# hit_min_reduce

==> config.mk <==
export PLATFORM = sky130hd
export DESIGN_NAME = hit_min_reduce
export DESIGN_NICKNAME = d
export VERILOG_FILES = /design/src/rtl/hit_min_reduce.sv
export SDC_FILE = /design/constraint.sdc
export NUM_CORES = 1
export LEC_CHECK = 0
export CAP_MARGIN = 30
export CORE_UTILIZATION = 48
export DETAILED_ROUTE_END_ITERATION = 8
export PLACE_DENSITY_LB_ADDON = 0.05
export SLEW_MARGIN = 20
export SYNTH_ARGS = -nofsm -noshare
export SYNTH_HDL_FRONTEND = slang
export SYNTH_SLANG_ARGS = --single-unit
==> constraint.sdc <==
create_clock -name clock -period 2.7 [get_ports clock]
set_input_delay 0.54 -clock clock [delete_from_list [all_inputs] [get_ports clock]]
set_output_delay 0.54 -clock clock [all_outputs]
set_load 0.02 [all_outputs]
==> src/rtl/hit_min_reduce.sv <==
// Drains per-triangle Q16.16 hit distances from a FWFT FIFO and emits, per ray of
// NUM_TRI samples, the nearest hit t >= EPS with its triangle index into a downstream FIFO.
module hit_min_reduce #(
  parameter int unsigned Q_BITS  = 16,
  parameter int unsigned NUM_TRI = 4,
  parameter int unsigned IDX_W   = 8,
  parameter int unsigned RAY_W   = 16,
  parameter int          EPS     = 1
) (
  input  logic             clock,
  input  logic             reset,
  input  logic [31:0]      in_dout,
  input  logic             in_empty,
  output logic             in_rd_en,
  output logic [31:0]      out_t,
  output logic [IDX_W-1:0] out_idx,
  output logic             out_hit,
  output logic [RAY_W-1:0] out_ray,
  output logic             out_wr_en,
  input  logic             out_full
);

  localparam logic [31:0]      T_MISS   = 32'h7FFF_FFFF;
  localparam logic [IDX_W-1:0] LAST_IDX = IDX_W'(NUM_TRI - 1);

  // EPS is in raw LSBs of a Q_BITS-fraction value; reject nonsensical configurations early.
  if (NUM_TRI < 1 || 64'(NUM_TRI) > (64'(1) << IDX_W) || Q_BITS > 31) begin : g_bad_params
    $error("hit_min_reduce: illegal NUM_TRI/IDX_W/Q_BITS combination");
  end

  typedef enum logic {S_ACC, S_EMIT} state_t;

  state_t           state, state_nxt;
  logic [IDX_W-1:0] cnt, cnt_nxt;
  logic             have_hit, have_hit_nxt;
  logic [31:0]      best_t, best_t_nxt;
  logic [IDX_W-1:0] best_idx, best_idx_nxt;
  logic [RAY_W-1:0] ray_cnt, ray_cnt_nxt;
  logic [31:0]      out_t_nxt;
  logic [IDX_W-1:0] out_idx_nxt;
  logic             out_hit_nxt;
  logic [RAY_W-1:0] out_ray_nxt;
  logic             sample_valid;
  logic             sample_better;

  assign sample_valid  = $signed(in_dout) >= EPS;
  assign sample_better = !have_hit || ($signed(in_dout) < $signed(best_t));

  // State and datapath registers
  always_ff @(posedge clock) begin
    if (reset) begin
      state    <= S_ACC;
      cnt      <= '0;
      have_hit <= 1'b0;
      best_t   <= T_MISS;
      best_idx <= '0;
      ray_cnt  <= '0;
      out_t    <= '0;
      out_idx  <= '0;
      out_hit  <= 1'b0;
      out_ray  <= '0;
    end else begin
      state    <= state_nxt;
      cnt      <= cnt_nxt;
      have_hit <= have_hit_nxt;
      best_t   <= best_t_nxt;
      best_idx <= best_idx_nxt;
      ray_cnt  <= ray_cnt_nxt;
      out_t    <= out_t_nxt;
      out_idx  <= out_idx_nxt;
      out_hit  <= out_hit_nxt;
      out_ray  <= out_ray_nxt;
    end
  end

  // Next-state, accumulation and FIFO handshakes
  always_comb begin
    state_nxt    = state;
    cnt_nxt      = cnt;
    have_hit_nxt = have_hit;
    best_t_nxt   = best_t;
    best_idx_nxt = best_idx;
    ray_cnt_nxt  = ray_cnt;
    out_t_nxt    = out_t;
    out_idx_nxt  = out_idx;
    out_hit_nxt  = out_hit;
    out_ray_nxt  = out_ray;
    in_rd_en     = 1'b0;
    out_wr_en    = 1'b0;

    case (state)
      S_ACC: begin
        in_rd_en = !in_empty;
        if (!in_empty) begin
          if (sample_valid && sample_better) begin
            best_t_nxt   = in_dout;
            best_idx_nxt = cnt;
            have_hit_nxt = 1'b1;
          end
          // Result words are latched here so they already include the final sample.
          if (cnt == LAST_IDX) begin
            cnt_nxt     = '0;
            state_nxt   = S_EMIT;
            out_hit_nxt = have_hit_nxt;
            out_t_nxt   = have_hit_nxt ? best_t_nxt : T_MISS;
            out_idx_nxt = have_hit_nxt ? best_idx_nxt : '0;
            out_ray_nxt = ray_cnt;
          end else begin
            cnt_nxt = cnt + IDX_W'(1);
          end
        end
      end
      S_EMIT: begin
        out_wr_en = !out_full;
        if (!out_full) begin
          ray_cnt_nxt  = ray_cnt + RAY_W'(1);
          have_hit_nxt = 1'b0;
          best_t_nxt   = T_MISS;
          best_idx_nxt = '0;
          state_nxt    = S_ACC;
        end
      end
      default: state_nxt = S_ACC;
    endcase

    if (reset) begin
      in_rd_en  = 1'b0;
      out_wr_en = 1'b0;
    end
  end

endmodule

# run_control

===== config.mk =====
export PLATFORM = sky130hd
export DESIGN_NAME = run_control
export DESIGN_NICKNAME = d
export VERILOG_FILES = /design/src/rtl/run_control_pkg.sv /design/src/rtl/sat_counter.sv /design/src/rtl/run_control.sv
export SDC_FILE = /design/constraint.sdc
export NUM_CORES = 1
export LEC_CHECK = 0
export CAP_MARGIN = 30
export CORE_ASPECT_RATIO = 0.75
export CORE_MARGIN = 1
export CORE_UTILIZATION = 47
export DETAILED_ROUTE_END_ITERATION = 8
export MAX_ROUTING_LAYER = met4
export PLACE_DENSITY = 0.95
export SLEW_MARGIN = 20
export SYNTH_ARGS = -nofsm -noshare
export SYNTH_HDL_FRONTEND = slang
export SYNTH_HIERARCHICAL = 1
export SYNTH_SLANG_ARGS = --single-unit

===== constraint.sdc =====
create_clock -name CLOCK -period 3.9 [get_ports CLOCK]
set_input_delay 0.78 -clock CLOCK [delete_from_list [all_inputs] [get_ports CLOCK]]
set_output_delay 0.78 -clock CLOCK [all_outputs]
set_load 0.05 [all_outputs]

===== src/rtl/run_control_pkg.sv =====
// run_control_pkg: shared state and halt-reason types for the run/halt controller
package run_control_pkg;
    localparam int REASON_W = 2;
    typedef enum logic [1:0] {S_IDLE, S_RUN, S_STEP, S_HALT} state_t;
    typedef enum logic [REASON_W-1:0] {
        R_NONE    = 2'd0,
        R_INSTR   = 2'd1,
        R_TIMEOUT = 2'd2
    } halt_reason_t;
endpackage


===== src/rtl/sat_counter.sv =====
// sat_counter: clearable up-counter that sticks at all-ones instead of wrapping
module sat_counter #(
    parameter int WIDTH = 32
) (
    input  logic             CLOCK,
    input  logic             RESET,
    input  logic             clr,
    input  logic             inc,
    output logic [WIDTH-1:0] count
);
    always_ff @(posedge CLOCK) begin
        if (RESET || clr) count <= '0;
        else if (inc && !(&count)) count <= count + 1'b1;
    end
endmodule


===== src/rtl/run_control.sv =====
// run_control: run/step/halt clock-enable controller with saturating cycle count.
// Define RUN_CONTROL_WATCHDOG_EN to halt with TIMEOUT once CYCLE_LIMIT cycles have run.
module run_control
    import run_control_pkg::*;
#(
    parameter int COUNT_WIDTH = 32
) (
    input  logic                   CLOCK,
    input  logic                   RESET,
    input  logic                   START,
    input  logic                   STOP,
    input  logic                   STEP,
    input  logic                   CLEAR,
    input  logic                   HALT_REQ,
    input  logic [COUNT_WIDTH-1:0] CYCLE_LIMIT,
    output logic                   CPU_EN,
    output logic                   RUNNING,
    output logic                   HALTED,
    output logic                   DONE,
    output logic [REASON_W-1:0]    HALT_REASON,
    output logic [COUNT_WIDTH-1:0] CYCLE_COUNT
);
    state_t       state, next;
    halt_reason_t reason;
    logic         limit_hit;
    logic         entering_halt;
`ifdef RUN_CONTROL_WATCHDOG_EN
    // Fires on the edge that counts the CYCLE_LIMIT-th cycle; a saturated count wraps to 0 here and never matches.
    assign limit_hit = state == S_RUN && CYCLE_LIMIT != '0 &&
                       COUNT_WIDTH'(CYCLE_COUNT + 1'b1) == CYCLE_LIMIT;
`else
    logic unused_limit;
    assign unused_limit = ^CYCLE_LIMIT;
    assign limit_hit    = 1'b0;
`endif
    always_comb begin
        next = state;
        case (state)
            S_IDLE:  next = START ? S_RUN : STEP ? S_STEP : S_IDLE;
            S_RUN:   next = (HALT_REQ || limit_hit) ? S_HALT : STOP ? S_IDLE : S_RUN;
            S_STEP:  next = HALT_REQ ? S_HALT : S_IDLE;
            default: next = S_HALT;
        endcase
        if (CLEAR) next = S_IDLE;
    end
    assign entering_halt = next == S_HALT && state != S_HALT;
    always_ff @(posedge CLOCK) begin
        if (RESET) begin
            state   <= S_IDLE;
            reason  <= R_NONE;
            CPU_EN  <= 1'b0;
            RUNNING <= 1'b0;
            HALTED  <= 1'b0;
            DONE    <= 1'b0;
        end else begin
            state   <= next;
            CPU_EN  <= next == S_RUN || next == S_STEP;
            RUNNING <= next == S_RUN;
            HALTED  <= next == S_HALT;
            DONE    <= entering_halt;
            if (CLEAR) reason <= R_NONE;
            else if (entering_halt) reason <= HALT_REQ ? R_INSTR : R_TIMEOUT;
        end
    end
    assign HALT_REASON = reason;
    sat_counter #(.WIDTH(COUNT_WIDTH)) u_cycles (
        .CLOCK(CLOCK),
        .RESET(RESET),
        .clr  (CLEAR),
        .inc  (CPU_EN),
        .count(CYCLE_COUNT)
    );
endmodule


### Where the registers sit, run_control

Bar = 20 µm. Other sequential cells in the stronger grey, the rest of the logic in the fainter grey.
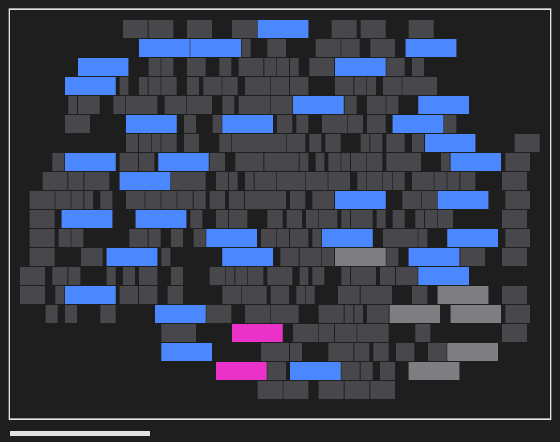
| colour | signal | flops |
|---|---|---|
| magenta | HALT_REASON | 2 |
| blue | u_cycles/count | 32 |
not coloured: 6
Seq area share: 31.5%
area taken by flip-flops and latches: 801 µm²
flip-flop and latch power: 0.000419 W

==> out/README.md, run_control <==
| Item | This run |
| --- | --- |
| Adder and majority gate portion of the synthesized area | 1.88% |
| Fraction of power spent switching nets | 23.4% |
| Critical path buffers and inverters | 0 |
| Cell Pwr Density | 296 nW/µm² |
| Outcome | complete, no violations |
| Cell type with the largest total area | sky130_fd_sc_hd__dfxtp_1 |
| H-tree levels | 2 |
| Portion of the layout cell area used by clock cells | 3.55% |
| Sequential Power Share | 55.6% |
| Area of the placeable core | 4050 µm² |
| Complex-gate fraction of the synthesized area | 19.7% |
| Synthesized instance count | 229 |
| Routed Antenna Nets | 0 |
| Taps Inserted | 55 |
| Distinct cells, synth | 43 |
| Starting DRT DRC Count | 259 |
| Largest net degree at the start of global routing | 33 |
| Ports placed on the boundary | 77 |
==> run_control: through the flow <==
stage | total power [W] | hold WS [ns] | util (%) | worst slack (ns)
floorplan | 0.000470 | 0.513 | - | 1.42
global placement | 0.000480 | 0.494 | 60.4 | 1.13
detailed placement | 0.000483 | 0.518 | 60.4 | 1.11
CTS | 0.000760 | 0.525 | 62.6 | 1.40
global route | 0.000786 | 0.558 | 62.6 | 1.22
finish | 0.000752 | 0.520 | 62.6 | 1.37
==> run_control: layer usage <==
layer	vias up	wire, µm	GRT usage (%)
li1	967	-	-
met3	6	321	4.34
met1	932	2190	29.2
met2	70	2190	35.8
met4	0	54	8.89
met5	-	0	-
==> run_control: registers in the layout (all words and copies together) (netlist names) <==
| register | flops |
|---|---|
| CPU_EN | 1 |
| DONE | 1 |
| HALTED | 1 |
| HALT_REASON | 2 |
| RUNNING | 1 |
| state | 2 |
| u_cycles/count | 32 |
==> run_control: cell usage in the layout (no fill, tap or decap), drive strengths merged, types with 8 or more instances in the layout <==
cell type and n:
dfxtp 40, nand3 10, o31ai 13, or4 13
o21ai 13, nand4 11, nand2 13, clkbuf 8
clkdlybuf4s50 44, nor2 13, a21oi 26, or3 15
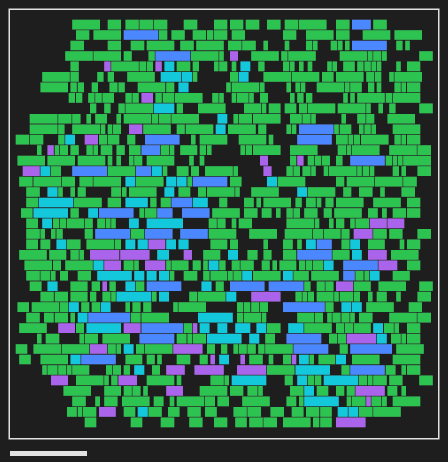
*Cells by drive strength, hit_min_reduce*
Bar = 20 µm.
| colour | size | cells | most used |
|---|---|---|---|
| cyan | x3 and x4 | 84 | buf_4 |
| purple | x2 | 44 | dfxtp_2 |
| blue | x6 and larger | 35 | clkbuf_16 |
| green | x1 and smaller | 642 | dfxtp_1 |
Buffers excl. clock: 167
total non-filler cell area in the finished layout: 8180 µm²

==> out/README.md, hit_min_reduce <==
| Item | This run |
| --- | --- |
| Non-clock inverter instance count of the final layout | 33 |
| Largest regs | best_t (32), out_t (32) |
| AND/OR/NAND/NOR Cells, Area Fraction | 18.4% |
| Total DRC errors in the routed layout | 14 |
| Die Area | 12400 µm² |
| Cell at the root of the clock tree | sky130_fd_sc_hd__clkbuf_16 |
| Total cell area reported by yosys after synthesis | 5730 µm² |
| Layout multi-input combinational cell count | 450 |
| Adder and majority gate portion of the synthesized area | 7.21% |
| Most instantiated cells after synthesis | 123 x sky130_fd_sc_hd__dfxtp_1, 60 x sky130_fd_sc_hd__nor2_1, 58 x sky130_fd_sc_hd__nand2_1, 49 x sky130_fd_sc_hd__a21oi_1, 38 x sky130_fd_sc_hd__nor4_1 |
| Met2 Wirelength | 7930 µm |
| GR met2 Demand/Resource | 42.1% |
| Biggest cell delay along the critical path | 0.42 ns |
| Largest net degree at the start of global routing | 41 |
| TritonCTS buffer count | 17 |
| Share of cells above drive strength 1 | 20.2% |
| Net Count, Synth | 724 |
| Critical path data arrival time | 3.02 ns |
| H-tree levels | 4 |
| Switching power | 0.00116 W |
| Slew margin rel. | 48.3% |
| Total routed wire length on the met1 layer | 7310 µm |
| Ports placed on the boundary | 95 |
| Remaining global-route overflow | 0 |
| Area-dominant class | multi-input combinational cells |
| Pwr top | clock |
| Failing checks | design-rule violations |
| Setup repair after global routing missed its margin | yes |
| Capture point of the worst path | out_idx[0]$_SDFFE_PP0P_ |
| Outcome | finished with violations |
[hit_min_reduce: worst reg2reg max path, stage by stage (launching register included)]
cell and delay, ns:
sky130_fd_sc_hd__dfxtp_2 0.34, sky130_fd_sc_hd__inv_2 0.05, sky130_fd_sc_hd__ha_1 0.28, sky130_fd_sc_hd__and4_4 0.23, sky130_fd_sc_hd__o211ai_1 0.09, sky130_fd_sc_hd__a2111o_1 0.42
sky130_fd_sc_hd__a311o_1 0.35, sky130_fd_sc_hd__buf_4 0.15, sky130_fd_sc_hd__o2111ai_4 0.15, sky130_fd_sc_hd__mux2_4 0.34, sky130_fd_sc_hd__a22o_1 0.19
[hit_min_reduce: cell usage in the layout, fill, tap and decap left out, drive strengths merged, types with 6 or more instances in the layout]
master         Yosys  layout
nand3             14      14
clkbuf            36      25
a21oi             49      49
mux2i             32      32
dlygate4sd2        0      19
nor2b             11      11
a32o               6       6
nand2             58      58
a31oi             30      30
dfxtp            123     123
a211oi            31      31
nor2              60      60
nand4             11      11
inv               33      34
clkdlybuf4s50      0      67
buf               13      70
o21ai             23      23
xor2              11      11
ha                33      33
or3                7       7
nor4              38      38

## Gallery

Clock wires, drivers and flops.
(a)
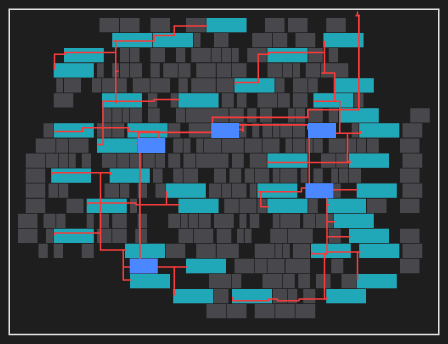
(b)
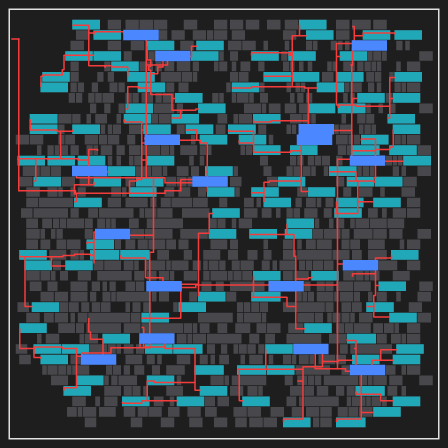
Of these, most sequential cells: (b)
(a) -> run_control
(b) -> hit_min_reduce

Key to (a):
[blue] clock-net drivers | count: 5
[red] clock wires | length: 449 µm
[cyan] flip-flops | count: 40
flops lie: spread over the die
routed clock nets: 6


# pipe_stage_elastic

### Clock wires, drivers and flops, pipe_stage_elastic

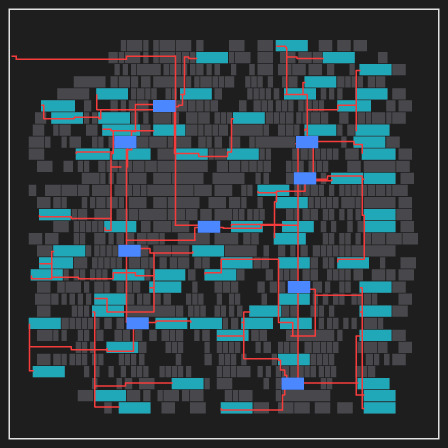

==> config.mk <==
export PLATFORM = sky130hd
export DESIGN_NAME = pipe_stage_elastic
export DESIGN_NICKNAME = d
export VERILOG_FILES = /design/src/rtl/qtpa_pkg.sv /design/src/rtl/pipe_stage_elastic.sv
export SDC_FILE = /design/constraint.sdc
export NUM_CORES = 1
export LEC_CHECK = 0
export ABC_AREA = 1
export CAP_MARGIN = 20
export CORE_MARGIN = 4
export CORE_UTILIZATION = 47
export DETAILED_ROUTE_END_ITERATION = 16
export GPL_ROUTABILITY_DRIVEN = 0
export PLACE_DENSITY_LB_ADDON = 0.1
export SLEW_MARGIN = 10
export SYNTH_ARGS = -nofsm -noshare
export SYNTH_HDL_FRONTEND = slang
export SYNTH_SLANG_ARGS = --single-unit
export TNS_END_PERCENT = 30
==> constraint.sdc <==
create_clock -name clk -period 1.35 [get_ports clk]
set_clock_uncertainty 0.15 [all_clocks]
set_input_delay 0.135 -clock clk [delete_from_list [all_inputs] [get_ports clk]]
set_output_delay 0.135 -clock clk [all_outputs]
set_load 0.005 [all_outputs]
==> src/rtl/qtpa_pkg.sv <==
// Shared qtpa pipeline types: elastic stage occupancy encoding and the ISSUE->EXECUTE packet.
package qtpa_pkg;

    localparam int unsigned OCC_W      = 2;
    localparam int unsigned XLEN       = 32;
    localparam int unsigned REG_ADDR_W = 5;

    typedef enum logic [OCC_W-1:0] {
        OCC_EMPTY = 2'd0,
        OCC_ONE   = 2'd1,
        OCC_FULL  = 2'd2
    } occ_e;

    typedef enum logic [3:0] {
        ALU_NOP  = 4'd0,
        ALU_ADD  = 4'd1,
        ALU_SUB  = 4'd2,
        ALU_AND  = 4'd3,
        ALU_OR   = 4'd4,
        ALU_XOR  = 4'd5,
        ALU_SLL  = 4'd6,
        ALU_SRL  = 4'd7,
        ALU_SRA  = 4'd8,
        ALU_SLT  = 4'd9,
        ALU_SLTU = 4'd10
    } alu_op_e;

    typedef struct packed {
        alu_op_e               alu_op;
        logic [REG_ADDR_W-1:0] rd_addr;
        logic                  we;
        logic [XLEN-1:0]       imm_ext;
        logic                  use_imm;
        logic [XLEN-1:0]       rs1_data;
        logic [XLEN-1:0]       rs2_data;
        logic [REG_ADDR_W-1:0] rs1_addr;
        logic [REG_ADDR_W-1:0] rs2_addr;
    } iss_ex_pkt_t;

    localparam iss_ex_pkt_t ISS_EX_NOP_PKT = '{
        alu_op:   ALU_NOP,
        rd_addr:  '0,
        we:       1'b0,
        imm_ext:  '0,
        use_imm:  1'b0,
        rs1_data: '0,
        rs2_data: '0,
        rs1_addr: '0,
        rs2_addr: '0
    };

endpackage

==> src/rtl/pipe_stage_elastic.sv <==
// Valid/ready pipeline register with a two-entry skid buffer; in_ready is a flop so
// no combinational path runs from out_ready back upstream.
module pipe_stage_elastic
    import qtpa_pkg::*;
#(
    parameter int unsigned      WIDTH     = 32,
    parameter logic [WIDTH-1:0] EMPTY_VAL = '0
) (
    input  logic             clk,
    input  logic             rst,
    input  logic             flush,
    input  logic             in_valid,
    output logic             in_ready,
    input  logic [WIDTH-1:0] in_data,
    output logic             out_valid,
    input  logic             out_ready,
    output logic [WIDTH-1:0] out_data,
    output logic [OCC_W-1:0] occupancy
);

    logic [WIDTH-1:0] main_q, main_d;
    logic [WIDTH-1:0] skid_q, skid_d;
    logic             main_v_q, main_v_d;
    logic             skid_v_q, skid_v_d;
    logic             in_ready_q, in_ready_d;
    occ_e             occ_q, occ_d;
    logic             in_fire;
    logic             out_fire;

    // Next-state decode; occupancy doubles as the state register.
    always_comb begin
        main_d   = main_q;
        skid_d   = skid_q;
        main_v_d = main_v_q;
        skid_v_d = skid_v_q;
        occ_d    = occ_q;
        in_fire  = in_valid & in_ready_q;
        out_fire = main_v_q & out_ready;

        if (flush) begin
            main_d   = EMPTY_VAL;
            skid_d   = EMPTY_VAL;
            main_v_d = 1'b0;
            skid_v_d = 1'b0;
            occ_d    = OCC_EMPTY;
        end else begin
            case (occ_q)
                OCC_EMPTY: begin
                    if (in_fire) begin
                        main_d   = in_data;
                        main_v_d = 1'b1;
                        occ_d    = OCC_ONE;
                    end
                end
                OCC_ONE: begin
                    if (in_fire && out_fire) begin
                        main_d = in_data;
                    end else if (out_fire) begin
                        main_d   = EMPTY_VAL;
                        main_v_d = 1'b0;
                        occ_d    = OCC_EMPTY;
                    end else if (in_fire) begin
                        skid_d   = in_data;
                        skid_v_d = 1'b1;
                        occ_d    = OCC_FULL;
                    end
                end
                OCC_FULL: begin
                    // Skid drains into main so order stays FIFO.
                    if (out_fire) begin
                        main_d   = skid_q;
                        skid_d   = EMPTY_VAL;
                        skid_v_d = 1'b0;
                        occ_d    = OCC_ONE;
                    end
                end
                default: begin
                    main_d   = EMPTY_VAL;
                    skid_d   = EMPTY_VAL;
                    main_v_d = 1'b0;
                    skid_v_d = 1'b0;
                    occ_d    = OCC_EMPTY;
                end
            endcase
        end

        in_ready_d = ~skid_v_d;
    end

    // State and output registers.
    always_ff @(posedge clk) begin
        if (rst) begin
            main_q     <= EMPTY_VAL;
            skid_q     <= EMPTY_VAL;
            main_v_q   <= 1'b0;
            skid_v_q   <= 1'b0;
            in_ready_q <= 1'b1;
            occ_q      <= OCC_EMPTY;
        end else begin
            main_q     <= main_d;
            skid_q     <= skid_d;
            main_v_q   <= main_v_d;
            skid_v_q   <= skid_v_d;
            in_ready_q <= in_ready_d;
            occ_q      <= occ_d;
        end
    end

    assign in_ready  = in_ready_q;
    assign out_valid = main_v_q;
    assign out_data  = main_q;
    assign occupancy = OCC_W'(occ_q);

endmodule

# operand_fetch_flat

[src/rtl/operand_fetch_pkg.sv]
// Shared constants and payload types for the operand fetch (decode-to-execute) stage.
package operand_fetch_pkg;

    localparam int unsigned DATA_W = 16;
    localparam int unsigned AW     = 3;
    localparam int unsigned NREG   = 1 << AW;

    typedef logic [DATA_W-1:0] word_t;
    typedef logic [AW-1:0]     reg_idx_t;

    localparam reg_idx_t R0 = '0;

    // Operand-B select encoding, shared with the downstream 2:1 mux
    localparam logic OPB_REG = 1'b0;
    localparam logic OPB_IMM = 1'b1;

    typedef struct packed {
        word_t    a;
        word_t    b;
        word_t    imm;
        logic     sel;
        reg_idx_t rd;
    } idex_t;

endpackage

[src/rtl/operand_fetch_if.sv]
// Decoded-instruction input, write-back port and ID/EX output bundle of the operand fetch stage.
interface operand_fetch_if;
    import operand_fetch_pkg::*;

    logic     in_valid;
    logic     in_ready;
    reg_idx_t in_rs;
    reg_idx_t in_rt;
    reg_idx_t in_rd;
    word_t    in_imm;
    logic     in_use_imm;

    logic     wb_en;
    reg_idx_t wb_addr;
    word_t    wb_data;

    logic     out_valid;
    logic     out_ready;
    word_t    out_a;
    word_t    out_b;
    word_t    out_imm;
    logic     out_sel;
    reg_idx_t out_rd;

    modport master (
        output in_valid, in_rs, in_rt, in_rd, in_imm, in_use_imm,
        output wb_en, wb_addr, wb_data,
        output out_ready,
        input  in_ready,
        input  out_valid, out_a, out_b, out_imm, out_sel, out_rd
    );

    modport slave (
        input  in_valid, in_rs, in_rt, in_rd, in_imm, in_use_imm,
        input  wb_en, wb_addr, wb_data,
        input  out_ready,
        output in_ready,
        output out_valid, out_a, out_b, out_imm, out_sel, out_rd
    );

endinterface

[src/rtl/operand_fetch_regfile_2r1w.sv]
// regfile_2r1w: 8x16 register file, one write port, two read ports with same-cycle write bypass.
module operand_fetch_regfile_2r1w
    import operand_fetch_pkg::*;
(
    input  logic     clk,
    input  logic     rst,
    input  logic     wr_en,
    input  reg_idx_t wr_addr,
    input  word_t    wr_data,
    input  reg_idx_t ra_addr,
    output word_t    ra_data_c,
    input  reg_idx_t rb_addr,
    output word_t    rb_data_c
);

    word_t mem [NREG];
    logic  wr_live_c;

    assign wr_live_c = wr_en && (wr_addr != R0);

    // R0 is never written, so it stays at its reset value of zero
    always_ff @(posedge clk or posedge rst) begin
        if (rst) begin
            for (int unsigned i = 0; i < NREG; i++) begin
                mem[i] <= '0;
            end
        end else if (wr_live_c) begin
            mem[wr_addr] <= wr_data;
        end
    end

    assign ra_data_c = (ra_addr == R0)                   ? '0      :
                       (wr_live_c && wr_addr == ra_addr) ? wr_data : mem[ra_addr];
    assign rb_data_c = (rb_addr == R0)                   ? '0      :
                       (wr_live_c && wr_addr == rb_addr) ? wr_data : mem[rb_addr];

endmodule

[src/rtl/operand_fetch.sv]
// Operand fetch stage: register file read plus ID/EX pipeline register with valid/ready handshake.
module operand_fetch
    import operand_fetch_pkg::*;
(
    input  logic           clk,
    input  logic           rst,
    operand_fetch_if.slave bus
);

    word_t    rd_a_c;
    word_t    rd_b_c;
    idex_t    idex;
    logic     out_valid;
    reg_idx_t cap_rs;
    reg_idx_t cap_rt;
    logic     in_ready_c;
    logic     accept_c;
    logic     stall_c;
    logic     wb_live_c;

    operand_fetch_regfile_2r1w u_regfile (
        .clk       (clk),
        .rst       (rst),
        .wr_en     (bus.wb_en),
        .wr_addr   (bus.wb_addr),
        .wr_data   (bus.wb_data),
        .ra_addr   (bus.in_rs),
        .ra_data_c (rd_a_c),
        .rb_addr   (bus.in_rt),
        .rb_data_c (rd_b_c)
    );

    assign in_ready_c = !out_valid || bus.out_ready;
    assign accept_c   = bus.in_valid && in_ready_c;
    assign stall_c    = out_valid && !bus.out_ready;
    assign wb_live_c  = bus.wb_en && (bus.wb_addr != R0);

    // ID/EX register; a stalled instruction tracks write-backs to its captured sources
    always_ff @(posedge clk or posedge rst) begin
        if (rst) begin
            out_valid <= 1'b0;
            idex      <= '0;
            cap_rs    <= R0;
            cap_rt    <= R0;
        end else if (accept_c) begin
            out_valid <= 1'b1;
            idex.a    <= rd_a_c;
            idex.b    <= rd_b_c;
            idex.imm  <= bus.in_imm;
            idex.sel  <= bus.in_use_imm ? OPB_IMM : OPB_REG;
            idex.rd   <= bus.in_rd;
            cap_rs    <= bus.in_rs;
            cap_rt    <= bus.in_rt;
        end else if (stall_c) begin
            if (wb_live_c && bus.wb_addr == cap_rs) begin
                idex.a <= bus.wb_data;
            end
            if (wb_live_c && bus.wb_addr == cap_rt) begin
                idex.b <= bus.wb_data;
            end
        end else if (out_valid && bus.out_ready) begin
            out_valid <= 1'b0;
        end
    end

    assign bus.in_ready  = in_ready_c;
    assign bus.out_valid = out_valid;
    assign bus.out_a     = idex.a;
    assign bus.out_b     = idex.b;
    assign bus.out_imm   = idex.imm;
    assign bus.out_sel   = idex.sel;
    assign bus.out_rd    = idex.rd;

endmodule

[src/flat_wrapper.sv]
// flat-port wrapper written by rule: the top's interface ports become plain ports
module operand_fetch_flat import operand_fetch_pkg::*;
  (clk, rst, bus_in_valid, bus_in_rs, bus_in_rt, bus_in_rd, bus_in_imm, bus_in_use_imm, bus_wb_en, bus_wb_addr, bus_wb_data, bus_out_ready, bus_in_ready, bus_out_valid, bus_out_a, bus_out_b, bus_out_imm, bus_out_sel, bus_out_rd);
  operand_fetch_if bus_i ();
  input  logic clk;
  input  logic rst;
  input wire logic [$bits(bus_i.in_valid)-1:0] bus_in_valid;
  input wire logic [$bits(bus_i.in_rs)-1:0] bus_in_rs;
  input wire logic [$bits(bus_i.in_rt)-1:0] bus_in_rt;
  input wire logic [$bits(bus_i.in_rd)-1:0] bus_in_rd;
  input wire logic [$bits(bus_i.in_imm)-1:0] bus_in_imm;
  input wire logic [$bits(bus_i.in_use_imm)-1:0] bus_in_use_imm;
  input wire logic [$bits(bus_i.wb_en)-1:0] bus_wb_en;
  input wire logic [$bits(bus_i.wb_addr)-1:0] bus_wb_addr;
  input wire logic [$bits(bus_i.wb_data)-1:0] bus_wb_data;
  input wire logic [$bits(bus_i.out_ready)-1:0] bus_out_ready;
  output wire logic [$bits(bus_i.in_ready)-1:0] bus_in_ready;
  output wire logic [$bits(bus_i.out_valid)-1:0] bus_out_valid;
  output wire logic [$bits(bus_i.out_a)-1:0] bus_out_a;
  output wire logic [$bits(bus_i.out_b)-1:0] bus_out_b;
  output wire logic [$bits(bus_i.out_imm)-1:0] bus_out_imm;
  output wire logic [$bits(bus_i.out_sel)-1:0] bus_out_sel;
  output wire logic [$bits(bus_i.out_rd)-1:0] bus_out_rd;
  assign bus_i.in_valid = bus_in_valid;
  assign bus_i.in_rs = bus_in_rs;
  assign bus_i.in_rt = bus_in_rt;
  assign bus_i.in_rd = bus_in_rd;
  assign bus_i.in_imm = bus_in_imm;
  assign bus_i.in_use_imm = bus_in_use_imm;
  assign bus_i.wb_en = bus_wb_en;
  assign bus_i.wb_addr = bus_wb_addr;
  assign bus_i.wb_data = bus_wb_data;
  assign bus_i.out_ready = bus_out_ready;
  assign bus_in_ready = bus_i.in_ready;
  assign bus_out_valid = bus_i.out_valid;
  assign bus_out_a = bus_i.out_a;
  assign bus_out_b = bus_i.out_b;
  assign bus_out_imm = bus_i.out_imm;
  assign bus_out_sel = bus_i.out_sel;
  assign bus_out_rd = bus_i.out_rd;
  operand_fetch u_core (.clk(clk), .rst(rst), .bus(bus_i));
endmodule
[config.mk]
export PLATFORM = sky130hd
export DESIGN_NAME = operand_fetch_flat
export DESIGN_NICKNAME = d
export VERILOG_FILES = /design/src/rtl/operand_fetch_pkg.sv /design/src/rtl/operand_fetch_if.sv /design/src/rtl/operand_fetch_regfile_2r1w.sv /design/src/rtl/operand_fetch.sv /design/src/flat_wrapper.sv
export SDC_FILE = /design/constraint.sdc
export NUM_CORES = 1
export LEC_CHECK = 0
export ABC_AREA = 1
export CAP_MARGIN = 30
export CORE_ASPECT_RATIO = 0.9
export CORE_MARGIN = 2
export CORE_UTILIZATION = 35
export DETAILED_ROUTE_END_ITERATION = 12
export GPL_TIMING_DRIVEN = 0
export HOLD_SLACK_MARGIN = 0.15
export SYNTH_ARGS = -nofsm -noshare
export SYNTH_HDL_FRONTEND = slang
export SYNTH_HIERARCHICAL = 1
export SYNTH_SLANG_ARGS = --single-unit
[constraint.sdc]
create_clock -name clk -period 9.2 [get_ports clk]
set_input_delay 0.92 -clock clk [delete_from_list [all_inputs] [get_ports clk]]
set_output_delay 0.92 -clock clk [all_outputs]
set_load 0.05 [all_outputs]
# multi_channel_freq_counter

## config.mk

```make
export PLATFORM = sky130hd
export DESIGN_NAME = multi_channel_freq_counter
export DESIGN_NICKNAME = d
export VERILOG_FILES = /design/src/rtl/freq_counter_pkg.sv /design/src/rtl/freq_channel.sv /design/src/rtl/multi_channel_freq_counter.sv
export SDC_FILE = /design/constraint.sdc
export NUM_CORES = 1
export LEC_CHECK = 0
export CAP_MARGIN = 15
export CORE_MARGIN = 2
export CORE_UTILIZATION = 40
export CTS_CLUSTER_SIZE = 40
export DETAILED_ROUTE_END_ITERATION = 10
export GPL_TIMING_DRIVEN = 0
export PLACE_DENSITY = 0.63
export SLEW_MARGIN = 10
export SYNTH_ARGS = -nofsm -noshare
export SYNTH_HDL_FRONTEND = slang
export SYNTH_HIERARCHICAL = 1
export SYNTH_SLANG_ARGS = --single-unit
```

## constraint.sdc

```tcl
create_clock -name clk_ref_in -period 4.7 [get_ports clk_ref_in]
set_clock_uncertainty 0.15 [all_clocks]
set_input_delay 1.175 -clock clk_ref_in [delete_from_list [all_inputs] [get_ports clk_ref_in]]
set_output_delay 1.175 -clock clk_ref_in [all_outputs]
set_load 0.1 [all_outputs]
```

## src/rtl/freq_counter_pkg.sv

```systemverilog
// Shared types and widths for the multi-channel BCD frequency counter.
package freq_counter_pkg;

    typedef enum logic {
        ST_IDLE,
        ST_SEND
    } state_t;

    localparam int unsigned DIGIT_W      = 4;
    localparam int unsigned DROP_W       = 8;
    localparam int unsigned CHAN_W       = 3;
    localparam int unsigned MAX_CHANNELS = 1 << CHAN_W;

endpackage

```

## src/rtl/freq_channel.sv

```systemverilog
// One measured input: 2-flop synchroniser, registered rising-edge detector,
// saturating DIGITS-digit BCD counter and per-window overflow flag.
module freq_channel
    import freq_counter_pkg::*;
#(
    parameter int unsigned DIGITS = 6
) (
    input  logic                        i_clk,
    input  logic                        i_rst,
    input  logic                        i_x,
    input  logic                        i_en,
    input  logic                        i_gate_end,
    output logic [DIGIT_W*DIGITS-1:0]   o_cnt,
    output logic                        o_ovf
);

    localparam int unsigned CNT_W = DIGIT_W * DIGITS;

    logic             r_sync1;
    logic             r_sync2;
    logic             r_sync3;
    logic             r_rise;
    logic [CNT_W-1:0] r_cnt;
    logic             r_ovf;
    logic [CNT_W-1:0] w_cnt_inc;
    logic             w_carry;
    logic             w_all9;

    // The registered edge pulse puts a sampled rise on the counter 3 cycles later.
    always_ff @(posedge i_clk or posedge i_rst) begin
        if (i_rst) begin
            r_sync1 <= 1'b0;
            r_sync2 <= 1'b0;
            r_sync3 <= 1'b0;
            r_rise  <= 1'b0;
        end else begin
            r_sync1 <= i_x;
            r_sync2 <= r_sync1;
            r_sync3 <= r_sync2;
            r_rise  <= r_sync2 & ~r_sync3;
        end
    end

    always_comb begin
        w_cnt_inc = r_cnt;
        w_carry   = 1'b1;
        w_all9    = 1'b1;
        for (int unsigned d = 0; d < DIGITS; d++) begin
            if (r_cnt[d*DIGIT_W +: DIGIT_W] != 4'd9) begin
                w_all9 = 1'b0;
            end
            if (w_carry) begin
                if (r_cnt[d*DIGIT_W +: DIGIT_W] == 4'd9) begin
                    w_cnt_inc[d*DIGIT_W +: DIGIT_W] = '0;
                end else begin
                    w_cnt_inc[d*DIGIT_W +: DIGIT_W] = r_cnt[d*DIGIT_W +: DIGIT_W] + 4'd1;
                    w_carry = 1'b0;
                end
            end
        end
    end

    always_ff @(posedge i_clk or posedge i_rst) begin
        if (i_rst) begin
            r_cnt <= '0;
            r_ovf <= 1'b0;
        end else if (!i_en) begin
            r_cnt <= '0;
            r_ovf <= 1'b0;
        end else if (i_gate_end) begin
            // An edge landing on the gate boundary belongs to the next window.
            r_cnt <= r_rise ? CNT_W'(1) : '0;
            r_ovf <= 1'b0;
        end else if (r_rise) begin
            if (w_all9) begin
                r_ovf <= 1'b1;
            end else begin
                r_cnt <= w_cnt_inc;
            end
        end
    end

    assign o_cnt = r_cnt;
    assign o_ovf = r_ovf;

endmodule

```

## src/rtl/multi_channel_freq_counter.sv

```systemverilog
// Gated multi-channel frequency counter: per-window BCD snapshots are streamed
// out one channel per valid/ready handshake; windows arriving mid-transfer are dropped.
module multi_channel_freq_counter
    import freq_counter_pkg::*;
#(
    parameter int unsigned CHANNELS    = 4,
    parameter int unsigned DIGITS      = 6,
    parameter int unsigned GATE_CYCLES = 1000000
) (
    input  logic                        clk_ref_in,
    input  logic                        reset_in,
    input  logic [CHANNELS-1:0]         clk_x_in,
    input  logic                        en_in,
    output logic                        res_valid_out,
    input  logic                        res_ready_in,
    output logic [CHAN_W-1:0]           res_chan_out,
    output logic [DIGIT_W*DIGITS-1:0]   res_bcd_out,
    output logic                        res_ovf_out,
    output logic [DROP_W-1:0]           drop_cnt_out
);

    localparam int unsigned CNT_W = DIGIT_W * DIGITS;
    localparam int unsigned TMR_W = $clog2(GATE_CYCLES);

    logic [TMR_W-1:0]        r_timer;
    logic                    w_gate_end;
    state_t                  r_state;
    state_t                  w_state_nxt;
    logic [CHAN_W-1:0]       r_ptr;
    logic [CHAN_W-1:0]       w_ptr_nxt;
    logic                    w_load;
    logic                    w_drop_inc;
    logic                    w_last;
    logic [DROP_W-1:0]       r_drop;
    logic [CNT_W-1:0]        w_cnt     [MAX_CHANNELS];
    logic [MAX_CHANNELS-1:0] w_ovf;
    logic [CNT_W-1:0]        r_buf_bcd [MAX_CHANNELS];
    logic [MAX_CHANNELS-1:0] r_buf_ovf;

    assign w_gate_end = en_in && (r_timer == TMR_W'(GATE_CYCLES - 1));

    // Unused slots are tied off so the pointer can index a full power-of-two buffer.
    for (genvar g = 0; g < MAX_CHANNELS; g++) begin : g_ch
        if (g < CHANNELS) begin : g_inst
            freq_channel #(
                .DIGITS (DIGITS)
            ) u_ch (
                .i_clk      (clk_ref_in),
                .i_rst      (reset_in),
                .i_x        (clk_x_in[g]),
                .i_en       (en_in),
                .i_gate_end (w_gate_end),
                .o_cnt      (w_cnt[g]),
                .o_ovf      (w_ovf[g])
            );
        end else begin : g_tie
            assign w_cnt[g] = '0;
            assign w_ovf[g] = 1'b0;
        end
    end

    always_comb begin
        w_state_nxt   = r_state;
        w_ptr_nxt     = r_ptr;
        w_load        = 1'b0;
        w_drop_inc    = 1'b0;
        w_last        = (r_ptr == CHAN_W'(CHANNELS - 1));
        res_valid_out = 1'b0;
        res_chan_out  = '0;
        res_bcd_out   = '0;
        res_ovf_out   = 1'b0;
        case (r_state)
            ST_IDLE: begin
                if (w_gate_end) begin
                    w_load      = 1'b1;
                    w_ptr_nxt   = '0;
                    w_state_nxt = ST_SEND;
                end
            end
            ST_SEND: begin
                res_valid_out = 1'b1;
                res_chan_out  = r_ptr;
                res_bcd_out   = r_buf_bcd[r_ptr];
                res_ovf_out   = r_buf_ovf[r_ptr];
                w_drop_inc    = w_gate_end;
                if (res_ready_in) begin
                    if (w_last) begin
                        w_state_nxt = ST_IDLE;
                        w_ptr_nxt   = '0;
                    end else begin
                        w_ptr_nxt = r_ptr + 1'b1;
                    end
                end
            end
            default: w_state_nxt = ST_IDLE;
        endcase
    end

    always_ff @(posedge clk_ref_in or posedge reset_in) begin
        if (reset_in) begin
            r_state <= ST_IDLE;
            r_ptr   <= '0;
            r_drop  <= '0;
            r_timer <= '0;
        end else begin
            r_state <= w_state_nxt;
            r_ptr   <= w_ptr_nxt;
            if (w_drop_inc && (r_drop != '1)) begin
                r_drop <= r_drop + 1'b1;
            end
            if (!en_in || w_gate_end) begin
                r_timer <= '0;
            end else begin
                r_timer <= r_timer + 1'b1;
            end
        end
    end

    always_ff @(posedge clk_ref_in or posedge reset_in) begin
        if (reset_in) begin
            for (int unsigned i = 0; i < MAX_CHANNELS; i++) begin
                r_buf_bcd[i] <= '0;
            end
            r_buf_ovf <= '0;
        end else if (w_load) begin
            for (int unsigned i = 0; i < MAX_CHANNELS; i++) begin
                r_buf_bcd[i] <= w_cnt[i];
            end
            r_buf_ovf <= w_ovf;
        end
    end

    assign drop_cnt_out = r_drop;

endmodule

```

# spi_receive

===== src/rtl/spi_pkg.sv =====
// Shared SPI definitions: FSM state encoding and default word width,
// so the receive and transmit sides stay consistent.
package spi_pkg;

  localparam int unsigned DefaultDataW = 8;

  typedef enum logic [1:0] {
    StIdle   = 2'd0,
    StArmed  = 2'd1,
    StActive = 2'd2
  } spi_state_e;

endpackage


===== src/rtl/spi_sync.sv =====
// Multi-flop synchronizer for one asynchronous input line, with a
// selectable reset level so each line resets to its idle state.
module spi_sync #(
  parameter int unsigned Depth    = 2,
  parameter logic        ResetVal = 1'b0
) (
  input  logic clk,
  input  logic rst,
  input  logic d_i,
  output logic q_o
);

  logic [Depth-1:0] sync_q;

  always_ff @(posedge clk or posedge rst) begin
    if (rst) begin
      sync_q <= {Depth{ResetVal}};
    end else begin
      sync_q <= {sync_q[Depth-2:0], d_i};
    end
  end

  assign q_o = sync_q[Depth-1];

endmodule


===== src/rtl/spi_receive.sv =====
// SPI receive slave (mode 3, MSB first) sampled in the clk domain, with a
// single-entry holding register and valid/ready hand-off to the consumer.
module spi_receive
  import spi_pkg::*;
#(
  parameter int unsigned DATA_W      = DefaultDataW,
  parameter int unsigned SYNC_STAGES = 2
) (
  input  logic              clk,
  input  logic              rst,
  input  logic              sck,
  input  logic              cs,
  input  logic              mosi,
  output logic [DATA_W-1:0] rx_data,
  output logic              rx_valid,
  input  logic              rx_ready,
  output logic              rx_busy,
  output logic              frame_err,
  output logic              overrun
);

  localparam int unsigned CntW   = $clog2(DATA_W) + 1;
  localparam int unsigned FlushW = $clog2(SYNC_STAGES + 1);

  logic sck_s, cs_s, mosi_s;

  spi_sync #(.Depth(SYNC_STAGES), .ResetVal(1'b1)) u_sync_sck (
    .clk (clk),
    .rst (rst),
    .d_i (sck),
    .q_o (sck_s)
  );

  spi_sync #(.Depth(SYNC_STAGES), .ResetVal(1'b1)) u_sync_cs (
    .clk (clk),
    .rst (rst),
    .d_i (cs),
    .q_o (cs_s)
  );

  spi_sync #(.Depth(SYNC_STAGES), .ResetVal(1'b0)) u_sync_mosi (
    .clk (clk),
    .rst (rst),
    .d_i (mosi),
    .q_o (mosi_s)
  );

  spi_state_e        state_q, state_d;
  logic              sck_prev_q, rise_q, mosi_q;
  logic [FlushW-1:0] flush_q;
  logic              primed;
  logic [CntW-1:0]   cnt_q, cnt_d;
  logic [DATA_W-1:0] shift_q, shift_d;
  logic              done_q, done_d;
  logic [DATA_W-1:0] rx_data_q, rx_data_d;
  logic              rx_valid_q, rx_valid_d;
  logic              frame_err_q, frame_err_d;
  logic              overrun_q, overrun_d;

  // The cs synchronizer holds its reset level for SYNC_STAGES cycles after reset;
  // ignore it until real pin values have flushed through so a mid-frame reset
  // release cannot look like a cs-high and arm a misaligned capture.
  assign primed = (flush_q == FlushW'(SYNC_STAGES));

  always_ff @(posedge clk or posedge rst) begin
    if (rst) begin
      flush_q    <= '0;
      sck_prev_q <= 1'b1;
      rise_q     <= 1'b0;
      mosi_q     <= 1'b0;
    end else begin
      if (!primed) flush_q <= flush_q + FlushW'(1);
      sck_prev_q <= sck_s;
      rise_q     <= sck_s & ~sck_prev_q;
      mosi_q     <= mosi_s;
    end
  end

  always_comb begin
    state_d     = state_q;
    frame_err_d = 1'b0;
    unique case (state_q)
      StIdle:   if (primed && cs_s) state_d = StArmed;
      StArmed:  if (!cs_s) state_d = StActive;
      StActive: begin
        if (cs_s) begin
          state_d     = StArmed;
          frame_err_d = (cnt_q != '0);
        end
      end
      default:  state_d = StIdle;
    endcase
  end

  always_comb begin
    shift_d = shift_q;
    cnt_d   = cnt_q;
    done_d  = 1'b0;
    if (state_q == StActive) begin
      if (cs_s) begin
        shift_d = '0;
        cnt_d   = '0;
      end else if (rise_q) begin
        shift_d = {shift_q[DATA_W-2:0], mosi_q};
        if (cnt_q == CntW'(DATA_W - 1)) begin
          cnt_d  = '0;
          done_d = 1'b1;
        end else begin
          cnt_d = cnt_q + CntW'(1);
        end
      end
    end
  end

  // A completing word and a same-cycle consume can coexist: old word leaves, new loads.
  always_comb begin
    rx_data_d  = rx_data_q;
    rx_valid_d = rx_valid_q;
    overrun_d  = 1'b0;
    if (done_q) begin
      if (!rx_valid_q || rx_ready) begin
        rx_data_d  = shift_q;
        rx_valid_d = 1'b1;
      end else begin
        overrun_d = 1'b1;
      end
    end else if (rx_valid_q && rx_ready) begin
      rx_valid_d = 1'b0;
    end
  end

  always_ff @(posedge clk or posedge rst) begin
    if (rst) begin
      state_q     <= StIdle;
      cnt_q       <= '0;
      shift_q     <= '0;
      done_q      <= 1'b0;
      rx_data_q   <= '0;
      rx_valid_q  <= 1'b0;
      frame_err_q <= 1'b0;
      overrun_q   <= 1'b0;
    end else begin
      state_q     <= state_d;
      cnt_q       <= cnt_d;
      shift_q     <= shift_d;
      done_q      <= done_d;
      rx_data_q   <= rx_data_d;
      rx_valid_q  <= rx_valid_d;
      frame_err_q <= frame_err_d;
      overrun_q   <= overrun_d;
    end
  end

  assign rx_data   = rx_data_q;
  assign rx_valid  = rx_valid_q;
  assign rx_busy   = (state_q == StActive);
  assign frame_err = frame_err_q;
  assign overrun   = overrun_q;

endmodule

===== config.mk =====
export PLATFORM = sky130hd
export DESIGN_NAME = spi_receive
export DESIGN_NICKNAME = d
export VERILOG_FILES = /design/src/rtl/spi_pkg.sv /design/src/rtl/spi_sync.sv /design/src/rtl/spi_receive.sv
export SDC_FILE = /design/constraint.sdc
export NUM_CORES = 1
export LEC_CHECK = 0
export CORE_ASPECT_RATIO = 1.5
export CORE_UTILIZATION = 48
export CTS_CLUSTER_DIAMETER = 200
export DETAILED_ROUTE_END_ITERATION = 6
export PLACE_DENSITY = 0.74
export SKIP_CTS_REPAIR_TIMING = 1
export SYNTH_ARGS = -nofsm -noshare
export SYNTH_HDL_FRONTEND = slang
export SYNTH_HIERARCHICAL = 1
export SYNTH_SLANG_ARGS = --single-unit

===== constraint.sdc =====
create_clock -name clk -period 1.25 [get_ports clk]
set_input_delay 0.25 -clock clk [delete_from_list [all_inputs] [get_ports clk]]
set_output_delay 0.25 -clock clk [all_outputs]
set_load 0.02 [all_outputs]

### Routed metal per tile, operand_fetch_flat

The die is cut into 38 by 34 equal tiles; dark blue is low, red is high, scaled to the fullest tile. Values are wire area over tile area, all layers added.
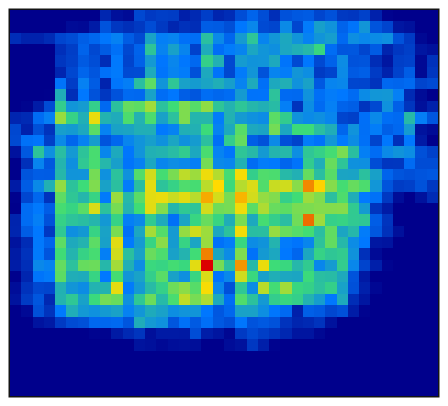
tiles over half the peak: 13%
mean over tiles: 0.20
emptiest ninth of the die: south-east
GR Util All Layers: 25.0%
final WL: 39600 µm
per-cell routed wire length: 18.9 µm
total vias in the final route: 11200

==> out/README.md, operand_fetch_flat <==
| Item | This run |
| --- | --- |
| Area after DPL | 12300 µm² |
| Taps Inserted | 403 |
| Max Clock Skew | 0.0117 ns |
| Maximum vdd ir drop | 133 µV |
| Critical path startpoint category | input pin |
| Outcome | complete, no violations |
| First-pass detailed-route iteration total | 7 |
| Top cell family by delay on the critical path | buffers and inverters |
| Area taken by flip-flops and latches | 4680 µm² |
| Sequential Power Share | 41.9% |
| Number of warnings the tools reported | 26 |
| Number of flip-flops in the largest register | 128 |
| Cell count listed in synth_stat.txt | 1551 |
| Most instantiated cells after synthesis | 668 x sky130_fd_sc_hd__nand2_1, 267 x sky130_fd_sc_hd__nand3_1, 187 x sky130_fd_sc_hd__dfrtp_1, 95 x sky130_fd_sc_hd__o21ai_0, 77 x sky130_fd_sc_hd__nor2_1 |
| Die Wd | 188 µm |
| AND/OR/NAND/NOR Cells, Area Fraction | 42.8% |
| Ports placed on the boundary | 104 |
| Dominant comb cell | simple AND/OR/NAND/NOR gates |
[operand_fetch_flat: metrics by stage]
step / setup WS, ns / total power (W) / hold slack, ns
4_1_cts: 5.37 / 0.00254 / 0.476
2_1_floorplan: 4.87 / 0.00154 / 0.451
5_1_grt: 5.28 / 0.00266 / 0.488
3_5_place_dp: 5.38 / 0.00180 / 0.458
3_3_place_gp: 2.82 / 0.00178 / 0.453
6_report: 5.35 / 0.00253 / 0.473
[operand_fetch_flat: worst paths after layout]
check,slack (ns),endpoint,startpoint
worst max-delay path,5.35,bus_in_ready,bus_out_ready
worst min-delay path,0.47,u_core/bus.out_rd[0]$_DFFE_PP0P_,u_core/bus.out_rd[0]$_DFFE_PP0P_
worst max register to register,7.63,u_core/bus.out_b[1]$_DFFE_PP0P_,u_core/bus.out_valid$_DFFE_PP0P_
worst min register to register,0.47,u_core/bus.out_rd[0]$_DFFE_PP0P_,u_core/bus.out_rd[0]$_DFFE_PP0P_
max in group asynchronous,7.48,u_core/u_regfile/mem[17]$_DFFE_PP0P_,rst
min in group asynchronous,0.94,u_core/u_regfile/mem[11]$_DFFE_PP0P_,rst
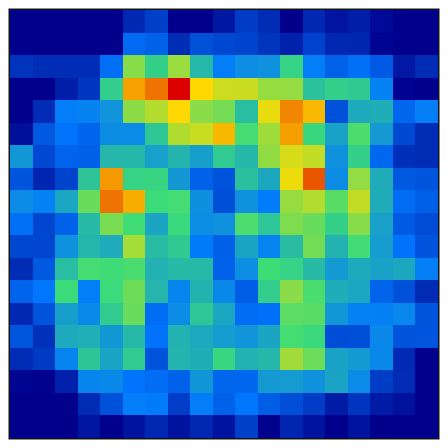
*Routed metal per tile, pipe_stage_elastic*
The die is cut into 19 by 19 equal tiles; dark blue is low, red is high, scaled to the fullest tile. Values are wire area over tile area, all layers added.
tiles over half the peak: 17%
densest ninth of the die: north
fullest tile: 0.65
total vias in the final route: 4078
final WL: 11000 µm
GR Util All Layers: 23.9%
per-cell routed wire length: 13.7 µm

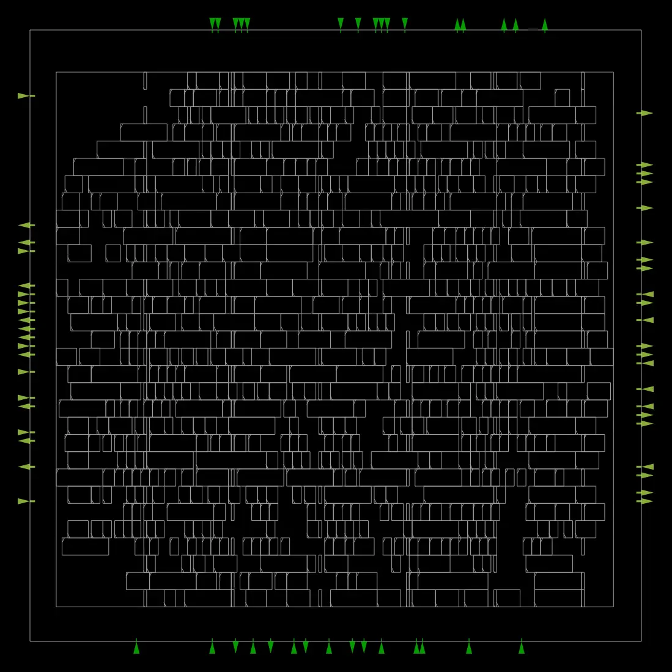
*Cell outlines without signal wires, pipe_stage_elastic*
non-filler instance count after layout: 803
number of cell rows: 31

Notes on 'Clock wires, drivers and flops' of pipe_stage_elastic above:
[cyan] flip-flops | count: 69
[red] clock wires | length: 954 µm
[blue] clock-net drivers | count: 9
routed clock nets: 10
flops lie: spread over the die
clock group power: 0.00206 W
Insertion Delay late pin: 0.35 ns

==> out/README.md, pipe_stage_elastic <==
| Item | This run |
| --- | --- |
| Highest Clock Rate | 0.631 GHz |
| Cell count listed in synth_stat.txt | 598 |
| Total DRC errors in the routed layout | 0 |
| Setup violations, final | 70 |
| Complex-gate fraction of the synthesized area | 9.30% |
| Data required, critical path | 1.48 ns |
| Final hold violation count | 0 |
| Ant diodes | 0 |
| Outcome | finished with violations |
| XOR/XNOR share of the synthesized area | 0% |
| Most common library cell in the layout ignoring fill and taps | sky130_fd_sc_hd__nand2_1 |
| Met2 Wirelength | 5290 µm |
| Post-synth tally of flip-flops with integrated enable | 0 |
| Failing checks | negative setup slack |
| Final worst-path setup slack | -0.234 ns |
| Sequential Power Share | 40.9% |
| Area of the placeable core | 7410 µm² |
| Flop-to-flop setup slack | -0.23 ns |
| Capture point of the worst path | out_data[2]$_SDFFE_PP0P_ |
| Die Area | 9290 µm² |
| Cell Area, Synth | 3670 µm² |
-- pipe_stage_elastic: flip-flops by register name (all words and copies together), names as in the netlist --
name / cells
in_ready: 1
occupancy: 2
out_data: 32
out_valid: 1
skid_q: 32
skid_v_q: 1
-- pipe_stage_elastic: routing by layer --
layer,vias up,track usage (%)
met2,167,39.3
met3,19,3.80
li1,2043,-
met1,1849,31.0
met5,-,0
met4,0,10.0
-- pipe_stage_elastic: layout make-up --
cell class              count  area, µm²
clock inverters             7        114
repair buffers            129       1340
flip-flops and latches     69       1400
clock buffers               9        124
well taps                  99        124
fillers                   611       2090
inverters                  73        279
multi-input cells         417       1940
-- pipe_stage_elastic: repair_timing --
item,in CTS,in global routing
gates resized,90,31
gates cloned,3,1
pin swaps,3,12
setup endpoints to repair,103,71
buffers inserted,10,1
-- pipe_stage_elastic: through the flow --
stage	setup TNS [ns]	std cells	instance area [µm²]
final	-9.45	803	5320
after floorplan	-0.845	598	3680
after global placement	-21.55	773	4680
after CTS	-7.05	802	5200
after global routing	-14.45	803	5320
after detailed placement	-23.54	773	4680
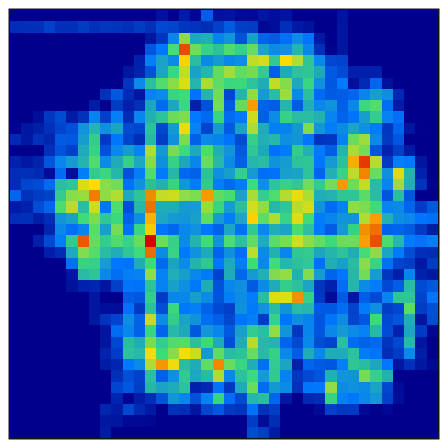
*Routed metal per tile, multi_channel_freq_counter*
The die is cut into 38 by 38 equal tiles; dark blue is low, red is high, scaled to the fullest tile. Values are wire area over tile area, all layers added.
tiles over half the peak: 12%
densest ninth of the die: centre
emptiest ninth of the die: south-west
GR Util All Layers: 19.0%
final WL: 33000 µm

==> out/README.md, multi_channel_freq_counter <==
| Item | This run |
| --- | --- |
| Top area contributor share | 45.6% |
| Depth of the most critical reg-to-reg path | 8 |
| Endpoint class of the critical path | primary output |
| Dominant flop cell | sky130_fd_sc_hd__dfrtp_1 |
| NumNets Final | 1298 |
| Final hold violation count | 0 |
| Number of warnings the tools reported | 46 |
| Outcome | complete, no violations |
| Largest net degree at the start of global routing | 39 |
| Cell type with the largest total area | sky130_fd_sc_hd__dfrtp_1 |
| Total cell area reported by yosys after synthesis | 13600 µm² |
| Most area-consuming cells after synthesis | sky130_fd_sc_hd__dfrtp_1 46%, sky130_fd_sc_hd__mux2_4 9.8%, sky130_fd_sc_hd__mux4_2 4.1% |
| Top cell family by delay on the critical path | buffers and inverters |
| Leakage power figure | 7.21 nW |
| Critical path data arrival time | 3.30 ns |
| Met1 GRT Util | 27.9% |
| Async set or reset register ratio after synthesis | 100% |
| Detailed-placement wirelength estimate | 24400 µm |
| Die Area | 35500 µm² |
| Y dimension of the die | 188 µm |
| Die Wd | 188 µm |
| Final period demand of the worst path | 4.62 ns |
| Routed Antenna Nets | 0 |
| Total internal power | 0.00359 W |
| Insertion Delay late pin | 0.55 ns |
| Met3 wire length | 1730 µm |
| Cell at the root of the clock tree | sky130_fd_sc_hd__clkbuf_16 |
| Highest routed metal layer | met4 |
| Hold path depth | 0 |
| Synthesized instance count | 1163 |
| First-pass GRT wire length | 53400 µm |
| Kind of critical path | flip-flop to primary output |
| Number of antenna violations at the first check in global routing | 0 |
## multi_channel_freq_counter: cells by family (layout without fill, tap and decap cells)
group | count (synthesis) | in the layout | synth area share, %
AND/OR/NAND/NOR | 407 | 407 | 19.0
flip-flops | 248 | 248 | 45.6
AND-OR/OR-AND | 197 | 197 | 8.88
multiplexers | 149 | 149 | 16.7
buffers and inverters | 93 | 198 | 4.15
adder cells (fa/ha/maj) | 43 | 43 | 3.95
XOR/XNOR | 26 | 26 | 1.67
## multi_channel_freq_counter: through the flow
stage,utilization [%],total power [W],cell area [µm²],std cells
after global routing,46.9,0.00477,15700,1716
after floorplan,-,0.00232,13600,1163
final,46.9,0.00460,15700,1716
after detailed placement,44.3,0.00240,14800,1664
after CTS,47.0,0.00467,15800,1716
after global placement,43.6,0.00237,14600,1655
## multi_channel_freq_counter: final cells by class
type	instances	area, µm²
Buffer	49	400
Clock buffer	41	821
Clock inverter	11	136
Fill cell	3050	17800
Inverter	44	169
Multi-Input combinational cell	822	6840
Sequential cell	248	6210
Tap cell	448	561
Timing Repair Buffer	53	589
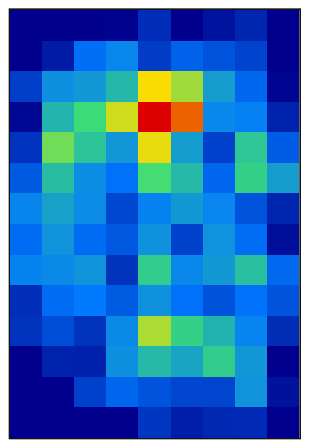
*Routed metal per tile, spi_receive*
The die is cut into 9 by 14 equal tiles; dark blue is low, red is high, scaled to the fullest tile. Values are wire area over tile area, all layers added.
tiles over half the peak: 7.1%
mean over tiles: 0.11
fullest tile: 0.45
nearly empty tiles: 15%
emptiest ninth of the die: south-west
per-cell routed wire length: 12.7 µm
final WL: 2150 µm

==> out/README.md, spi_receive <==
| Item | This run |
| --- | --- |
| Share of cells above drive strength 1 | 27.1% |
| Critical-path cell list | and4bb_2 -> o21a_1 -> mux2_4 |
| Utilization of the core after routing | 66.1% |
| Flop-to-flop setup slack | -0.02 ns |
| Data required, critical path | 1.41 ns |
| Post-synth tally of flip-flops with integrated enable | 0 |
| Area after DPL | 1680 µm² |
| Final total negative setup slack | -0.0179 ns |
| Switching power | 0.000474 W |
| Final worst-path setup slack | -0.0179 ns |
| Pwr top | registers |
| Core utilization at floorplan | 51.9% |
| Number of warnings the tools reported | 29 |
| Met3 wire length | 80 µm |
| Starting DRT DRC Count | 25 |
| Total of buffers placed on input and output ports | 17 |
| Beginning of the critical path | u_sync_cs/sync_q[1]$_DFF_PP1_ |
| Relative contribution of the clock network to total power | 35.4% |
| Y dimension of the die | 68.6 µm |
| Total internal power | 0.00177 W |
| Biggest cell delay along the critical path | 0.53 ns |
| Leakage power figure | 1.05 nW |
| First-pass detailed-route iteration total | 3 |
| Via-to-Cell Ratio | 4.99 |
| Filler cell count | 219 |
| TritonCTS clock tree | built |
| Number of cell rows | 23 |
| Outcome | finished with violations |
| Failing checks | negative setup slack |
| Total DRC errors in the routed layout | 0 |
| Clk sinks | 37 |
| Number of warnings printed during yosys synthesis | 6 |
| TritonCTS buffer count | 5 |
| Setup violations, final | 1 |
| Routed Antenna Nets | 0 |
| Distinct cells, synth | 29 |
| Most common logic cells in the final layout | 32 x sky130_fd_sc_hd__dfrtp_1, 11 x sky130_fd_sc_hd__dlymetal6s2s_1, 9 x sky130_fd_sc_hd__a22o_1, 9 x sky130_fd_sc_hd__inv_1 |
| Hold_ws | 0.206 ns |
| Post-synthesis sequential element count | 37 |
| H-tree levels | 2 |
| Combinational Power | 0.000166 W |
[spi_receive: sequential cells by signal, indices dropped and copies added (netlist names)]
name,flops
rx_data,8
shift_q,8
cnt_q,4
flush_q,2
state_q,2
u_sync_cs/sync_q,2
u_sync_mosi/sync_q,2
u_sync_sck/sync_q,2
done_q,1
frame_err,1
mosi_q,1
overrun,1
rise_q,1
rx_valid,1
sck_prev_q,1
[spi_receive: final cells by class]
| cell class | instances | share of cell area [%] |
|---|---|---|
| Sequential cell | 37 | 51.6 |
| Multi-Input combinational cell | 53 | 23.4 |
| Timing Repair Buffer | 26 | 15.5 |
| Clock buffer | 7 | 4.78 |
| Tap cell | 37 | 2.56 |
| Inverter | 10 | 2.21 |
[spi_receive: cell families (layout without fill, tap and decap cells)]
kind of cell               Yosys count  count (layout)  share of synthesized area (%)
AOI/OAI and AO/OA                   17              17                           9.53
adders and majority gates            3               3                           2.65
DFF                                 37              37                           65.8
buffers and inverters               12              43                           4.41
muxes                                9               9                           7.41
and+or+nand+nor                     23              23                           9.62
xor gates and xnor gates             1               1                          0.618

# serial_compliment2_flat

### Cell outlines without signal wires, serial_compliment2_flat

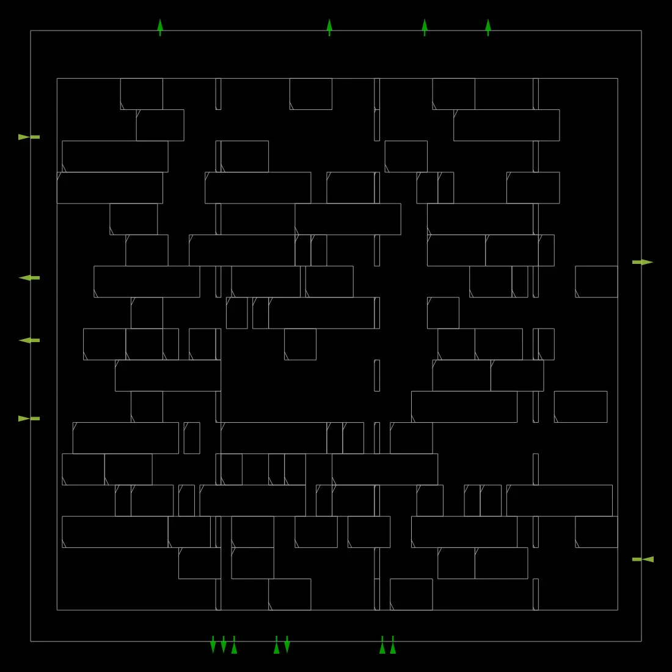

[src/rtl/serial_compliment2_if.sv]
// Handshake and result bundle for the bit-serial two's-complement negator.
// The master drives the operand and start request. The slave returns the serial stream and the parallel result.
interface serial_compliment2_if #(
    parameter int WIDTH = 4
);
    logic             start;
    logic [WIDTH-1:0] A;
    logic             busy;
    logic             ser_out;
    logic             ser_valid;
    logic             done;
    logic [WIDTH-1:0] OUT;
    logic             ovf;
    logic             zero;

    modport master (
        output start, A,
        input  busy, ser_out, ser_valid, done, OUT, ovf, zero
    );

    modport slave (
        input  start, A,
        output busy, ser_out, ser_valid, done, OUT, ovf, zero
    );
endinterface

[src/rtl/serial_compliment2.sv]
// Bit-serial two's-complement negator. Bits are processed LSB first.
// Bits up to and including the first 1 are copied, and every later bit is inverted.
module serial_compliment2 #(
    parameter int WIDTH = 4
) (
    input  logic                 clk,
    input  logic                 rst_n,
    serial_compliment2_if.slave  bus
);
    localparam int CNT_W = $clog2(WIDTH);
    localparam logic [CNT_W-1:0] LAST = CNT_W'(WIDTH - 1);

    typedef enum logic [1:0] {
        IDLE   = 2'd0,
        COPY   = 2'd1,
        INVERT = 2'd2,
        DONE   = 2'd3
    } state_t;

    state_t           state;
    logic [WIDTH-1:0] sr;
    logic [WIDTH-1:0] res;
    logic [WIDTH-1:0] out_q;
    logic [CNT_W-1:0] cnt;
    logic             msb_in;
    logic             ovf_q;
    logic             zero_q;

    logic             processing;
    logic             res_bit;
    logic [WIDTH-1:0] res_next;

    // NOTE: every variable gets a default at the top, so no path leaves a latch.
    always_comb begin
        processing = 1'b0;
        res_bit    = 1'b0;
        res_next   = res;
        processing = (state == COPY) || (state == INVERT);
        res_bit    = sr[0] ^ (state == INVERT);
        res_next   = {res_bit, res[WIDTH-1:1]};
    end

    // The serial output is gated so it reads 0 whenever no bit is being produced.
    assign bus.busy      = processing;
    assign bus.ser_valid = processing;
    assign bus.ser_out   = processing & res_bit;
    assign bus.done      = (state == DONE);
    assign bus.OUT       = out_q;
    assign bus.ovf       = ovf_q;
    assign bus.zero      = zero_q;

    // NOTE: state is written with <= only, so every register samples the pre-edge values.
    always_ff @(posedge clk or negedge rst_n) begin
        if (!rst_n) begin
            state  <= IDLE;
            sr     <= '0;
            res    <= '0;
            out_q  <= '0;
            cnt    <= '0;
            msb_in <= 1'b0;
            ovf_q  <= 1'b0;
            zero_q <= 1'b0;
        end else begin
            case (state)
                IDLE, DONE: begin
                    if (bus.start) begin
                        sr     <= bus.A;
                        msb_in <= bus.A[WIDTH-1];
                        cnt    <= '0;
                        ovf_q  <= 1'b0;
                        zero_q <= 1'b0;
                        state  <= COPY;
                    end else begin
                        state  <= IDLE;
                    end
                end

                COPY, INVERT: begin
                    res <= res_next;
                    sr  <= sr >> 1;
                    cnt <= cnt + 1'b1;
                    if (cnt == LAST) begin
                        // The holding register keeps OUT stable while the next operand shifts through res.
                        out_q  <= res_next;
                        ovf_q  <= msb_in & res_next[WIDTH-1];
                        zero_q <= (res_next == '0);
                        state  <= DONE;
                    end else if ((state == COPY) && sr[0]) begin
                        state  <= INVERT;
                    end
                end

                default: state <= IDLE;
            endcase
        end
    end
endmodule

[src/flat_wrapper.sv]
// flat-port wrapper written by rule: the top's interface ports become plain ports
module serial_compliment2_flat 
#(
    parameter int WIDTH = 4
)
  (clk, rst_n, bus_start, bus_A, bus_busy, bus_ser_out, bus_ser_valid, bus_done, bus_OUT, bus_ovf, bus_zero);
  serial_compliment2_if #(.WIDTH(WIDTH)) bus_i ();
  input  logic clk;
  input  logic rst_n;
  input wire logic [$bits(bus_i.start)-1:0] bus_start;
  input wire logic [$bits(bus_i.A)-1:0] bus_A;
  output wire logic [$bits(bus_i.busy)-1:0] bus_busy;
  output wire logic [$bits(bus_i.ser_out)-1:0] bus_ser_out;
  output wire logic [$bits(bus_i.ser_valid)-1:0] bus_ser_valid;
  output wire logic [$bits(bus_i.done)-1:0] bus_done;
  output wire logic [$bits(bus_i.OUT)-1:0] bus_OUT;
  output wire logic [$bits(bus_i.ovf)-1:0] bus_ovf;
  output wire logic [$bits(bus_i.zero)-1:0] bus_zero;
  assign bus_i.start = bus_start;
  assign bus_i.A = bus_A;
  assign bus_busy = bus_i.busy;
  assign bus_ser_out = bus_i.ser_out;
  assign bus_ser_valid = bus_i.ser_valid;
  assign bus_done = bus_i.done;
  assign bus_OUT = bus_i.OUT;
  assign bus_ovf = bus_i.ovf;
  assign bus_zero = bus_i.zero;
  serial_compliment2 #(.WIDTH(WIDTH)) u_core (.clk(clk), .rst_n(rst_n), .bus(bus_i));
endmodule
[config.mk]
export PLATFORM = sky130hd
export DESIGN_NAME = serial_compliment2_flat
export DESIGN_NICKNAME = d
export VERILOG_FILES = /design/src/rtl/serial_compliment2_if.sv /design/src/rtl/serial_compliment2.sv /design/src/flat_wrapper.sv
export SDC_FILE = /design/constraint.sdc
export NUM_CORES = 1
export LEC_CHECK = 0
export CAP_MARGIN = 5
export CORE_MARGIN = 2
export CORE_UTILIZATION = 35
export CTS_BUF_LIST = sky130_fd_sc_hd__clkbuf_4 sky130_fd_sc_hd__clkbuf_8 sky130_fd_sc_hd__clkbuf_16
export CTS_CLUSTER_SIZE = 25
export DETAILED_ROUTE_END_ITERATION = 10
export PLACE_DENSITY_LB_ADDON = 0.05
export REMOVE_ABC_BUFFERS = 1
export SYNTH_ARGS = -nofsm -noshare
export SYNTH_HDL_FRONTEND = slang
export SYNTH_SLANG_ARGS = --single-unit
[constraint.sdc]
create_clock -name clk -period 3.5 [get_ports clk]
set_input_delay 0.35 -clock clk [delete_from_list [all_inputs] [get_ports clk]]
set_output_delay 0.35 -clock clk [all_outputs]
set_load 0.01 [all_outputs]
# fpu_mul_arbiter

[src/rtl/fpu_pkg.sv]
// rtl/fpu_pkg.sv - shared FP32 field widths, flag indices, rounding modes and arbiter states
package fpu_pkg;
  localparam int EXP_W  = 8;
  localparam int MAN_W  = 23;
  localparam int FP_W   = 1 + EXP_W + MAN_W;
  localparam int FLAG_W = 5;

  // Flag vector order is {invalid,overflow,underflow,inexact,zero}
  localparam int FLAG_ZERO      = 0;
  localparam int FLAG_INEXACT   = 1;
  localparam int FLAG_UNDERFLOW = 2;
  localparam int FLAG_OVERFLOW  = 3;
  localparam int FLAG_INVALID   = 4;

  localparam logic [1:0] RM_NEAREST_EVEN = 2'b00;
  localparam logic [1:0] RM_TO_ZERO      = 2'b01;
  localparam logic [1:0] RM_POS_INF      = 2'b10;
  localparam logic [1:0] RM_NEG_INF      = 2'b11;

  typedef enum logic [1:0] {
    ST_IDLE = 2'd0,
    ST_WAIT = 2'd1,
    ST_RESP = 2'd2
  } mul_state_t;
endpackage

[src/rtl/fpu_rr_arb2.sv]
// rtl/fpu_rr_arb2.sv - 2-way combinational arbiter; FPU_MUL_FIXED_PRIO_EN selects fixed port-0 priority
module fpu_rr_arb2 (
  input  logic [1:0] req,
  input  logic       ptr,
  output logic [1:0] gnt
);
`ifdef FPU_MUL_FIXED_PRIO_EN
  logic w_unused_ptr;
  assign w_unused_ptr = ptr;
  assign gnt = req[0] ? 2'b01 : {req[1], 1'b0};
`else
  always_comb begin
    gnt = req;
    if (req == 2'b11) gnt = ptr ? 2'b10 : 2'b01;
  end
`endif
endmodule

[src/rtl/fpu_mul_arbiter.sv]
// rtl/fpu_mul_arbiter.sv - shares one combinational FP32 multiplier between two requesters; FPU_MUL_FIXED_PRIO_EN drops round-robin
module fpu_mul_arbiter
  import fpu_pkg::*;
#(
  parameter int MUL_LAT = 1,
  parameter int CNT_W   = 4
) (
  input  logic              CLK,
  input  logic              RST,
  input  logic [1:0]        req_valid,
  output logic [1:0]        req_ready,
  input  logic [FP_W-1:0]   req_x0,
  input  logic [FP_W-1:0]   req_y0,
  input  logic [FP_W-1:0]   req_x1,
  input  logic [FP_W-1:0]   req_y1,
  input  logic [1:0]        req_rmode0,
  input  logic [1:0]        req_rmode1,
  output logic [1:0]        rsp_valid,
  input  logic [1:0]        rsp_ready,
  output logic [FP_W-1:0]   rsp_z,
  output logic [FLAG_W-1:0] rsp_flags,
  output logic [FP_W-1:0]   mul_x,
  output logic [FP_W-1:0]   mul_y,
  output logic [1:0]        mul_rmode,
  input  logic [FP_W-1:0]   mul_z,
  input  logic [FLAG_W-1:0] mul_flags,
  output logic [FLAG_W-1:0] sticky_flags,
  input  logic              flag_clr,
  output logic              busy
);
  mul_state_t       r_state;
  logic             r_gnt;
  logic [CNT_W-1:0] r_cnt;
  logic             w_ptr;
  logic [1:0]       w_arb_gnt;
  logic             w_sel;
  logic             w_capture;
  logic             w_rsp_acc;

`ifdef FPU_MUL_FIXED_PRIO_EN
  assign w_ptr = 1'b0;
`else
  logic r_rr_ptr;
  assign w_ptr = r_rr_ptr;

  always_ff @(posedge CLK or posedge RST) begin
    if (RST) r_rr_ptr <= 1'b0;
    else if (w_rsp_acc) r_rr_ptr <= ~r_gnt;
  end
`endif

  fpu_rr_arb2 u_arb (
    .req (req_valid),
    .ptr (w_ptr),
    .gnt (w_arb_gnt)
  );

  assign w_sel     = w_arb_gnt[1];
  assign req_ready = (r_state == ST_IDLE) ? w_arb_gnt : 2'b00;
  assign w_capture = (r_state == ST_WAIT) && (r_cnt == '0);
  assign w_rsp_acc = (r_state == ST_RESP) && rsp_ready[r_gnt];
  assign busy      = (r_state != ST_IDLE);

  always_ff @(posedge CLK or posedge RST) begin
    if (RST) begin
      r_state      <= ST_IDLE;
      r_gnt        <= 1'b0;
      r_cnt        <= '0;
      rsp_valid    <= 2'b00;
      rsp_z        <= '0;
      rsp_flags    <= '0;
      mul_x        <= '0;
      mul_y        <= '0;
      mul_rmode    <= 2'b00;
      sticky_flags <= '0;
    end else begin
      // A clear coinciding with a capture keeps only the newly captured flags
      sticky_flags <= (flag_clr ? '0 : sticky_flags) | (w_capture ? mul_flags : '0);
      case (r_state)
        ST_IDLE: begin
          if (|req_valid) begin
            mul_x     <= w_sel ? req_x1 : req_x0;
            mul_y     <= w_sel ? req_y1 : req_y0;
            mul_rmode <= w_sel ? req_rmode1 : req_rmode0;
            r_gnt     <= w_sel;
            r_cnt     <= CNT_W'(MUL_LAT - 1);
            r_state   <= ST_WAIT;
          end
        end
        ST_WAIT: begin
          if (r_cnt != '0) begin
            r_cnt <= r_cnt - CNT_W'(1);
          end else begin
            rsp_z     <= mul_z;
            rsp_flags <= mul_flags;
            rsp_valid <= r_gnt ? 2'b10 : 2'b01;
            r_state   <= ST_RESP;
          end
        end
        ST_RESP: begin
          if (w_rsp_acc) begin
            rsp_valid <= 2'b00;
            r_state   <= ST_IDLE;
          end
        end
        default: r_state <= ST_IDLE;
      endcase
    end
  end
endmodule

[config.mk]
export PLATFORM = sky130hd
export DESIGN_NAME = fpu_mul_arbiter
export DESIGN_NICKNAME = d
export VERILOG_FILES = /design/src/rtl/fpu_pkg.sv /design/src/rtl/fpu_rr_arb2.sv /design/src/rtl/fpu_mul_arbiter.sv
export SDC_FILE = /design/constraint.sdc
export NUM_CORES = 1
export LEC_CHECK = 0
export ABC_AREA = 1
export CORE_UTILIZATION = 44
export CTS_BUF_LIST = sky130_fd_sc_hd__clkbuf_4 sky130_fd_sc_hd__clkbuf_8
export DETAILED_ROUTE_END_ITERATION = 8
export PLACE_DENSITY = 0.89
export SYNTH_ARGS = -nofsm -noshare
export SYNTH_HDL_FRONTEND = slang
export SYNTH_SLANG_ARGS = --single-unit
[constraint.sdc]
create_clock -name CLK -period 10.3 [get_ports CLK]
set_input_delay 1.03 -clock CLK [delete_from_list [all_inputs] [get_ports CLK]]
set_output_delay 1.03 -clock CLK [all_outputs]
set_load 0.02 [all_outputs]

==> screenshots <==
Routed metal per tile.
panel A
The die is cut into 22 by 22 equal tiles; dark blue is low, red is high, scaled to the fullest tile. Values are wire area over tile area, all layers added.
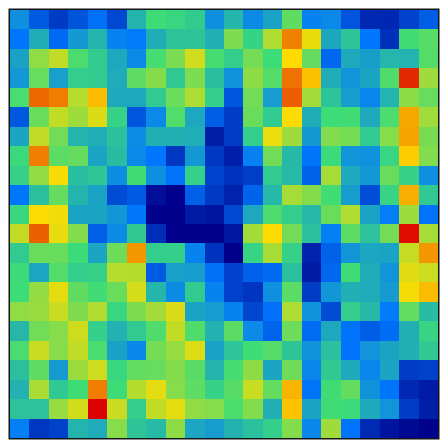
panel B
The die is cut into 11 by 11 equal tiles; dark blue is low, red is high, scaled to the fullest tile. Values are wire area over tile area, all layers added.
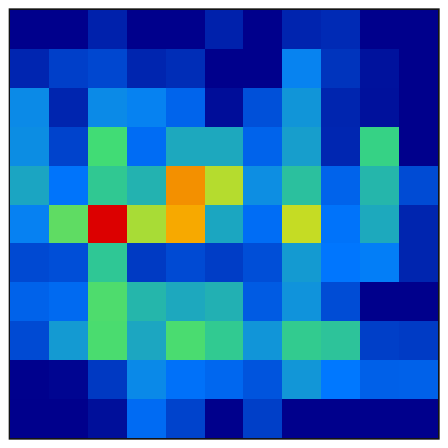
| from | picture |
|---|---|
| fpu_mul_arbiter | panel A |
| serial_compliment2_flat | panel B |

### Where the registers sit, fpu_mul_arbiter

Bar = 20 µm. Other sequential cells in the stronger grey, the rest of the logic in the fainter grey.
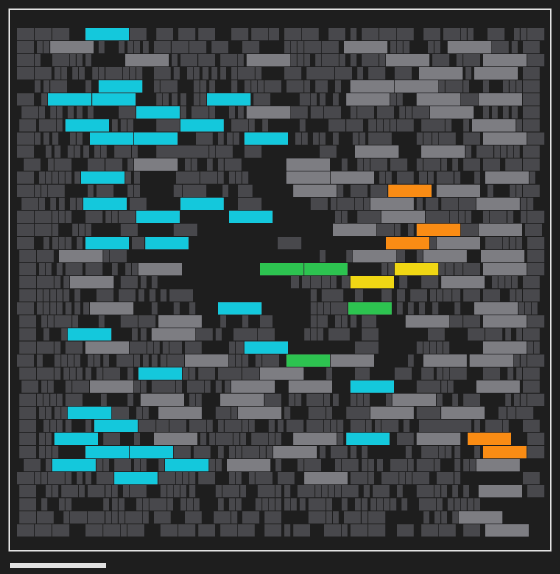
| colour | signal | flops |
|---|---|---|
| orange | sticky_flags | 5 |
| green | r_cnt | 4 |
| cyan | mul_x | 32 |
| yellow | r_state | 2 |
flip-flop and latch power: 0.000806 W
Seq area share: 34.1%

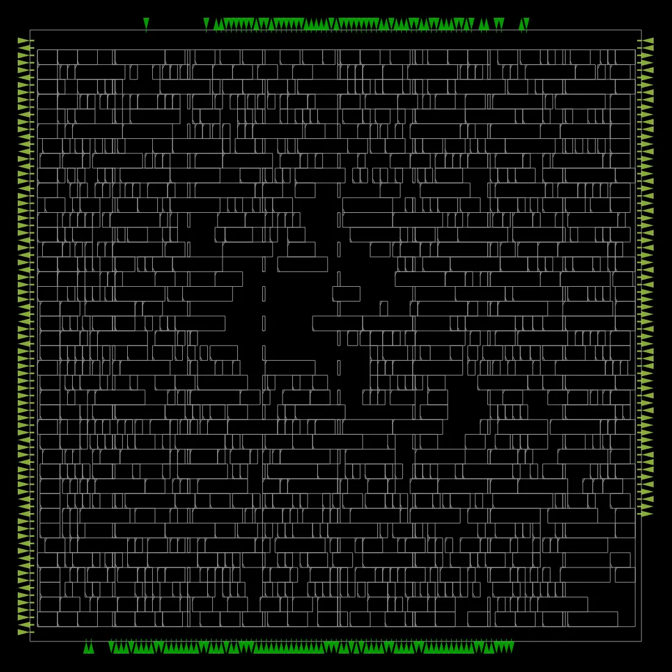
*Cell outlines without signal wires, fpu_mul_arbiter*
number of cell rows: 39
utilization of the core after routing: 74.3%
Taps Inserted: 143
area of the placeable core: 11700 µm²
total number of sequential cells: 118

==> out/README.md, fpu_mul_arbiter <==
| Item | This run |
| --- | --- |
| Beginning of the critical path | req_valid[1] |
| Start point of the worst hold path | rsp_z[12]$_DFFE_PP0N_ |
| Depth of the most critical reg-to-reg path | 6 |
| Bufs on Longest Clock Path | 2 |
| Slew margin rel. | 24.8% |
| Cell at the root of the clock tree | sky130_fd_sc_hd__clkbuf_8 |
| Largest fanout of any net on the critical path | 67 |
| Dpl ws | 5.31 ns |
| Combinational fraction of design power | 52.2% |
| Outcome | complete, no violations |
| Worst-margin pin slew | 1.13 ns |
| Power consumption | 0.00255 W |
| # placed instances | 1124 |
| Part of the Yosys area used for sequential elements | 55.0% |
| Insertion Delay late pin | 0.42 ns |
| Routed Antenna Nets | 0 |
| Mean instance size in the synthesized netlist | 7.41 µm² |
| Synthesized instance count | 724 |
| Max Clock Skew | 0.0138 ns |
| Die Wd | 112 µm |
| Dominant comb cell | simple AND/OR/NAND/NOR gates |
| Largest regs | mul_x (32), mul_y (32), rsp_z (32) |
| Most common logic cells in the final layout | 520 x sky130_fd_sc_hd__nand2_1, 288 x sky130_fd_sc_hd__clkdlybuf4s50_1, 118 x sky130_fd_sc_hd__dfrtp_1 |
| Die Area | 12600 µm² |
| Total cell area reported by yosys after synthesis | 5370 µm² |
| Cell count listed in synth_stat.txt | 724 |
## fpu_mul_arbiter: cell type report
type | count | area (µm²) | share of cell area, %
clock buffers | 20 | 263 | 3.03
clock inverters | 12 | 130 | 1.50
inverters | 16 | 62.6 | 0.722
multi-input cells | 555 | 2160 | 24.9
flip-flops and latches | 118 | 2950 | 34.1
well taps | 143 | 179 | 2.07
repair buffers | 292 | 2910 | 33.6
## fpu_mul_arbiter: worst max-delay path: stages
cell	delay (ns)
sky130_fd_sc_hd__clkdlybuf4s50_1	0.55
sky130_fd_sc_hd__nand2_1	0.10
sky130_fd_sc_hd__nand2_2	0.07
sky130_fd_sc_hd__buf_4	0.52
sky130_fd_sc_hd__inv_2	0.62
sky130_fd_sc_hd__nor2_1	0.29
sky130_fd_sc_hd__clkdlybuf4s50_1	0.66
## fpu_mul_arbiter: per-layer routing
layer | global-route usage (%) | vias up | wire [µm]
met2 | 48.8 | 204 | 8290
met4 | 9.51 | 0 | 386
met5 | 0 | - | 0
met3 | 8.53 | 29 | 1200
li1 | - | 2726 | -
met1 | 29.3 | 2442 | 6170
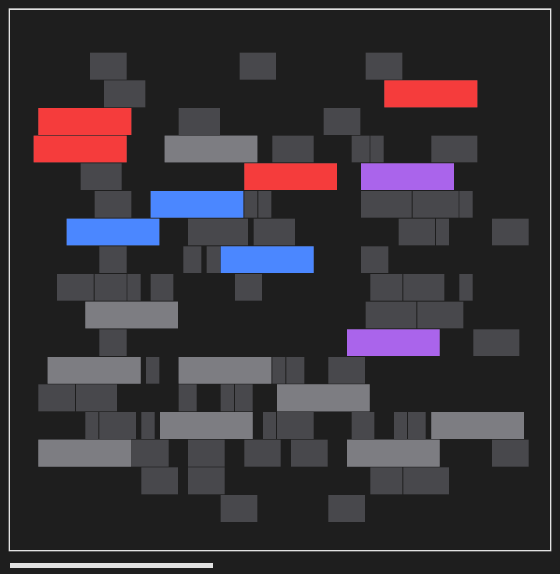
*Where the registers sit, serial_compliment2_flat*
Bar = 20 µm. Other sequential cells in the stronger grey, the rest of the logic in the fainter grey.
| colour | signal | flops |
|---|---|---|
| red | u_core.bus.OUT | 4 |
| purple | u_core.state | 2 |
| blue | u_core.res | 3 |
not coloured: 9
Seq area share: 43.5%
flip-flop and latch power: 0.000377 W

Notes on 'Cell outlines without signal wires' of serial_compliment2_flat above:
number of cell rows: 17
Taps Inserted: 28
non-filler instance count after layout: 112
area of the placeable core: 2250 µm²

==> out/README.md, serial_compliment2_flat <==
| Item | This run |
| --- | --- |
| Outcome | complete, no violations |
| AND/OR/NAND/NOR Cells, Area Fraction | 9.04% |
| Area-dominant class | sequential cells |
| Final hold violation count | 0 |
| Complex-gate fraction of the synthesized area | 9.33% |
| Biggest cell delay along the critical path | 0.58 ns |
| Distinct cells, synth | 22 |
| Most area-consuming cells after synthesis | sky130_fd_sc_hd__dfrtp_1 53%, sky130_fd_sc_hd__mux2_2 9.3%, sky130_fd_sc_hd__ha_1 5.9% |
| Number of antenna violations at the first check in global routing | 0 |
| Hold path depth | 1 |
| Cell with the largest stage delay on the worst path | sky130_fd_sc_hd__clkdlybuf4s50_1 |
| Leakage power figure | 0.484 nW |
| H-tree levels | 1 |
| Clock-pin slew of the registers on the worst-case setup and hold paths | 0.10 ns |
| Post-synthesis sequential element count | 18 |
| Die Wd | 53.1 µm |
| Dominant flop cell | sky130_fd_sc_hd__dfrtp_1 |
| Reg-to-reg critical path startpoint | u_core.state[0]$_DFFE_PN0P_ |
| Sequential Power Share | 35.4% |
| Starting DRT DRC Count | 3 |
| Top area contributor share | 53.3% |
| Total number of sequential cells | 18 |
| Cell Pwr Density | 1030 nW/µm² |
| Share of cells above drive strength 1 | 16.7% |
| Critical path startpoint category | flip-flop |
| Setup violations, final | 0 |
| Max Clock Skew | 0.00156 ns |
| Highest Clock Rate | 0.399 GHz |
| Hold-fix buffer count after cts | 0 |
| Critical-path cell list | inv_1 -> ha_1 -> nor2_1 -> clkdlybuf4s50_1 |
-- serial_compliment2_flat: state kept, by name (all words and copies together), names as in the netlist --
signal / count
u_core.bus.zero: 1
u_core.state: 2
u_core.res: 3
u_core.bus.ovf: 1
u_core.bus.OUT: 4
u_core.cnt: 2
u_core.sr: 4
u_core.msb_in: 1
-- serial_compliment2_flat: power groups by stage --
stage | sequential, W | combinational, W | clock [W]
floorplan | 0.000380 | 0.000341 | 0
global placement | 0.000380 | 0.000554 | 0
detailed placement | 0.000383 | 0.000559 | 0
CTS | 0.000379 | 0.000563 | 0.000134
global route | 0.000390 | 0.000616 | 0.000145
finish | 0.000377 | 0.000557 | 0.000130
-- serial_compliment2_flat: critical path, delay by kind of cell, from the launching register on --
family / cells / cell delay [ns]
buf+inv: 2 / 0.64
simple gates: 1 / 0.29
fa+ha+maj: 1 / 0.51
flops: 1 / 0.42
-- serial_compliment2_flat: layer usage --
layer,share of wire [%],vias up
met4,1.0,0
met1,48,254
met5,0,-
li1,-,266
met2,47,10
met3,4.0,2

# r_ecc_chk_pipe

### Clock wires, drivers and flops, r_ecc_chk_pipe

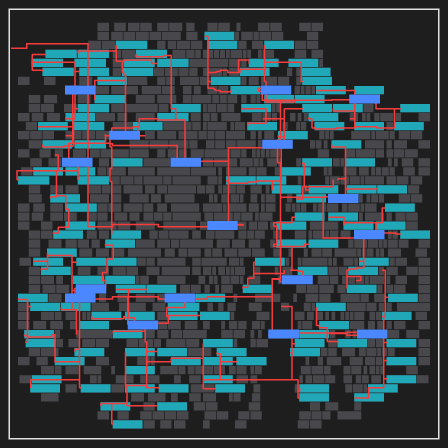

<file path="src/rtl/r_ecc_chk_pipe.sv">
// SEC-DED read-side check/correct pipeline: input stage S0, combinational check,
// registered output stage S1, with saturating error counters and a first-error log.
module r_ecc_chk_pipe #(
    parameter int WDTH  = 34,
    parameter int CBTS  = 7,
    parameter int AWDTH = 10,
    parameter int CNTW  = 16
) (
    input  logic             i_clk,
    input  logic             i_rst_n,
    input  logic             i_vld,
    output logic             o_rdy,
    input  logic [AWDTH-1:0] i_addr,
    input  logic [WDTH-1:0]  i_data,
    input  logic [CBTS-1:0]  i_chk,
    output logic             o_vld,
    input  logic             i_rdy,
    output logic [WDTH-1:0]  o_data,
    output logic             o_sb_err,
    output logic             o_mb_err,
    output logic [CNTW-1:0]  o_sb_cnt,
    output logic [CNTW-1:0]  o_mb_cnt,
    input  logic             i_cnt_clr,
    output logic             o_log_vld,
    output logic             o_log_mb,
    output logic [AWDTH-1:0] o_log_addr,
    output logic [CBTS-1:0]  o_log_synd,
    input  logic             i_log_clr
);
    localparam int SW = CBTS - 1;
    localparam logic [SW-1:0]   ONE_S = {{(SW-1){1'b0}}, 1'b1};
    localparam logic [CNTW-1:0] ONE_C = {{(CNTW-1){1'b0}}, 1'b1};

    // Extended Hamming layout shared with the write-side generator: data bit idx
    // sits at the idx-th non-power-of-two codeword position, check bit j at 2^j,
    // top check bit is overall parity.
    function automatic logic [SW-1:0] dpos(input int idx);
        logic [SW-1:0] r;
        int            cnt;
        r   = '0;
        cnt = 0;
        for (int p = 3; p < (1 << SW); p++) begin
            if ((p & (p - 1)) != 0) begin
                if (cnt == idx) r = p[SW-1:0];
                cnt++;
            end
        end
        return r;
    endfunction

    logic             s0_vld_q;
    logic [AWDTH-1:0] s0_addr_q;
    logic [WDTH-1:0]  s0_data_q;
    logic [CBTS-1:0]  s0_chk_q;
    logic             vld_q, sb_q, mb_q;
    logic [WDTH-1:0]  data_q;
    logic [CNTW-1:0]  sb_cnt_q, sb_cnt_d, mb_cnt_q, mb_cnt_d;
    logic             log_vld_q, log_vld_d, log_mb_q, log_mb_d;
    logic [AWDTH-1:0] log_addr_q, log_addr_d;
    logic [CBTS-1:0]  log_synd_q, log_synd_d;

    logic s1_adv, s0_adv, acc;
    assign s1_adv = !vld_q || i_rdy;
    assign s0_adv = s0_vld_q && s1_adv;
    assign o_rdy  = !s0_vld_q || s1_adv;
    assign acc    = i_vld && o_rdy;

    logic [SW-1:0]   syn;
    logic            par, data_hit, chk_hit, sb, mb;
    logic [WDTH-1:0] cor;
    logic [CBTS-1:0] synd;

    always_comb begin
        syn = s0_chk_q[SW-1:0];
        for (int i = 0; i < WDTH; i++)
            if (s0_data_q[i]) syn = syn ^ dpos(i);
        par      = ^{s0_data_q, s0_chk_q};
        data_hit = 1'b0;
        cor      = s0_data_q;
        for (int i = 0; i < WDTH; i++) begin
            if (syn == dpos(i)) begin
                data_hit = 1'b1;
                if (par) cor[i] = ~s0_data_q[i];
            end
        end
        // zero or power-of-two syndrome with odd parity points at a check bit
        chk_hit = ((syn & (syn - ONE_S)) == '0);
        sb      = par && (data_hit || chk_hit);
        mb      = (!par && (syn != '0)) || (par && !data_hit && !chk_hit);
        synd    = {par, syn};
    end

    logic sb_inc, mb_inc, err;
    always_comb begin
        sb_inc   = s0_adv && sb;
        mb_inc   = s0_adv && mb;
        err      = sb_inc || mb_inc;
        sb_cnt_d = sb_cnt_q;
        mb_cnt_d = mb_cnt_q;
        if (i_cnt_clr) begin
            sb_cnt_d = sb_inc ? ONE_C : '0;
            mb_cnt_d = mb_inc ? ONE_C : '0;
        end else begin
            if (sb_inc && (sb_cnt_q != '1)) sb_cnt_d = sb_cnt_q + ONE_C;
            if (mb_inc && (mb_cnt_q != '1)) mb_cnt_d = mb_cnt_q + ONE_C;
        end

        log_vld_d  = log_vld_q;
        log_mb_d   = log_mb_q;
        log_addr_d = log_addr_q;
        log_synd_d = log_synd_q;
        if (err && (!log_vld_q || i_log_clr || (mb && !log_mb_q))) begin
            log_vld_d  = 1'b1;
            log_mb_d   = mb;
            log_addr_d = s0_addr_q;
            log_synd_d = synd;
        end else if (i_log_clr) begin
            log_vld_d  = 1'b0;
            log_mb_d   = 1'b0;
            log_addr_d = '0;
            log_synd_d = '0;
        end
    end

    always_ff @(posedge i_clk or negedge i_rst_n) begin
        if (!i_rst_n) begin
            s0_vld_q   <= 1'b0;
            s0_addr_q  <= '0;
            s0_data_q  <= '0;
            s0_chk_q   <= '0;
            vld_q      <= 1'b0;
            data_q     <= '0;
            sb_q       <= 1'b0;
            mb_q       <= 1'b0;
            sb_cnt_q   <= '0;
            mb_cnt_q   <= '0;
            log_vld_q  <= 1'b0;
            log_mb_q   <= 1'b0;
            log_addr_q <= '0;
            log_synd_q <= '0;
        end else begin
            if (acc) begin
                s0_vld_q  <= 1'b1;
                s0_addr_q <= i_addr;
                s0_data_q <= i_data;
                s0_chk_q  <= i_chk;
            end else if (s0_adv) begin
                s0_vld_q  <= 1'b0;
            end
            if (s1_adv) vld_q <= s0_vld_q;
            if (s0_adv) begin
                data_q <= cor;
                sb_q   <= sb;
                mb_q   <= mb;
            end
            sb_cnt_q   <= sb_cnt_d;
            mb_cnt_q   <= mb_cnt_d;
            log_vld_q  <= log_vld_d;
            log_mb_q   <= log_mb_d;
            log_addr_q <= log_addr_d;
            log_synd_q <= log_synd_d;
        end
    end

    assign o_vld      = vld_q;
    assign o_data     = data_q;
    assign o_sb_err   = sb_q;
    assign o_mb_err   = mb_q;
    assign o_sb_cnt   = sb_cnt_q;
    assign o_mb_cnt   = mb_cnt_q;
    assign o_log_vld  = log_vld_q;
    assign o_log_mb   = log_mb_q;
    assign o_log_addr = log_addr_q;
    assign o_log_synd = log_synd_q;
endmodule

</file>
<file path="config.mk">
export PLATFORM = sky130hd
export DESIGN_NAME = r_ecc_chk_pipe
export DESIGN_NICKNAME = d
export VERILOG_FILES = /design/src/rtl/r_ecc_chk_pipe.sv
export SDC_FILE = /design/constraint.sdc
export NUM_CORES = 1
export LEC_CHECK = 0
export CORE_MARGIN = 2
export CORE_UTILIZATION = 47
export DETAILED_ROUTE_END_ITERATION = 10
export GPL_TIMING_DRIVEN = 0
export HOLD_SLACK_MARGIN = 0.03
export PLACE_DENSITY = 0.77
export SETUP_SLACK_MARGIN = 0.05
export SYNTH_ARGS = -nofsm -noshare
export SYNTH_HDL_FRONTEND = slang
export SYNTH_SLANG_ARGS = --single-unit
</file>
<file path="constraint.sdc">
create_clock -name i_clk -period 2.8 [get_ports i_clk]
set_input_delay 0.28 -clock i_clk [delete_from_list [all_inputs] [get_ports i_clk]]
set_output_delay 0.28 -clock i_clk [all_outputs]
set_load 0.02 [all_outputs]
</file>
# pkt_scheduler

===== config.mk =====
export PLATFORM = sky130hd
export DESIGN_NAME = pkt_scheduler
export DESIGN_NICKNAME = d
export VERILOG_FILES = /design/src/rtl/pkt_scheduler.sv
export SDC_FILE = /design/constraint.sdc
export NUM_CORES = 1
export LEC_CHECK = 0
export ABC_AREA = 0
export ABC_CLOCK_PERIOD_IN_PS = 2500
export CELL_PAD_IN_SITES_DETAIL_PLACEMENT = 0
export CELL_PAD_IN_SITES_GLOBAL_PLACEMENT = 2
export CORE_MARGIN = 2
export CORE_UTILIZATION = 29
export CTS_CLUSTER_DIAMETER = 150
export DETAILED_ROUTE_END_ITERATION = 10
export GPL_ROUTABILITY_DRIVEN = 1
export HOLD_SLACK_MARGIN = 0.1
export PLACE_DENSITY = 0.76
export SLEW_MARGIN = 20
export SYNTH_ARGS = -nofsm -noshare
export SYNTH_HDL_FRONTEND = slang
export SYNTH_SLANG_ARGS = --single-unit

===== constraint.sdc =====
create_clock -name CLK -period 2.5 [get_ports CLK]
set_input_delay 0.375 -clock CLK [delete_from_list [all_inputs] [get_ports CLK]]
set_output_delay 0.375 -clock CLK [all_outputs]
set_load 0.01 [all_outputs]

===== src/rtl/pkt_scheduler.sv =====
// Round-robin TS packet scheduler.
// Four reclocked channel buffers share one byte-serial output. The scheduler
// grants one channel per packet and reads exactly PKT_LEN bytes from it. When
// nothing is eligible it can emit a null packet instead, so the output rate
// stays constant. A fixed gap of idle cycles separates consecutive packets.
module pkt_scheduler #(
    parameter int PKT_LEN = 188,
    parameter int GAP     = 2
) (
    input  logic        CLK,
    input  logic        RST,
    input  logic [3:0]  CH_ENABLE,
    input  logic        NULL_INSERT,
    input  logic [3:0]  GOT_FULL_PACKET,
    input  logic [31:0] DATA_IN,
    output logic [3:0]  RD_REQ,
    output logic [7:0]  DATA_OUT,
    output logic        D_VALID_OUT,
    output logic        P_SYNC_OUT,
    output logic [2:0]  CUR_CH,
    output logic [63:0] PKT_CNT
);

    typedef enum logic [2:0] {
        ST_IDLE,
        ST_READ,
        ST_NULL,
        ST_DRAIN,
        ST_GAP
    } state_t;

    localparam logic [7:0] LAST_BYTE = 8'(PKT_LEN - 1);
    localparam logic [7:0] GAP_LAST  = 8'(GAP - 1);
    localparam logic [2:0] CH_NULL   = 3'd4;
    localparam logic [2:0] CH_IDLE   = 3'd7;

    state_t      state;
    logic [7:0]  byte_cnt;
    logic [7:0]  wait_cnt;
    logic [1:0]  rr_ptr;
    logic [1:0]  cur_sel;
    logic [63:0] pkt_cnt;

    logic [3:0]  eligible;
    logic [1:0]  pick;
    logic        decide;

    logic        vld_p1;
    logic        sop_p1;
    logic        null_p1;
    logic [1:0]  sel_p1;
    logic [7:0]  nbyte_p1;

    // First requesting channel at or after ptr, searching cyclically.
    function automatic logic [1:0] rr_pick(input logic [3:0] req, input logic [1:0] ptr);
        logic [7:0] dbl;
        logic [3:0] rot;
        logic [1:0] off;
        dbl = {req, req} >> ptr;
        rot = dbl[3:0];
        off = 2'd0;
        for (int i = 3; i >= 0; i--) begin
            if (rot[i]) off = 2'(i);
        end
        return ptr + off;
    endfunction

    // Null packet: sync 0x47, PID 0x1FFF, payload-only with CC 0, then stuffing.
    function automatic logic [7:0] null_byte(input logic [7:0] idx);
        case (idx)
            8'd0:    return 8'h47;
            8'd1:    return 8'h1F;
            8'd2:    return 8'hFF;
            8'd3:    return 8'h10;
            default: return 8'hFF;
        endcase
    endfunction

    function automatic logic [7:0] chan_byte(input logic [31:0] d, input logic [1:0] s);
        return d[{s, 3'b000} +: 8];
    endfunction

    // Arbitration inputs and the cycle on which the next packet is chosen.
    // The choice is taken on the last gap cycle (or the last drain cycle when
    // there is no gap) so that the two-cycle read latency overlaps nothing
    // else and packets are spaced by exactly 2+GAP invalid cycles.
    always_comb begin
        eligible = GOT_FULL_PACKET & CH_ENABLE;
        pick     = rr_pick(eligible, rr_ptr);
        decide   = 1'b0;
        case (state)
            ST_IDLE:  decide = 1'b1;
            ST_GAP:   decide = (wait_cnt == GAP_LAST);
            ST_DRAIN: decide = (GAP == 0) && (wait_cnt == 8'd1);
            default:  decide = 1'b0;
        endcase
    end

    // Control FSM: packet sequencing, read strobes, RR pointer and counters.
    always_ff @(posedge CLK or negedge RST) begin
        if (!RST) begin
            state    <= ST_IDLE;
            byte_cnt <= 8'd0;
            wait_cnt <= 8'd0;
            rr_ptr   <= 2'd0;
            cur_sel  <= 2'd0;
            RD_REQ   <= 4'd0;
            CUR_CH   <= CH_IDLE;
            pkt_cnt  <= 64'd0;
        end else begin
            case (state)
                ST_READ, ST_NULL: begin
                    if (byte_cnt == LAST_BYTE) begin
                        RD_REQ   <= 4'd0;
                        state    <= ST_DRAIN;
                        wait_cnt <= 8'd0;
                        byte_cnt <= 8'd0;
                        if (state == ST_READ) begin
                            rr_ptr <= cur_sel + 2'd1;
                            pkt_cnt[{cur_sel, 4'd0} +: 16] <= pkt_cnt[{cur_sel, 4'd0} +: 16] + 16'd1;
                        end
                    end else begin
                        byte_cnt <= byte_cnt + 8'd1;
                    end
                end
                ST_DRAIN: begin
                    if (wait_cnt == 8'd1) begin
                        state    <= (GAP == 0) ? ST_IDLE : ST_GAP;
                        wait_cnt <= 8'd0;
                    end else begin
                        wait_cnt <= wait_cnt + 8'd1;
                    end
                end
                ST_GAP: begin
                    wait_cnt <= wait_cnt + 8'd1;
                end
                default: ;
            endcase

            if (decide) begin
                byte_cnt <= 8'd0;
                wait_cnt <= 8'd0;
                if (eligible != 4'd0) begin
                    state   <= ST_READ;
                    cur_sel <= pick;
                    RD_REQ  <= 4'b0001 << pick;
                    CUR_CH  <= {1'b0, pick};
                end else if (NULL_INSERT) begin
                    state  <= ST_NULL;
                    CUR_CH <= CH_NULL;
                end else begin
                    state  <= ST_IDLE;
                    CUR_CH <= CH_IDLE;
                end
            end
        end
    end

    // ---- stage p1: buffer read in flight, note packet position and source ----
    always_ff @(posedge CLK or negedge RST) begin
        if (!RST) begin
            vld_p1  <= 1'b0;
            sop_p1  <= 1'b0;
            null_p1 <= 1'b0;
        end else begin
            vld_p1  <= (state == ST_READ) || (state == ST_NULL);
            sop_p1  <= ((state == ST_READ) || (state == ST_NULL)) && (byte_cnt == 8'd0);
            null_p1 <= (state == ST_NULL);
        end
    end

    // Stage p1 data side: channel select and the locally generated null byte.
    always_ff @(posedge CLK) begin
        sel_p1   <= cur_sel;
        nbyte_p1 <= null_byte(byte_cnt);
    end

    // ---- output stage: register the selected byte with its valid/sync flags ----
    always_ff @(posedge CLK or negedge RST) begin
        if (!RST) begin
            DATA_OUT    <= 8'd0;
            D_VALID_OUT <= 1'b0;
            P_SYNC_OUT  <= 1'b0;
        end else begin
            D_VALID_OUT <= vld_p1;
            P_SYNC_OUT  <= sop_p1;
            if (vld_p1) begin
                DATA_OUT <= null_p1 ? nbyte_p1 : chan_byte(DATA_IN, sel_p1);
            end else begin
                DATA_OUT <= 8'd0;
            end
        end
    end

    assign PKT_CNT = pkt_cnt;

endmodule


# sw_debounce_capture

==> src/rtl/sw_debounce_capture.sv <==
// sw_debounce_capture: synchronizes and debounces four raw active-low switch
// pins, drives clean active-high switch levels and emits one change event per
// settled switch change over a valid/ready handshake.
//
// Optional feature macro: SW_EVENT_CNT_EN (adds EVT_CNT, a wrapping count of
// accepted events).
//
// Ports:
//   FPGA_GlobalClock         clock, rising edge
//   FPGA_RESET_N             synchronous active-low reset
//   FPGA_INPUT_PIN_0..3      raw asynchronous switch pins, active-low
//   SW_0..SW_3               debounced active-high switch levels
//   NIB_DATA[3:0]            switch nibble {SW_3..SW_0} captured at the event
//   NIB_VALID / NIB_READY    change-event handshake
//   OVERRUN / OVERRUN_CLR    sticky overwrite flag and its clear
//   EVT_CNT[7:0]             accepted-event count (SW_EVENT_CNT_EN only)
module sw_debounce_capture #(
  parameter int unsigned DEBOUNCE_CYCLES = 16,
  parameter int unsigned CNT_W           = 16
) (
  input  logic       FPGA_GlobalClock,
  input  logic       FPGA_RESET_N,
  input  logic       FPGA_INPUT_PIN_0,
  input  logic       FPGA_INPUT_PIN_1,
  input  logic       FPGA_INPUT_PIN_2,
  input  logic       FPGA_INPUT_PIN_3,
  output logic       SW_0,
  output logic       SW_1,
  output logic       SW_2,
  output logic       SW_3,
  output logic [3:0] NIB_DATA,
  output logic       NIB_VALID,
  input  logic       NIB_READY,
  output logic       OVERRUN,
  input  logic       OVERRUN_CLR
`ifdef SW_EVENT_CNT_EN
  ,
  output logic [7:0] EVT_CNT
`endif
);

  localparam int unsigned NIB_W = 4;
  localparam logic [CNT_W-1:0] CNT_LAST = CNT_W'(DEBOUNCE_CYCLES - 1);

  typedef enum logic {
    ST_STABLE   = 1'b0,
    ST_SETTLING = 1'b1
  } state_t;

  state_t             state;
  state_t             state_nxt;
  logic [NIB_W-1:0]   pins;
  logic [NIB_W-1:0]   meta;
  logic [NIB_W-1:0]   sync_n;
  logic [NIB_W-1:0]   sync;
  logic [NIB_W-1:0]   cand;
  logic [NIB_W-1:0]   cand_nxt;
  logic [NIB_W-1:0]   stable;
  logic [CNT_W-1:0]   cnt;
  logic [CNT_W-1:0]   cnt_nxt;
  logic               commit_c;
  logic               event_c;
  logic               xfer_c;

  assign pins = {FPGA_INPUT_PIN_3, FPGA_INPUT_PIN_2, FPGA_INPUT_PIN_1, FPGA_INPUT_PIN_0};
  assign sync = ~sync_n;

  // Two-flop synchronizer; idles high so a released switch reads as off.
  always_ff @(posedge FPGA_GlobalClock) begin
    if (!FPGA_RESET_N) begin
      meta   <= {NIB_W{1'b1}};
      sync_n <= {NIB_W{1'b1}};
    end else begin
      meta   <= pins;
      sync_n <= meta;
    end
  end

  // Debounce state, candidate and settle counter.
  always_ff @(posedge FPGA_GlobalClock) begin
    if (!FPGA_RESET_N) begin
      state <= ST_STABLE;
      cand  <= '0;
      cnt   <= '0;
    end else begin
      state <= state_nxt;
      cand  <= cand_nxt;
      cnt   <= cnt_nxt;
    end
  end

  // Next-state: any movement of sync restarts the settle window.
  always_comb begin
    state_nxt = state;
    cand_nxt  = cand;
    cnt_nxt   = cnt;
    commit_c  = 1'b0;
    case (state)
      ST_STABLE: begin
        if (sync != cand) begin
          cand_nxt  = sync;
          cnt_nxt   = '0;
          state_nxt = ST_SETTLING;
        end
      end
      ST_SETTLING: begin
        if (sync != cand) begin
          cand_nxt = sync;
          cnt_nxt  = '0;
        end else if (cnt == CNT_LAST) begin
          commit_c  = 1'b1;
          state_nxt = ST_STABLE;
        end else begin
          cnt_nxt = cnt + CNT_W'(1);
        end
      end
      default: state_nxt = ST_STABLE;
    endcase
  end

  // A commit that returns to the current stable value is silent.
  assign event_c = commit_c && (cand != stable);
  assign xfer_c  = NIB_VALID && NIB_READY;

  // Committed levels and event handshake; a new event on a transfer edge
  // replaces the accepted one without flagging an overrun.
  always_ff @(posedge FPGA_GlobalClock) begin
    if (!FPGA_RESET_N) begin
      stable    <= '0;
      NIB_DATA  <= '0;
      NIB_VALID <= 1'b0;
      OVERRUN   <= 1'b0;
    end else begin
      if (commit_c) begin
        stable <= cand;
      end
      if (event_c) begin
        NIB_DATA  <= cand;
        NIB_VALID <= 1'b1;
      end else if (xfer_c) begin
        NIB_VALID <= 1'b0;
      end
      if (event_c && NIB_VALID && !NIB_READY) begin
        OVERRUN <= 1'b1;
      end else if (OVERRUN_CLR) begin
        OVERRUN <= 1'b0;
      end
    end
  end

  assign SW_0 = stable[0];
  assign SW_1 = stable[1];
  assign SW_2 = stable[2];
  assign SW_3 = stable[3];

`ifdef SW_EVENT_CNT_EN
  // Accepted-event counter, wraps naturally at 8 bits.
  always_ff @(posedge FPGA_GlobalClock) begin
    if (!FPGA_RESET_N) begin
      EVT_CNT <= '0;
    end else if (xfer_c) begin
      EVT_CNT <= EVT_CNT + 8'(1);
    end
  end
`endif

endmodule

==> config.mk <==
export PLATFORM = sky130hd
export DESIGN_NAME = sw_debounce_capture
export DESIGN_NICKNAME = d
export VERILOG_FILES = /design/src/rtl/sw_debounce_capture.sv
export SDC_FILE = /design/constraint.sdc
export NUM_CORES = 1
export LEC_CHECK = 0
export CAP_MARGIN = 20
export CORE_UTILIZATION = 61
export CTS_BUF_LIST = sky130_fd_sc_hd__clkbuf_2
export CTS_CLUSTER_SIZE = 14
export DETAILED_ROUTE_END_ITERATION = 8
export HOLD_SLACK_MARGIN = 0.02
export PLACE_DENSITY = 0.92
export SLEW_MARGIN = 0
export SYNTH_ARGS = -nofsm -noshare
export SYNTH_HDL_FRONTEND = slang
export SYNTH_SLANG_ARGS = --single-unit
export TNS_END_PERCENT = 20
==> constraint.sdc <==
create_clock -name FPGA_GlobalClock -period 4 [get_ports FPGA_GlobalClock]
set_input_delay 0.8 -clock FPGA_GlobalClock [delete_from_list [all_inputs] [get_ports FPGA_GlobalClock]]
set_output_delay 0.8 -clock FPGA_GlobalClock [all_outputs]
set_load 0.02 [all_outputs]

## Gallery

Routed metal per tile.
picture 1
The die is cut into 26 by 26 equal tiles; dark blue is low, red is high, scaled to the fullest tile. Values are wire area over tile area, all layers added.
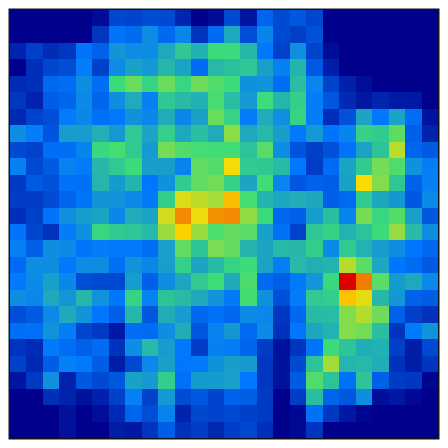
picture 2
The die is cut into 11 by 11 equal tiles; dark blue is low, red is high, scaled to the fullest tile. Values are wire area over tile area, all layers added.
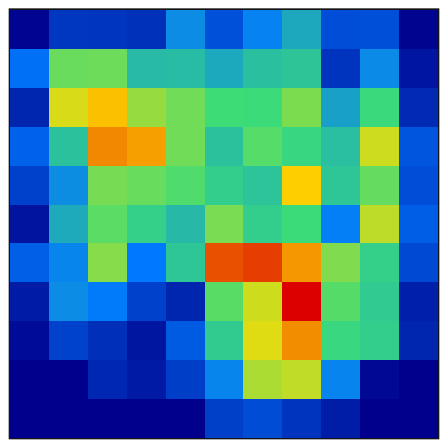
picture 3
The die is cut into 29 by 29 equal tiles; dark blue is low, red is high, scaled to the fullest tile. Values are wire area over tile area, all layers added.
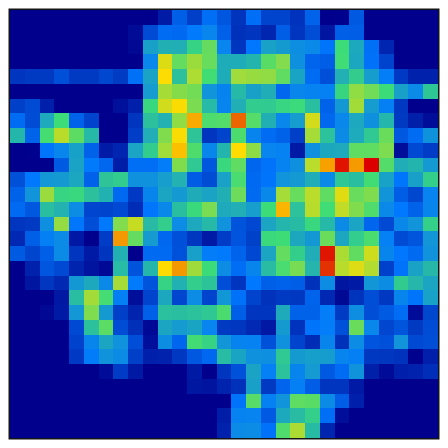
pkt_scheduler -> picture 3
r_ecc_chk_pipe -> picture 1

### Cells by drive strength, pkt_scheduler

Bar = 50 µm.
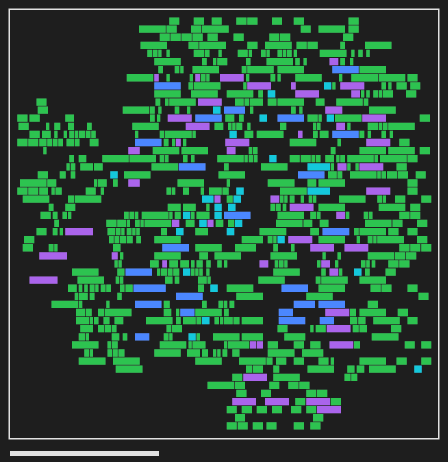
| colour | size | cells | most used |
|---|---|---|---|
| cyan | x3 and x4 | 28 | buf_4 |
| green | x1 and smaller | 593 | clkdlybuf4s50_1 |
| blue | x6 and larger | 24 | clkbuf_16 |
| purple | x2 | 52 | mux4_2 |
signed area change from the synthesized netlist to the final layout: 38.9%
total non-filler cell area in the finished layout: 7870 µm²
final worst-path setup slack: 0.118 ns

==> out/README.md, pkt_scheduler <==
| Item | This run |
| --- | --- |
| Max Clock Skew | 0.0176 ns |
| Dominant flop cell | sky130_fd_sc_hd__dfrtp_1 |
| Critical-path cell list | buf_4 -> inv_1 -> ha_1 -> inv_1 -> or4_1 -> buf_4 -> o21ai_1 |
| Setup repair after global routing missed its margin | no |
| First-pass detailed-route iteration total | 4 |
| Final period demand of the worst path | 2.38 ns |
| Capture point of the worst path | PKT_CNT[36]$_DFFE_PN0P_ |
| Most common logic cells in the final layout | 122 x sky130_fd_sc_hd__clkdlybuf4s50_1, 104 x sky130_fd_sc_hd__dfrtp_1, 99 x sky130_fd_sc_hd__nand2_1 |
| Setup violations, final | 0 |
| Top area contributor share | 45.9% |
| Classification of the worst-slack hold path | flip-flop to flip-flop |
| Number of warnings printed during yosys synthesis | 0 |
| End of the worst register-to-register path | PKT_CNT[36]$_DFFE_PN0P_ |
| Clk sinks | 114 |
| Final total negative setup slack | 0 ns |
| Dpl ws | 0.0657 ns |
| Outcome | complete, no violations |
| Number of antenna violations at the first check in global routing | 0 |
| NumNets Final | 739 |
| TritonCTS buffer count | 17 |
pkt_scheduler: kinds of logic (layout without fill, tap and decap cells):
logic type	count (synthesis)	count (layout)	share of synthesized area (%)
AOI/OAI and AO/OA	130	130	13.7
xor gates and xnor gates	21	21	3.25
adders and majority gates	12	12	2.65
buffers and inverters	34	191	3.24
DFF	114	114	49.8
muxes	30	30	10.6
and+or+nand+nor	199	199	16.8
pkt_scheduler: area by class of cell:
cell class,count,area [µm²]
inverters,9,33.8
flip-flops and latches,114,2820
clock buffers,25,495
repair buffers,150,1460
well taps,265,332
fillers,1880,11500
multi-input cells,392,2670
clock inverters,7,60.1
pkt_scheduler: metal layers:
metal / vias to the layer above / global-route usage, % / share of wire, %
met2: 145 / 25.6 / 47
met1: 2345 / 22.1 / 45
met4: 0 / 4.80 / 1.2
li1: 2227 / - / -
met3: 19 / 4.67 / 6.3
met5: - / 0 / 0
pkt_scheduler: critical path, delay by kind of cell (launching register included):
| family | cells | cell delay (ns) |
|---|---|---|
| adders and majority gates | 1 | 0.37 |
| buffers and inverters | 4 | 0.68 |
| and+or+nand+nor | 1 | 0.52 |
| AOI/OAI and AO/OA | 1 | 0.16 |
| DFF | 1 | 0.55 |
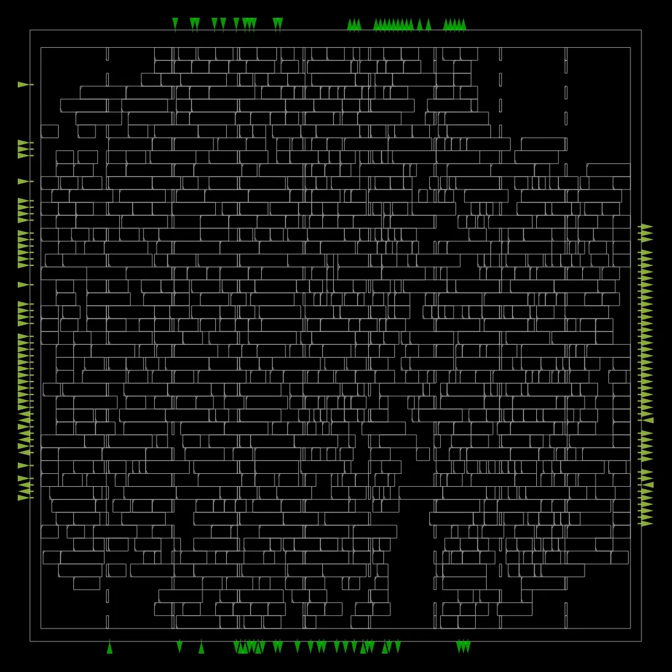
*Cell outlines without signal wires, r_ecc_chk_pipe*
utilization of the core after routing: 72.2%
Taps Inserted: 188
non-filler instance count after layout: 1094

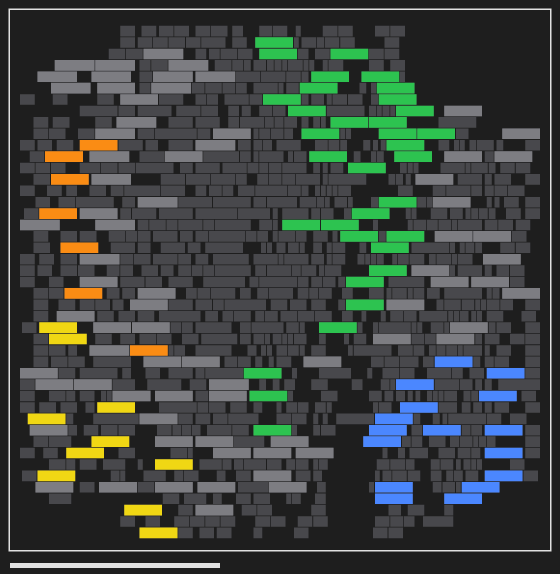
*Where the registers sit, r_ecc_chk_pipe*
Bar = 50 µm. Other sequential cells in the stronger grey, the rest of the logic in the fainter grey.
| colour | signal | flops |
|---|---|---|
| green | o_data | 34 |
| yellow | s0_addr_q | 10 |
| blue | o_mb_cnt | 16 |
| orange | s0_chk_q | 7 |
not coloured: 73
Seq area share: 32.2%
area taken by flip-flops and latches: 3530 µm²

About 'Clock wires, drivers and flops' of r_ecc_chk_pipe:
[cyan] flip-flops | count: 140
[blue] clock-net drivers | count: 17
[red] clock wires | length: 1810 µm
routed clock nets: 18
flops lie: spread over the die
Max Clock Skew: 0.0101 ns
Insertion Delay late pin: 0.43 ns

==> out/README.md, r_ecc_chk_pipe <==
| Item | This run |
| --- | --- |
| Outcome | finished with violations |
| Failing checks | negative setup slack |
| Reg-to-reg critical path startpoint | s0_data_q[7]$_DFFE_PN0P_ |
| Fraction of area in non-clock buffers | 20.9% |
| Dominant comb cell | XOR/XNOR gates |
| Top cell family by delay on the critical path | XOR/XNOR gates |
| Cell type with the largest total area | sky130_fd_sc_hd__dfrtp_1 |
| Top area contributor share | 47.9% |
| Worst-margin pin slew | 0.776 ns |
| Total number of sequential cells | 140 |
| Setup violations, final | 86 |
| Clk sinks | 140 |
| Non-clock inverter instance count of the final layout | 2 |
| H-tree levels | 4 |
| Most common library cell in the layout ignoring fill and taps | sky130_fd_sc_hd__clkdlybuf4s50_1 |
| Critical-path cell list | xnor2_2 -> xnor3_2 -> xor2_1 -> xnor2_1 -> buf_4 -> xor3_2 -> o21ai_2 -> nand3b_1 -> a21o_1 -> buf_6 -> buf_12 -> mux2_4 |
| Clk_buf instances | 19 |
| Ports placed on the boundary | 146 |
| Cell at the root of the clock tree | sky130_fd_sc_hd__clkbuf_16 |
| Post-synthesis sequential element count | 140 |
| Final worst-path setup slack | -0.437 ns |
==> r_ecc_chk_pipe: metal layers <==
layer,GRT usage (%),wire length (µm),up-vias
met2,44.7,11400,298
met1,34.1,9090,3017
met5,0,0,-
met4,7.99,568,0
met3,6.36,1530,54
li1,-,-,2714
==> r_ecc_chk_pipe: per-stage QoR <==
step	setup slack, ns	TNS [ns]
after detailed placement	-0.492	-19.55
after CTS	-0.248	-8.89
final	-0.437	-24.80
after global placement	-3.87	-556.39
after floorplan	-0.109	-0.798
after global routing	-0.522	-32.50
==> r_ecc_chk_pipe: worst reg2reg max path: cells and delay by family (launching register included) <==
family,cells,cell delay (ns)
flops,1,0.44
mux,1,0.29
xor+xnor,5,1.52
buf+inv,3,0.44
compound gates,2,0.35
simple gates,1,0.10
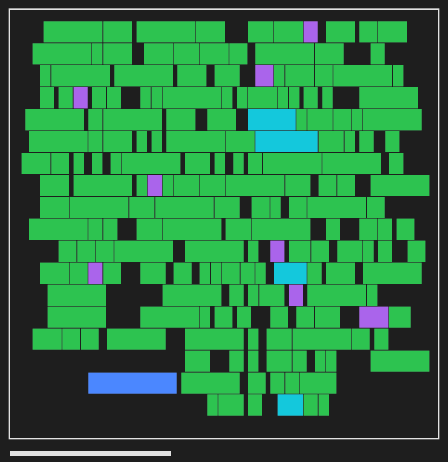
Bar = 20 µm.
| colour | size | cells |
|---|---|---|
| purple | x2 | 8 |
| green | x1 and smaller | 179 |
| blue | x6 and larger | 1 |
| cyan | x3 and x4 | 4 |
Buffers excl. clock: 17
total non-filler cell area in the finished layout: 1840 µm²

==> out/README.md, sw_debounce_capture <==
| Item | This run |
| --- | --- |
| Endpoint class of the critical path | flip-flop |
| Post-cts resize count | 0 |
| Dpl ws | 1.26 ns |
| Hold Path Sink | cand[0]$_SDFFE_PN0P_ |
| Capture point of the worst path | NIB_DATA[1]$_SDFFE_PN0P_ |
| Number of cell rows | 18 |
| Max Clock Skew | 0.0274 ns |
| GR Util All Layers | 27.3% |
| Beginning of the critical path | state$_SDFF_PN0_ |
| Starting DRT DRC Count | 26 |
| Largest fanout of any net on the critical path | 15 |
| Distinct cells, synth | 29 |
| TritonCTS clock tree | built |
| Part of the Yosys area used for sequential elements | 49.2% |
| Highest Clock Rate | 0.406 GHz |
| Cell at the root of the clock tree | sky130_fd_sc_hd__clkbuf_2 |
| Remaining global-route overflow | 0 |
| Hold-fix buffer count after cts | 0 |
| AND/OR/NAND/NOR Cells, Area Fraction | 29.7% |
| Max-Cap Viols | 0 |
| Mean instance size in the synthesized netlist | 9.18 µm² |
| Logic cell area | 773 µm² |
| Share of cells above drive strength 1 | 6.77% |
| Ports placed on the boundary | 18 |
| Via-to-Cell Ratio | 5.78 |
| End of the worst register-to-register path | NIB_DATA[1]$_SDFFE_PN0P_ |
| Insertion Delay late pin | 0.40 ns |
| Cell count listed in synth_stat.txt | 173 |
| Dominant comb cell | simple AND/OR/NAND/NOR gates |
| Die Wd | 53.0 µm |
| Outcome | complete, no violations |
| Complex-gate fraction of the synthesized area | 5.20% |
| Die Area | 2810 µm² |
| Number of global-route vias before repair | 1224 |
| Net Count, Synth | 182 |
| Depth of the most critical reg-to-reg path | 5 |
| Hold path depth | 1 |
| NumNets Final | 200 |
-- sw_debounce_capture: critical path, delay by kind of cell, from the launching register on --
family / cells / cell delay [ns]
AOI/OAI and AO/OA: 1 / 0.14
DFF: 1 / 0.66
and+or+nand+nor: 4 / 1.58
-- sw_debounce_capture: layout make-up --
| cell class | count | area share, % |
|---|---|---|
| clock buffers | 5 | 1.36 |
| clock inverters | 3 | 2.38 |
| repair buffers | 17 | 9.24 |
| inverters | 3 | 0.611 |
| flip-flops and latches | 39 | 42.4 |
| multi-input cells | 125 | 42.0 |
| well taps | 30 | 2.04 |
-- sw_debounce_capture: flip-flops by register name, indices dropped and copies added (netlist names) --
register   cells
cnt           16
NIB_DATA       4
cand           4
meta           4
stable         4
sync_n         4
NIB_VALID      1
OVERRUN        1
state          1
-- sw_debounce_capture: through the flow --
stage,hold WS (ns),instances
floorplan,0.386,173
global placement,0.392,214
detailed placement,0.404,214
CTS,0.446,222
global route,0.466,222
finish,0.434,222
-- sw_debounce_capture: metal layers --
metal  vias to the layer above  GRT usage [%]  wire, µm
met5                         -              0         0
met4                         0           10.1        57
met3                        12           6.32       119
met2                        26           51.3      1770
met1                       615           29.1      1390
li1                        630              -         -


==> layout pictures side by side <==
Clock wires, drivers and flops.
Plate I
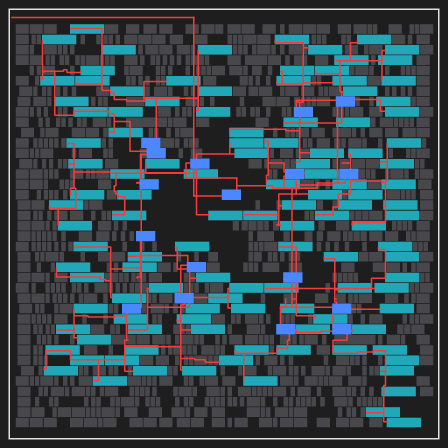
Plate II
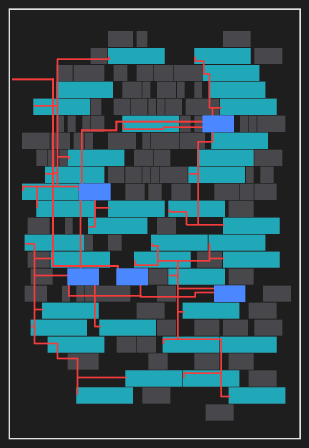
Plate III
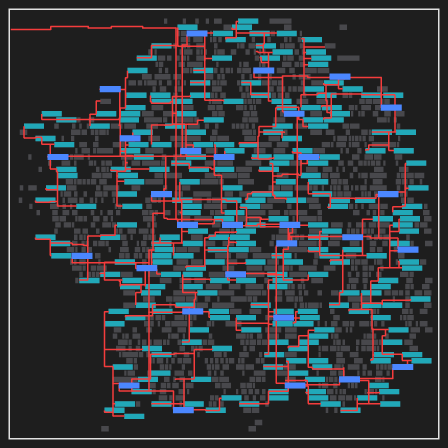
Plate IV
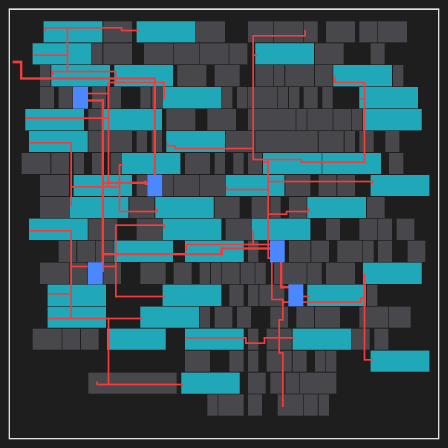
Plate V
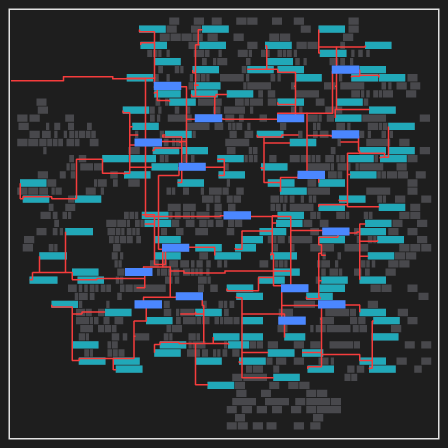
Plate VI
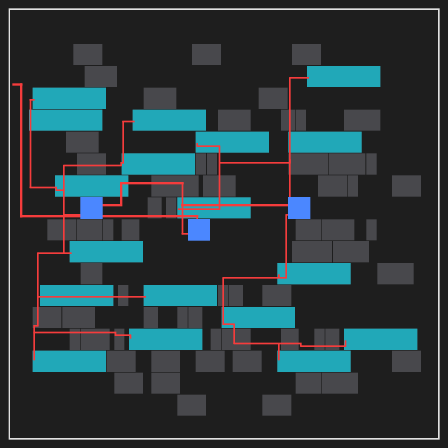
For spi_receive, see Plate II.
For multi_channel_freq_counter, see Plate III.
For pkt_scheduler, see Plate V.
For fpu_mul_arbiter, see Plate I.
For serial_compliment2_flat, see Plate VI.
- fewest sequential cells: Plate VI

Key to Plate II:
[blue] clock-net drivers | count: 5
[cyan] flip-flops | count: 37
[red] clock wires | length: 390 µm
routed clock nets: 6
flops lie: spread over the die


## Gallery

Where the registers sit.
shot_01.png
Bar = 50 µm. Other sequential cells in the stronger grey, the rest of the logic in the fainter grey.
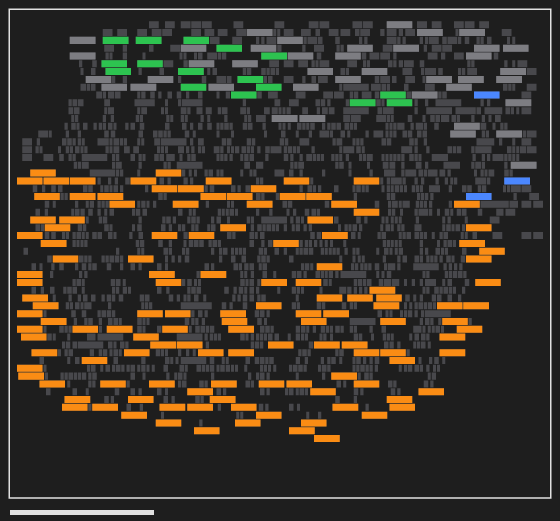
shot_02.png
Bar = 10 µm. Other sequential cells in the stronger grey, the rest of the logic in the fainter grey.
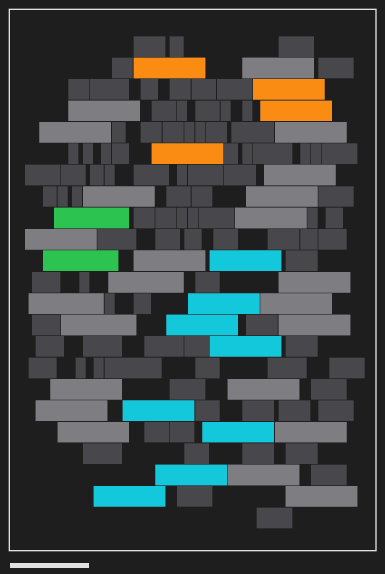
shot_03.png
Bar = 50 µm. Other sequential cells in the stronger grey, the rest of the logic in the fainter grey.
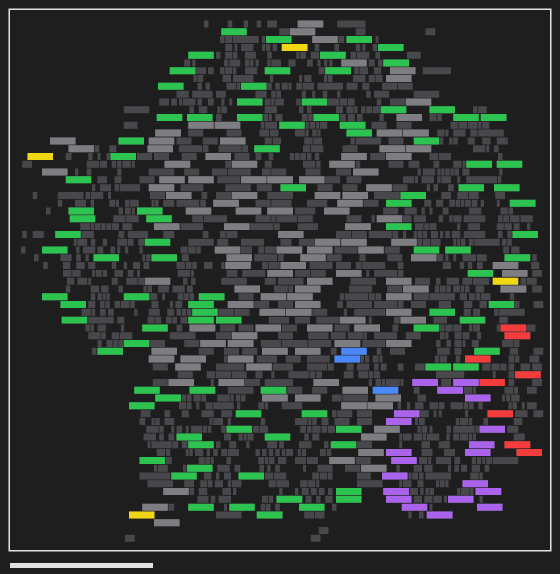
shot_04.png
Bar = 20 µm. Other sequential cells in the stronger grey, the rest of the logic in the fainter grey.
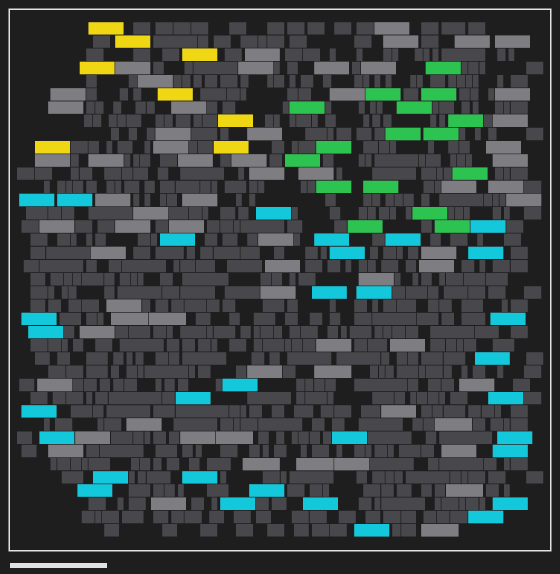
shot_05.png
Bar = 50 µm. Other sequential cells in the stronger grey, the rest of the logic in the fainter grey.
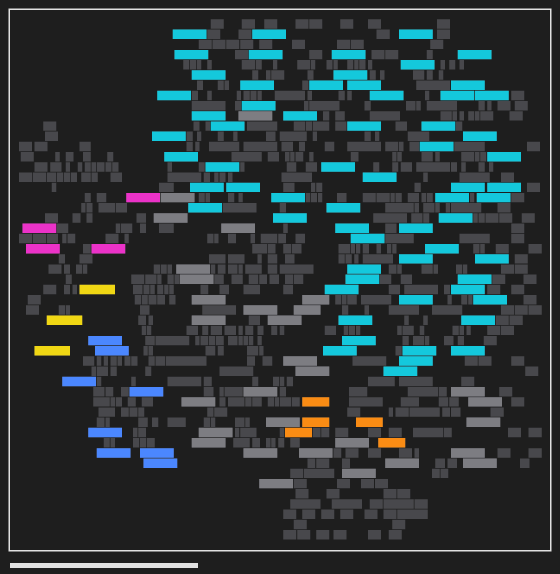
shot_06.png
Bar = 20 µm. Other sequential cells in the stronger grey, the rest of the logic in the fainter grey.
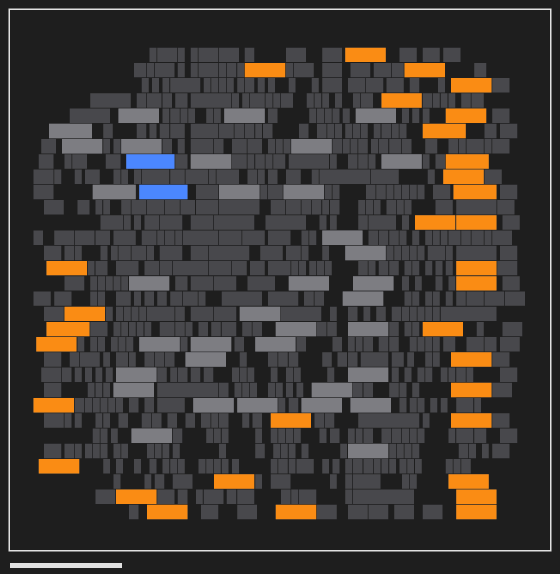
shot_03.png: multi_channel_freq_counter
shot_02.png: spi_receive
shot_01.png: operand_fetch_flat
shot_04.png: hit_min_reduce
shot_06.png: pipe_stage_elastic
shot_05.png: pkt_scheduler

Key to shot_04.png:
| colour | signal | flops |
|---|---|---|
| green | ray_cnt | 16 |
| yellow | out_idx | 8 |
| cyan | out_t | 32 |
not coloured: 67

Power and IR drop assume default switching activity.
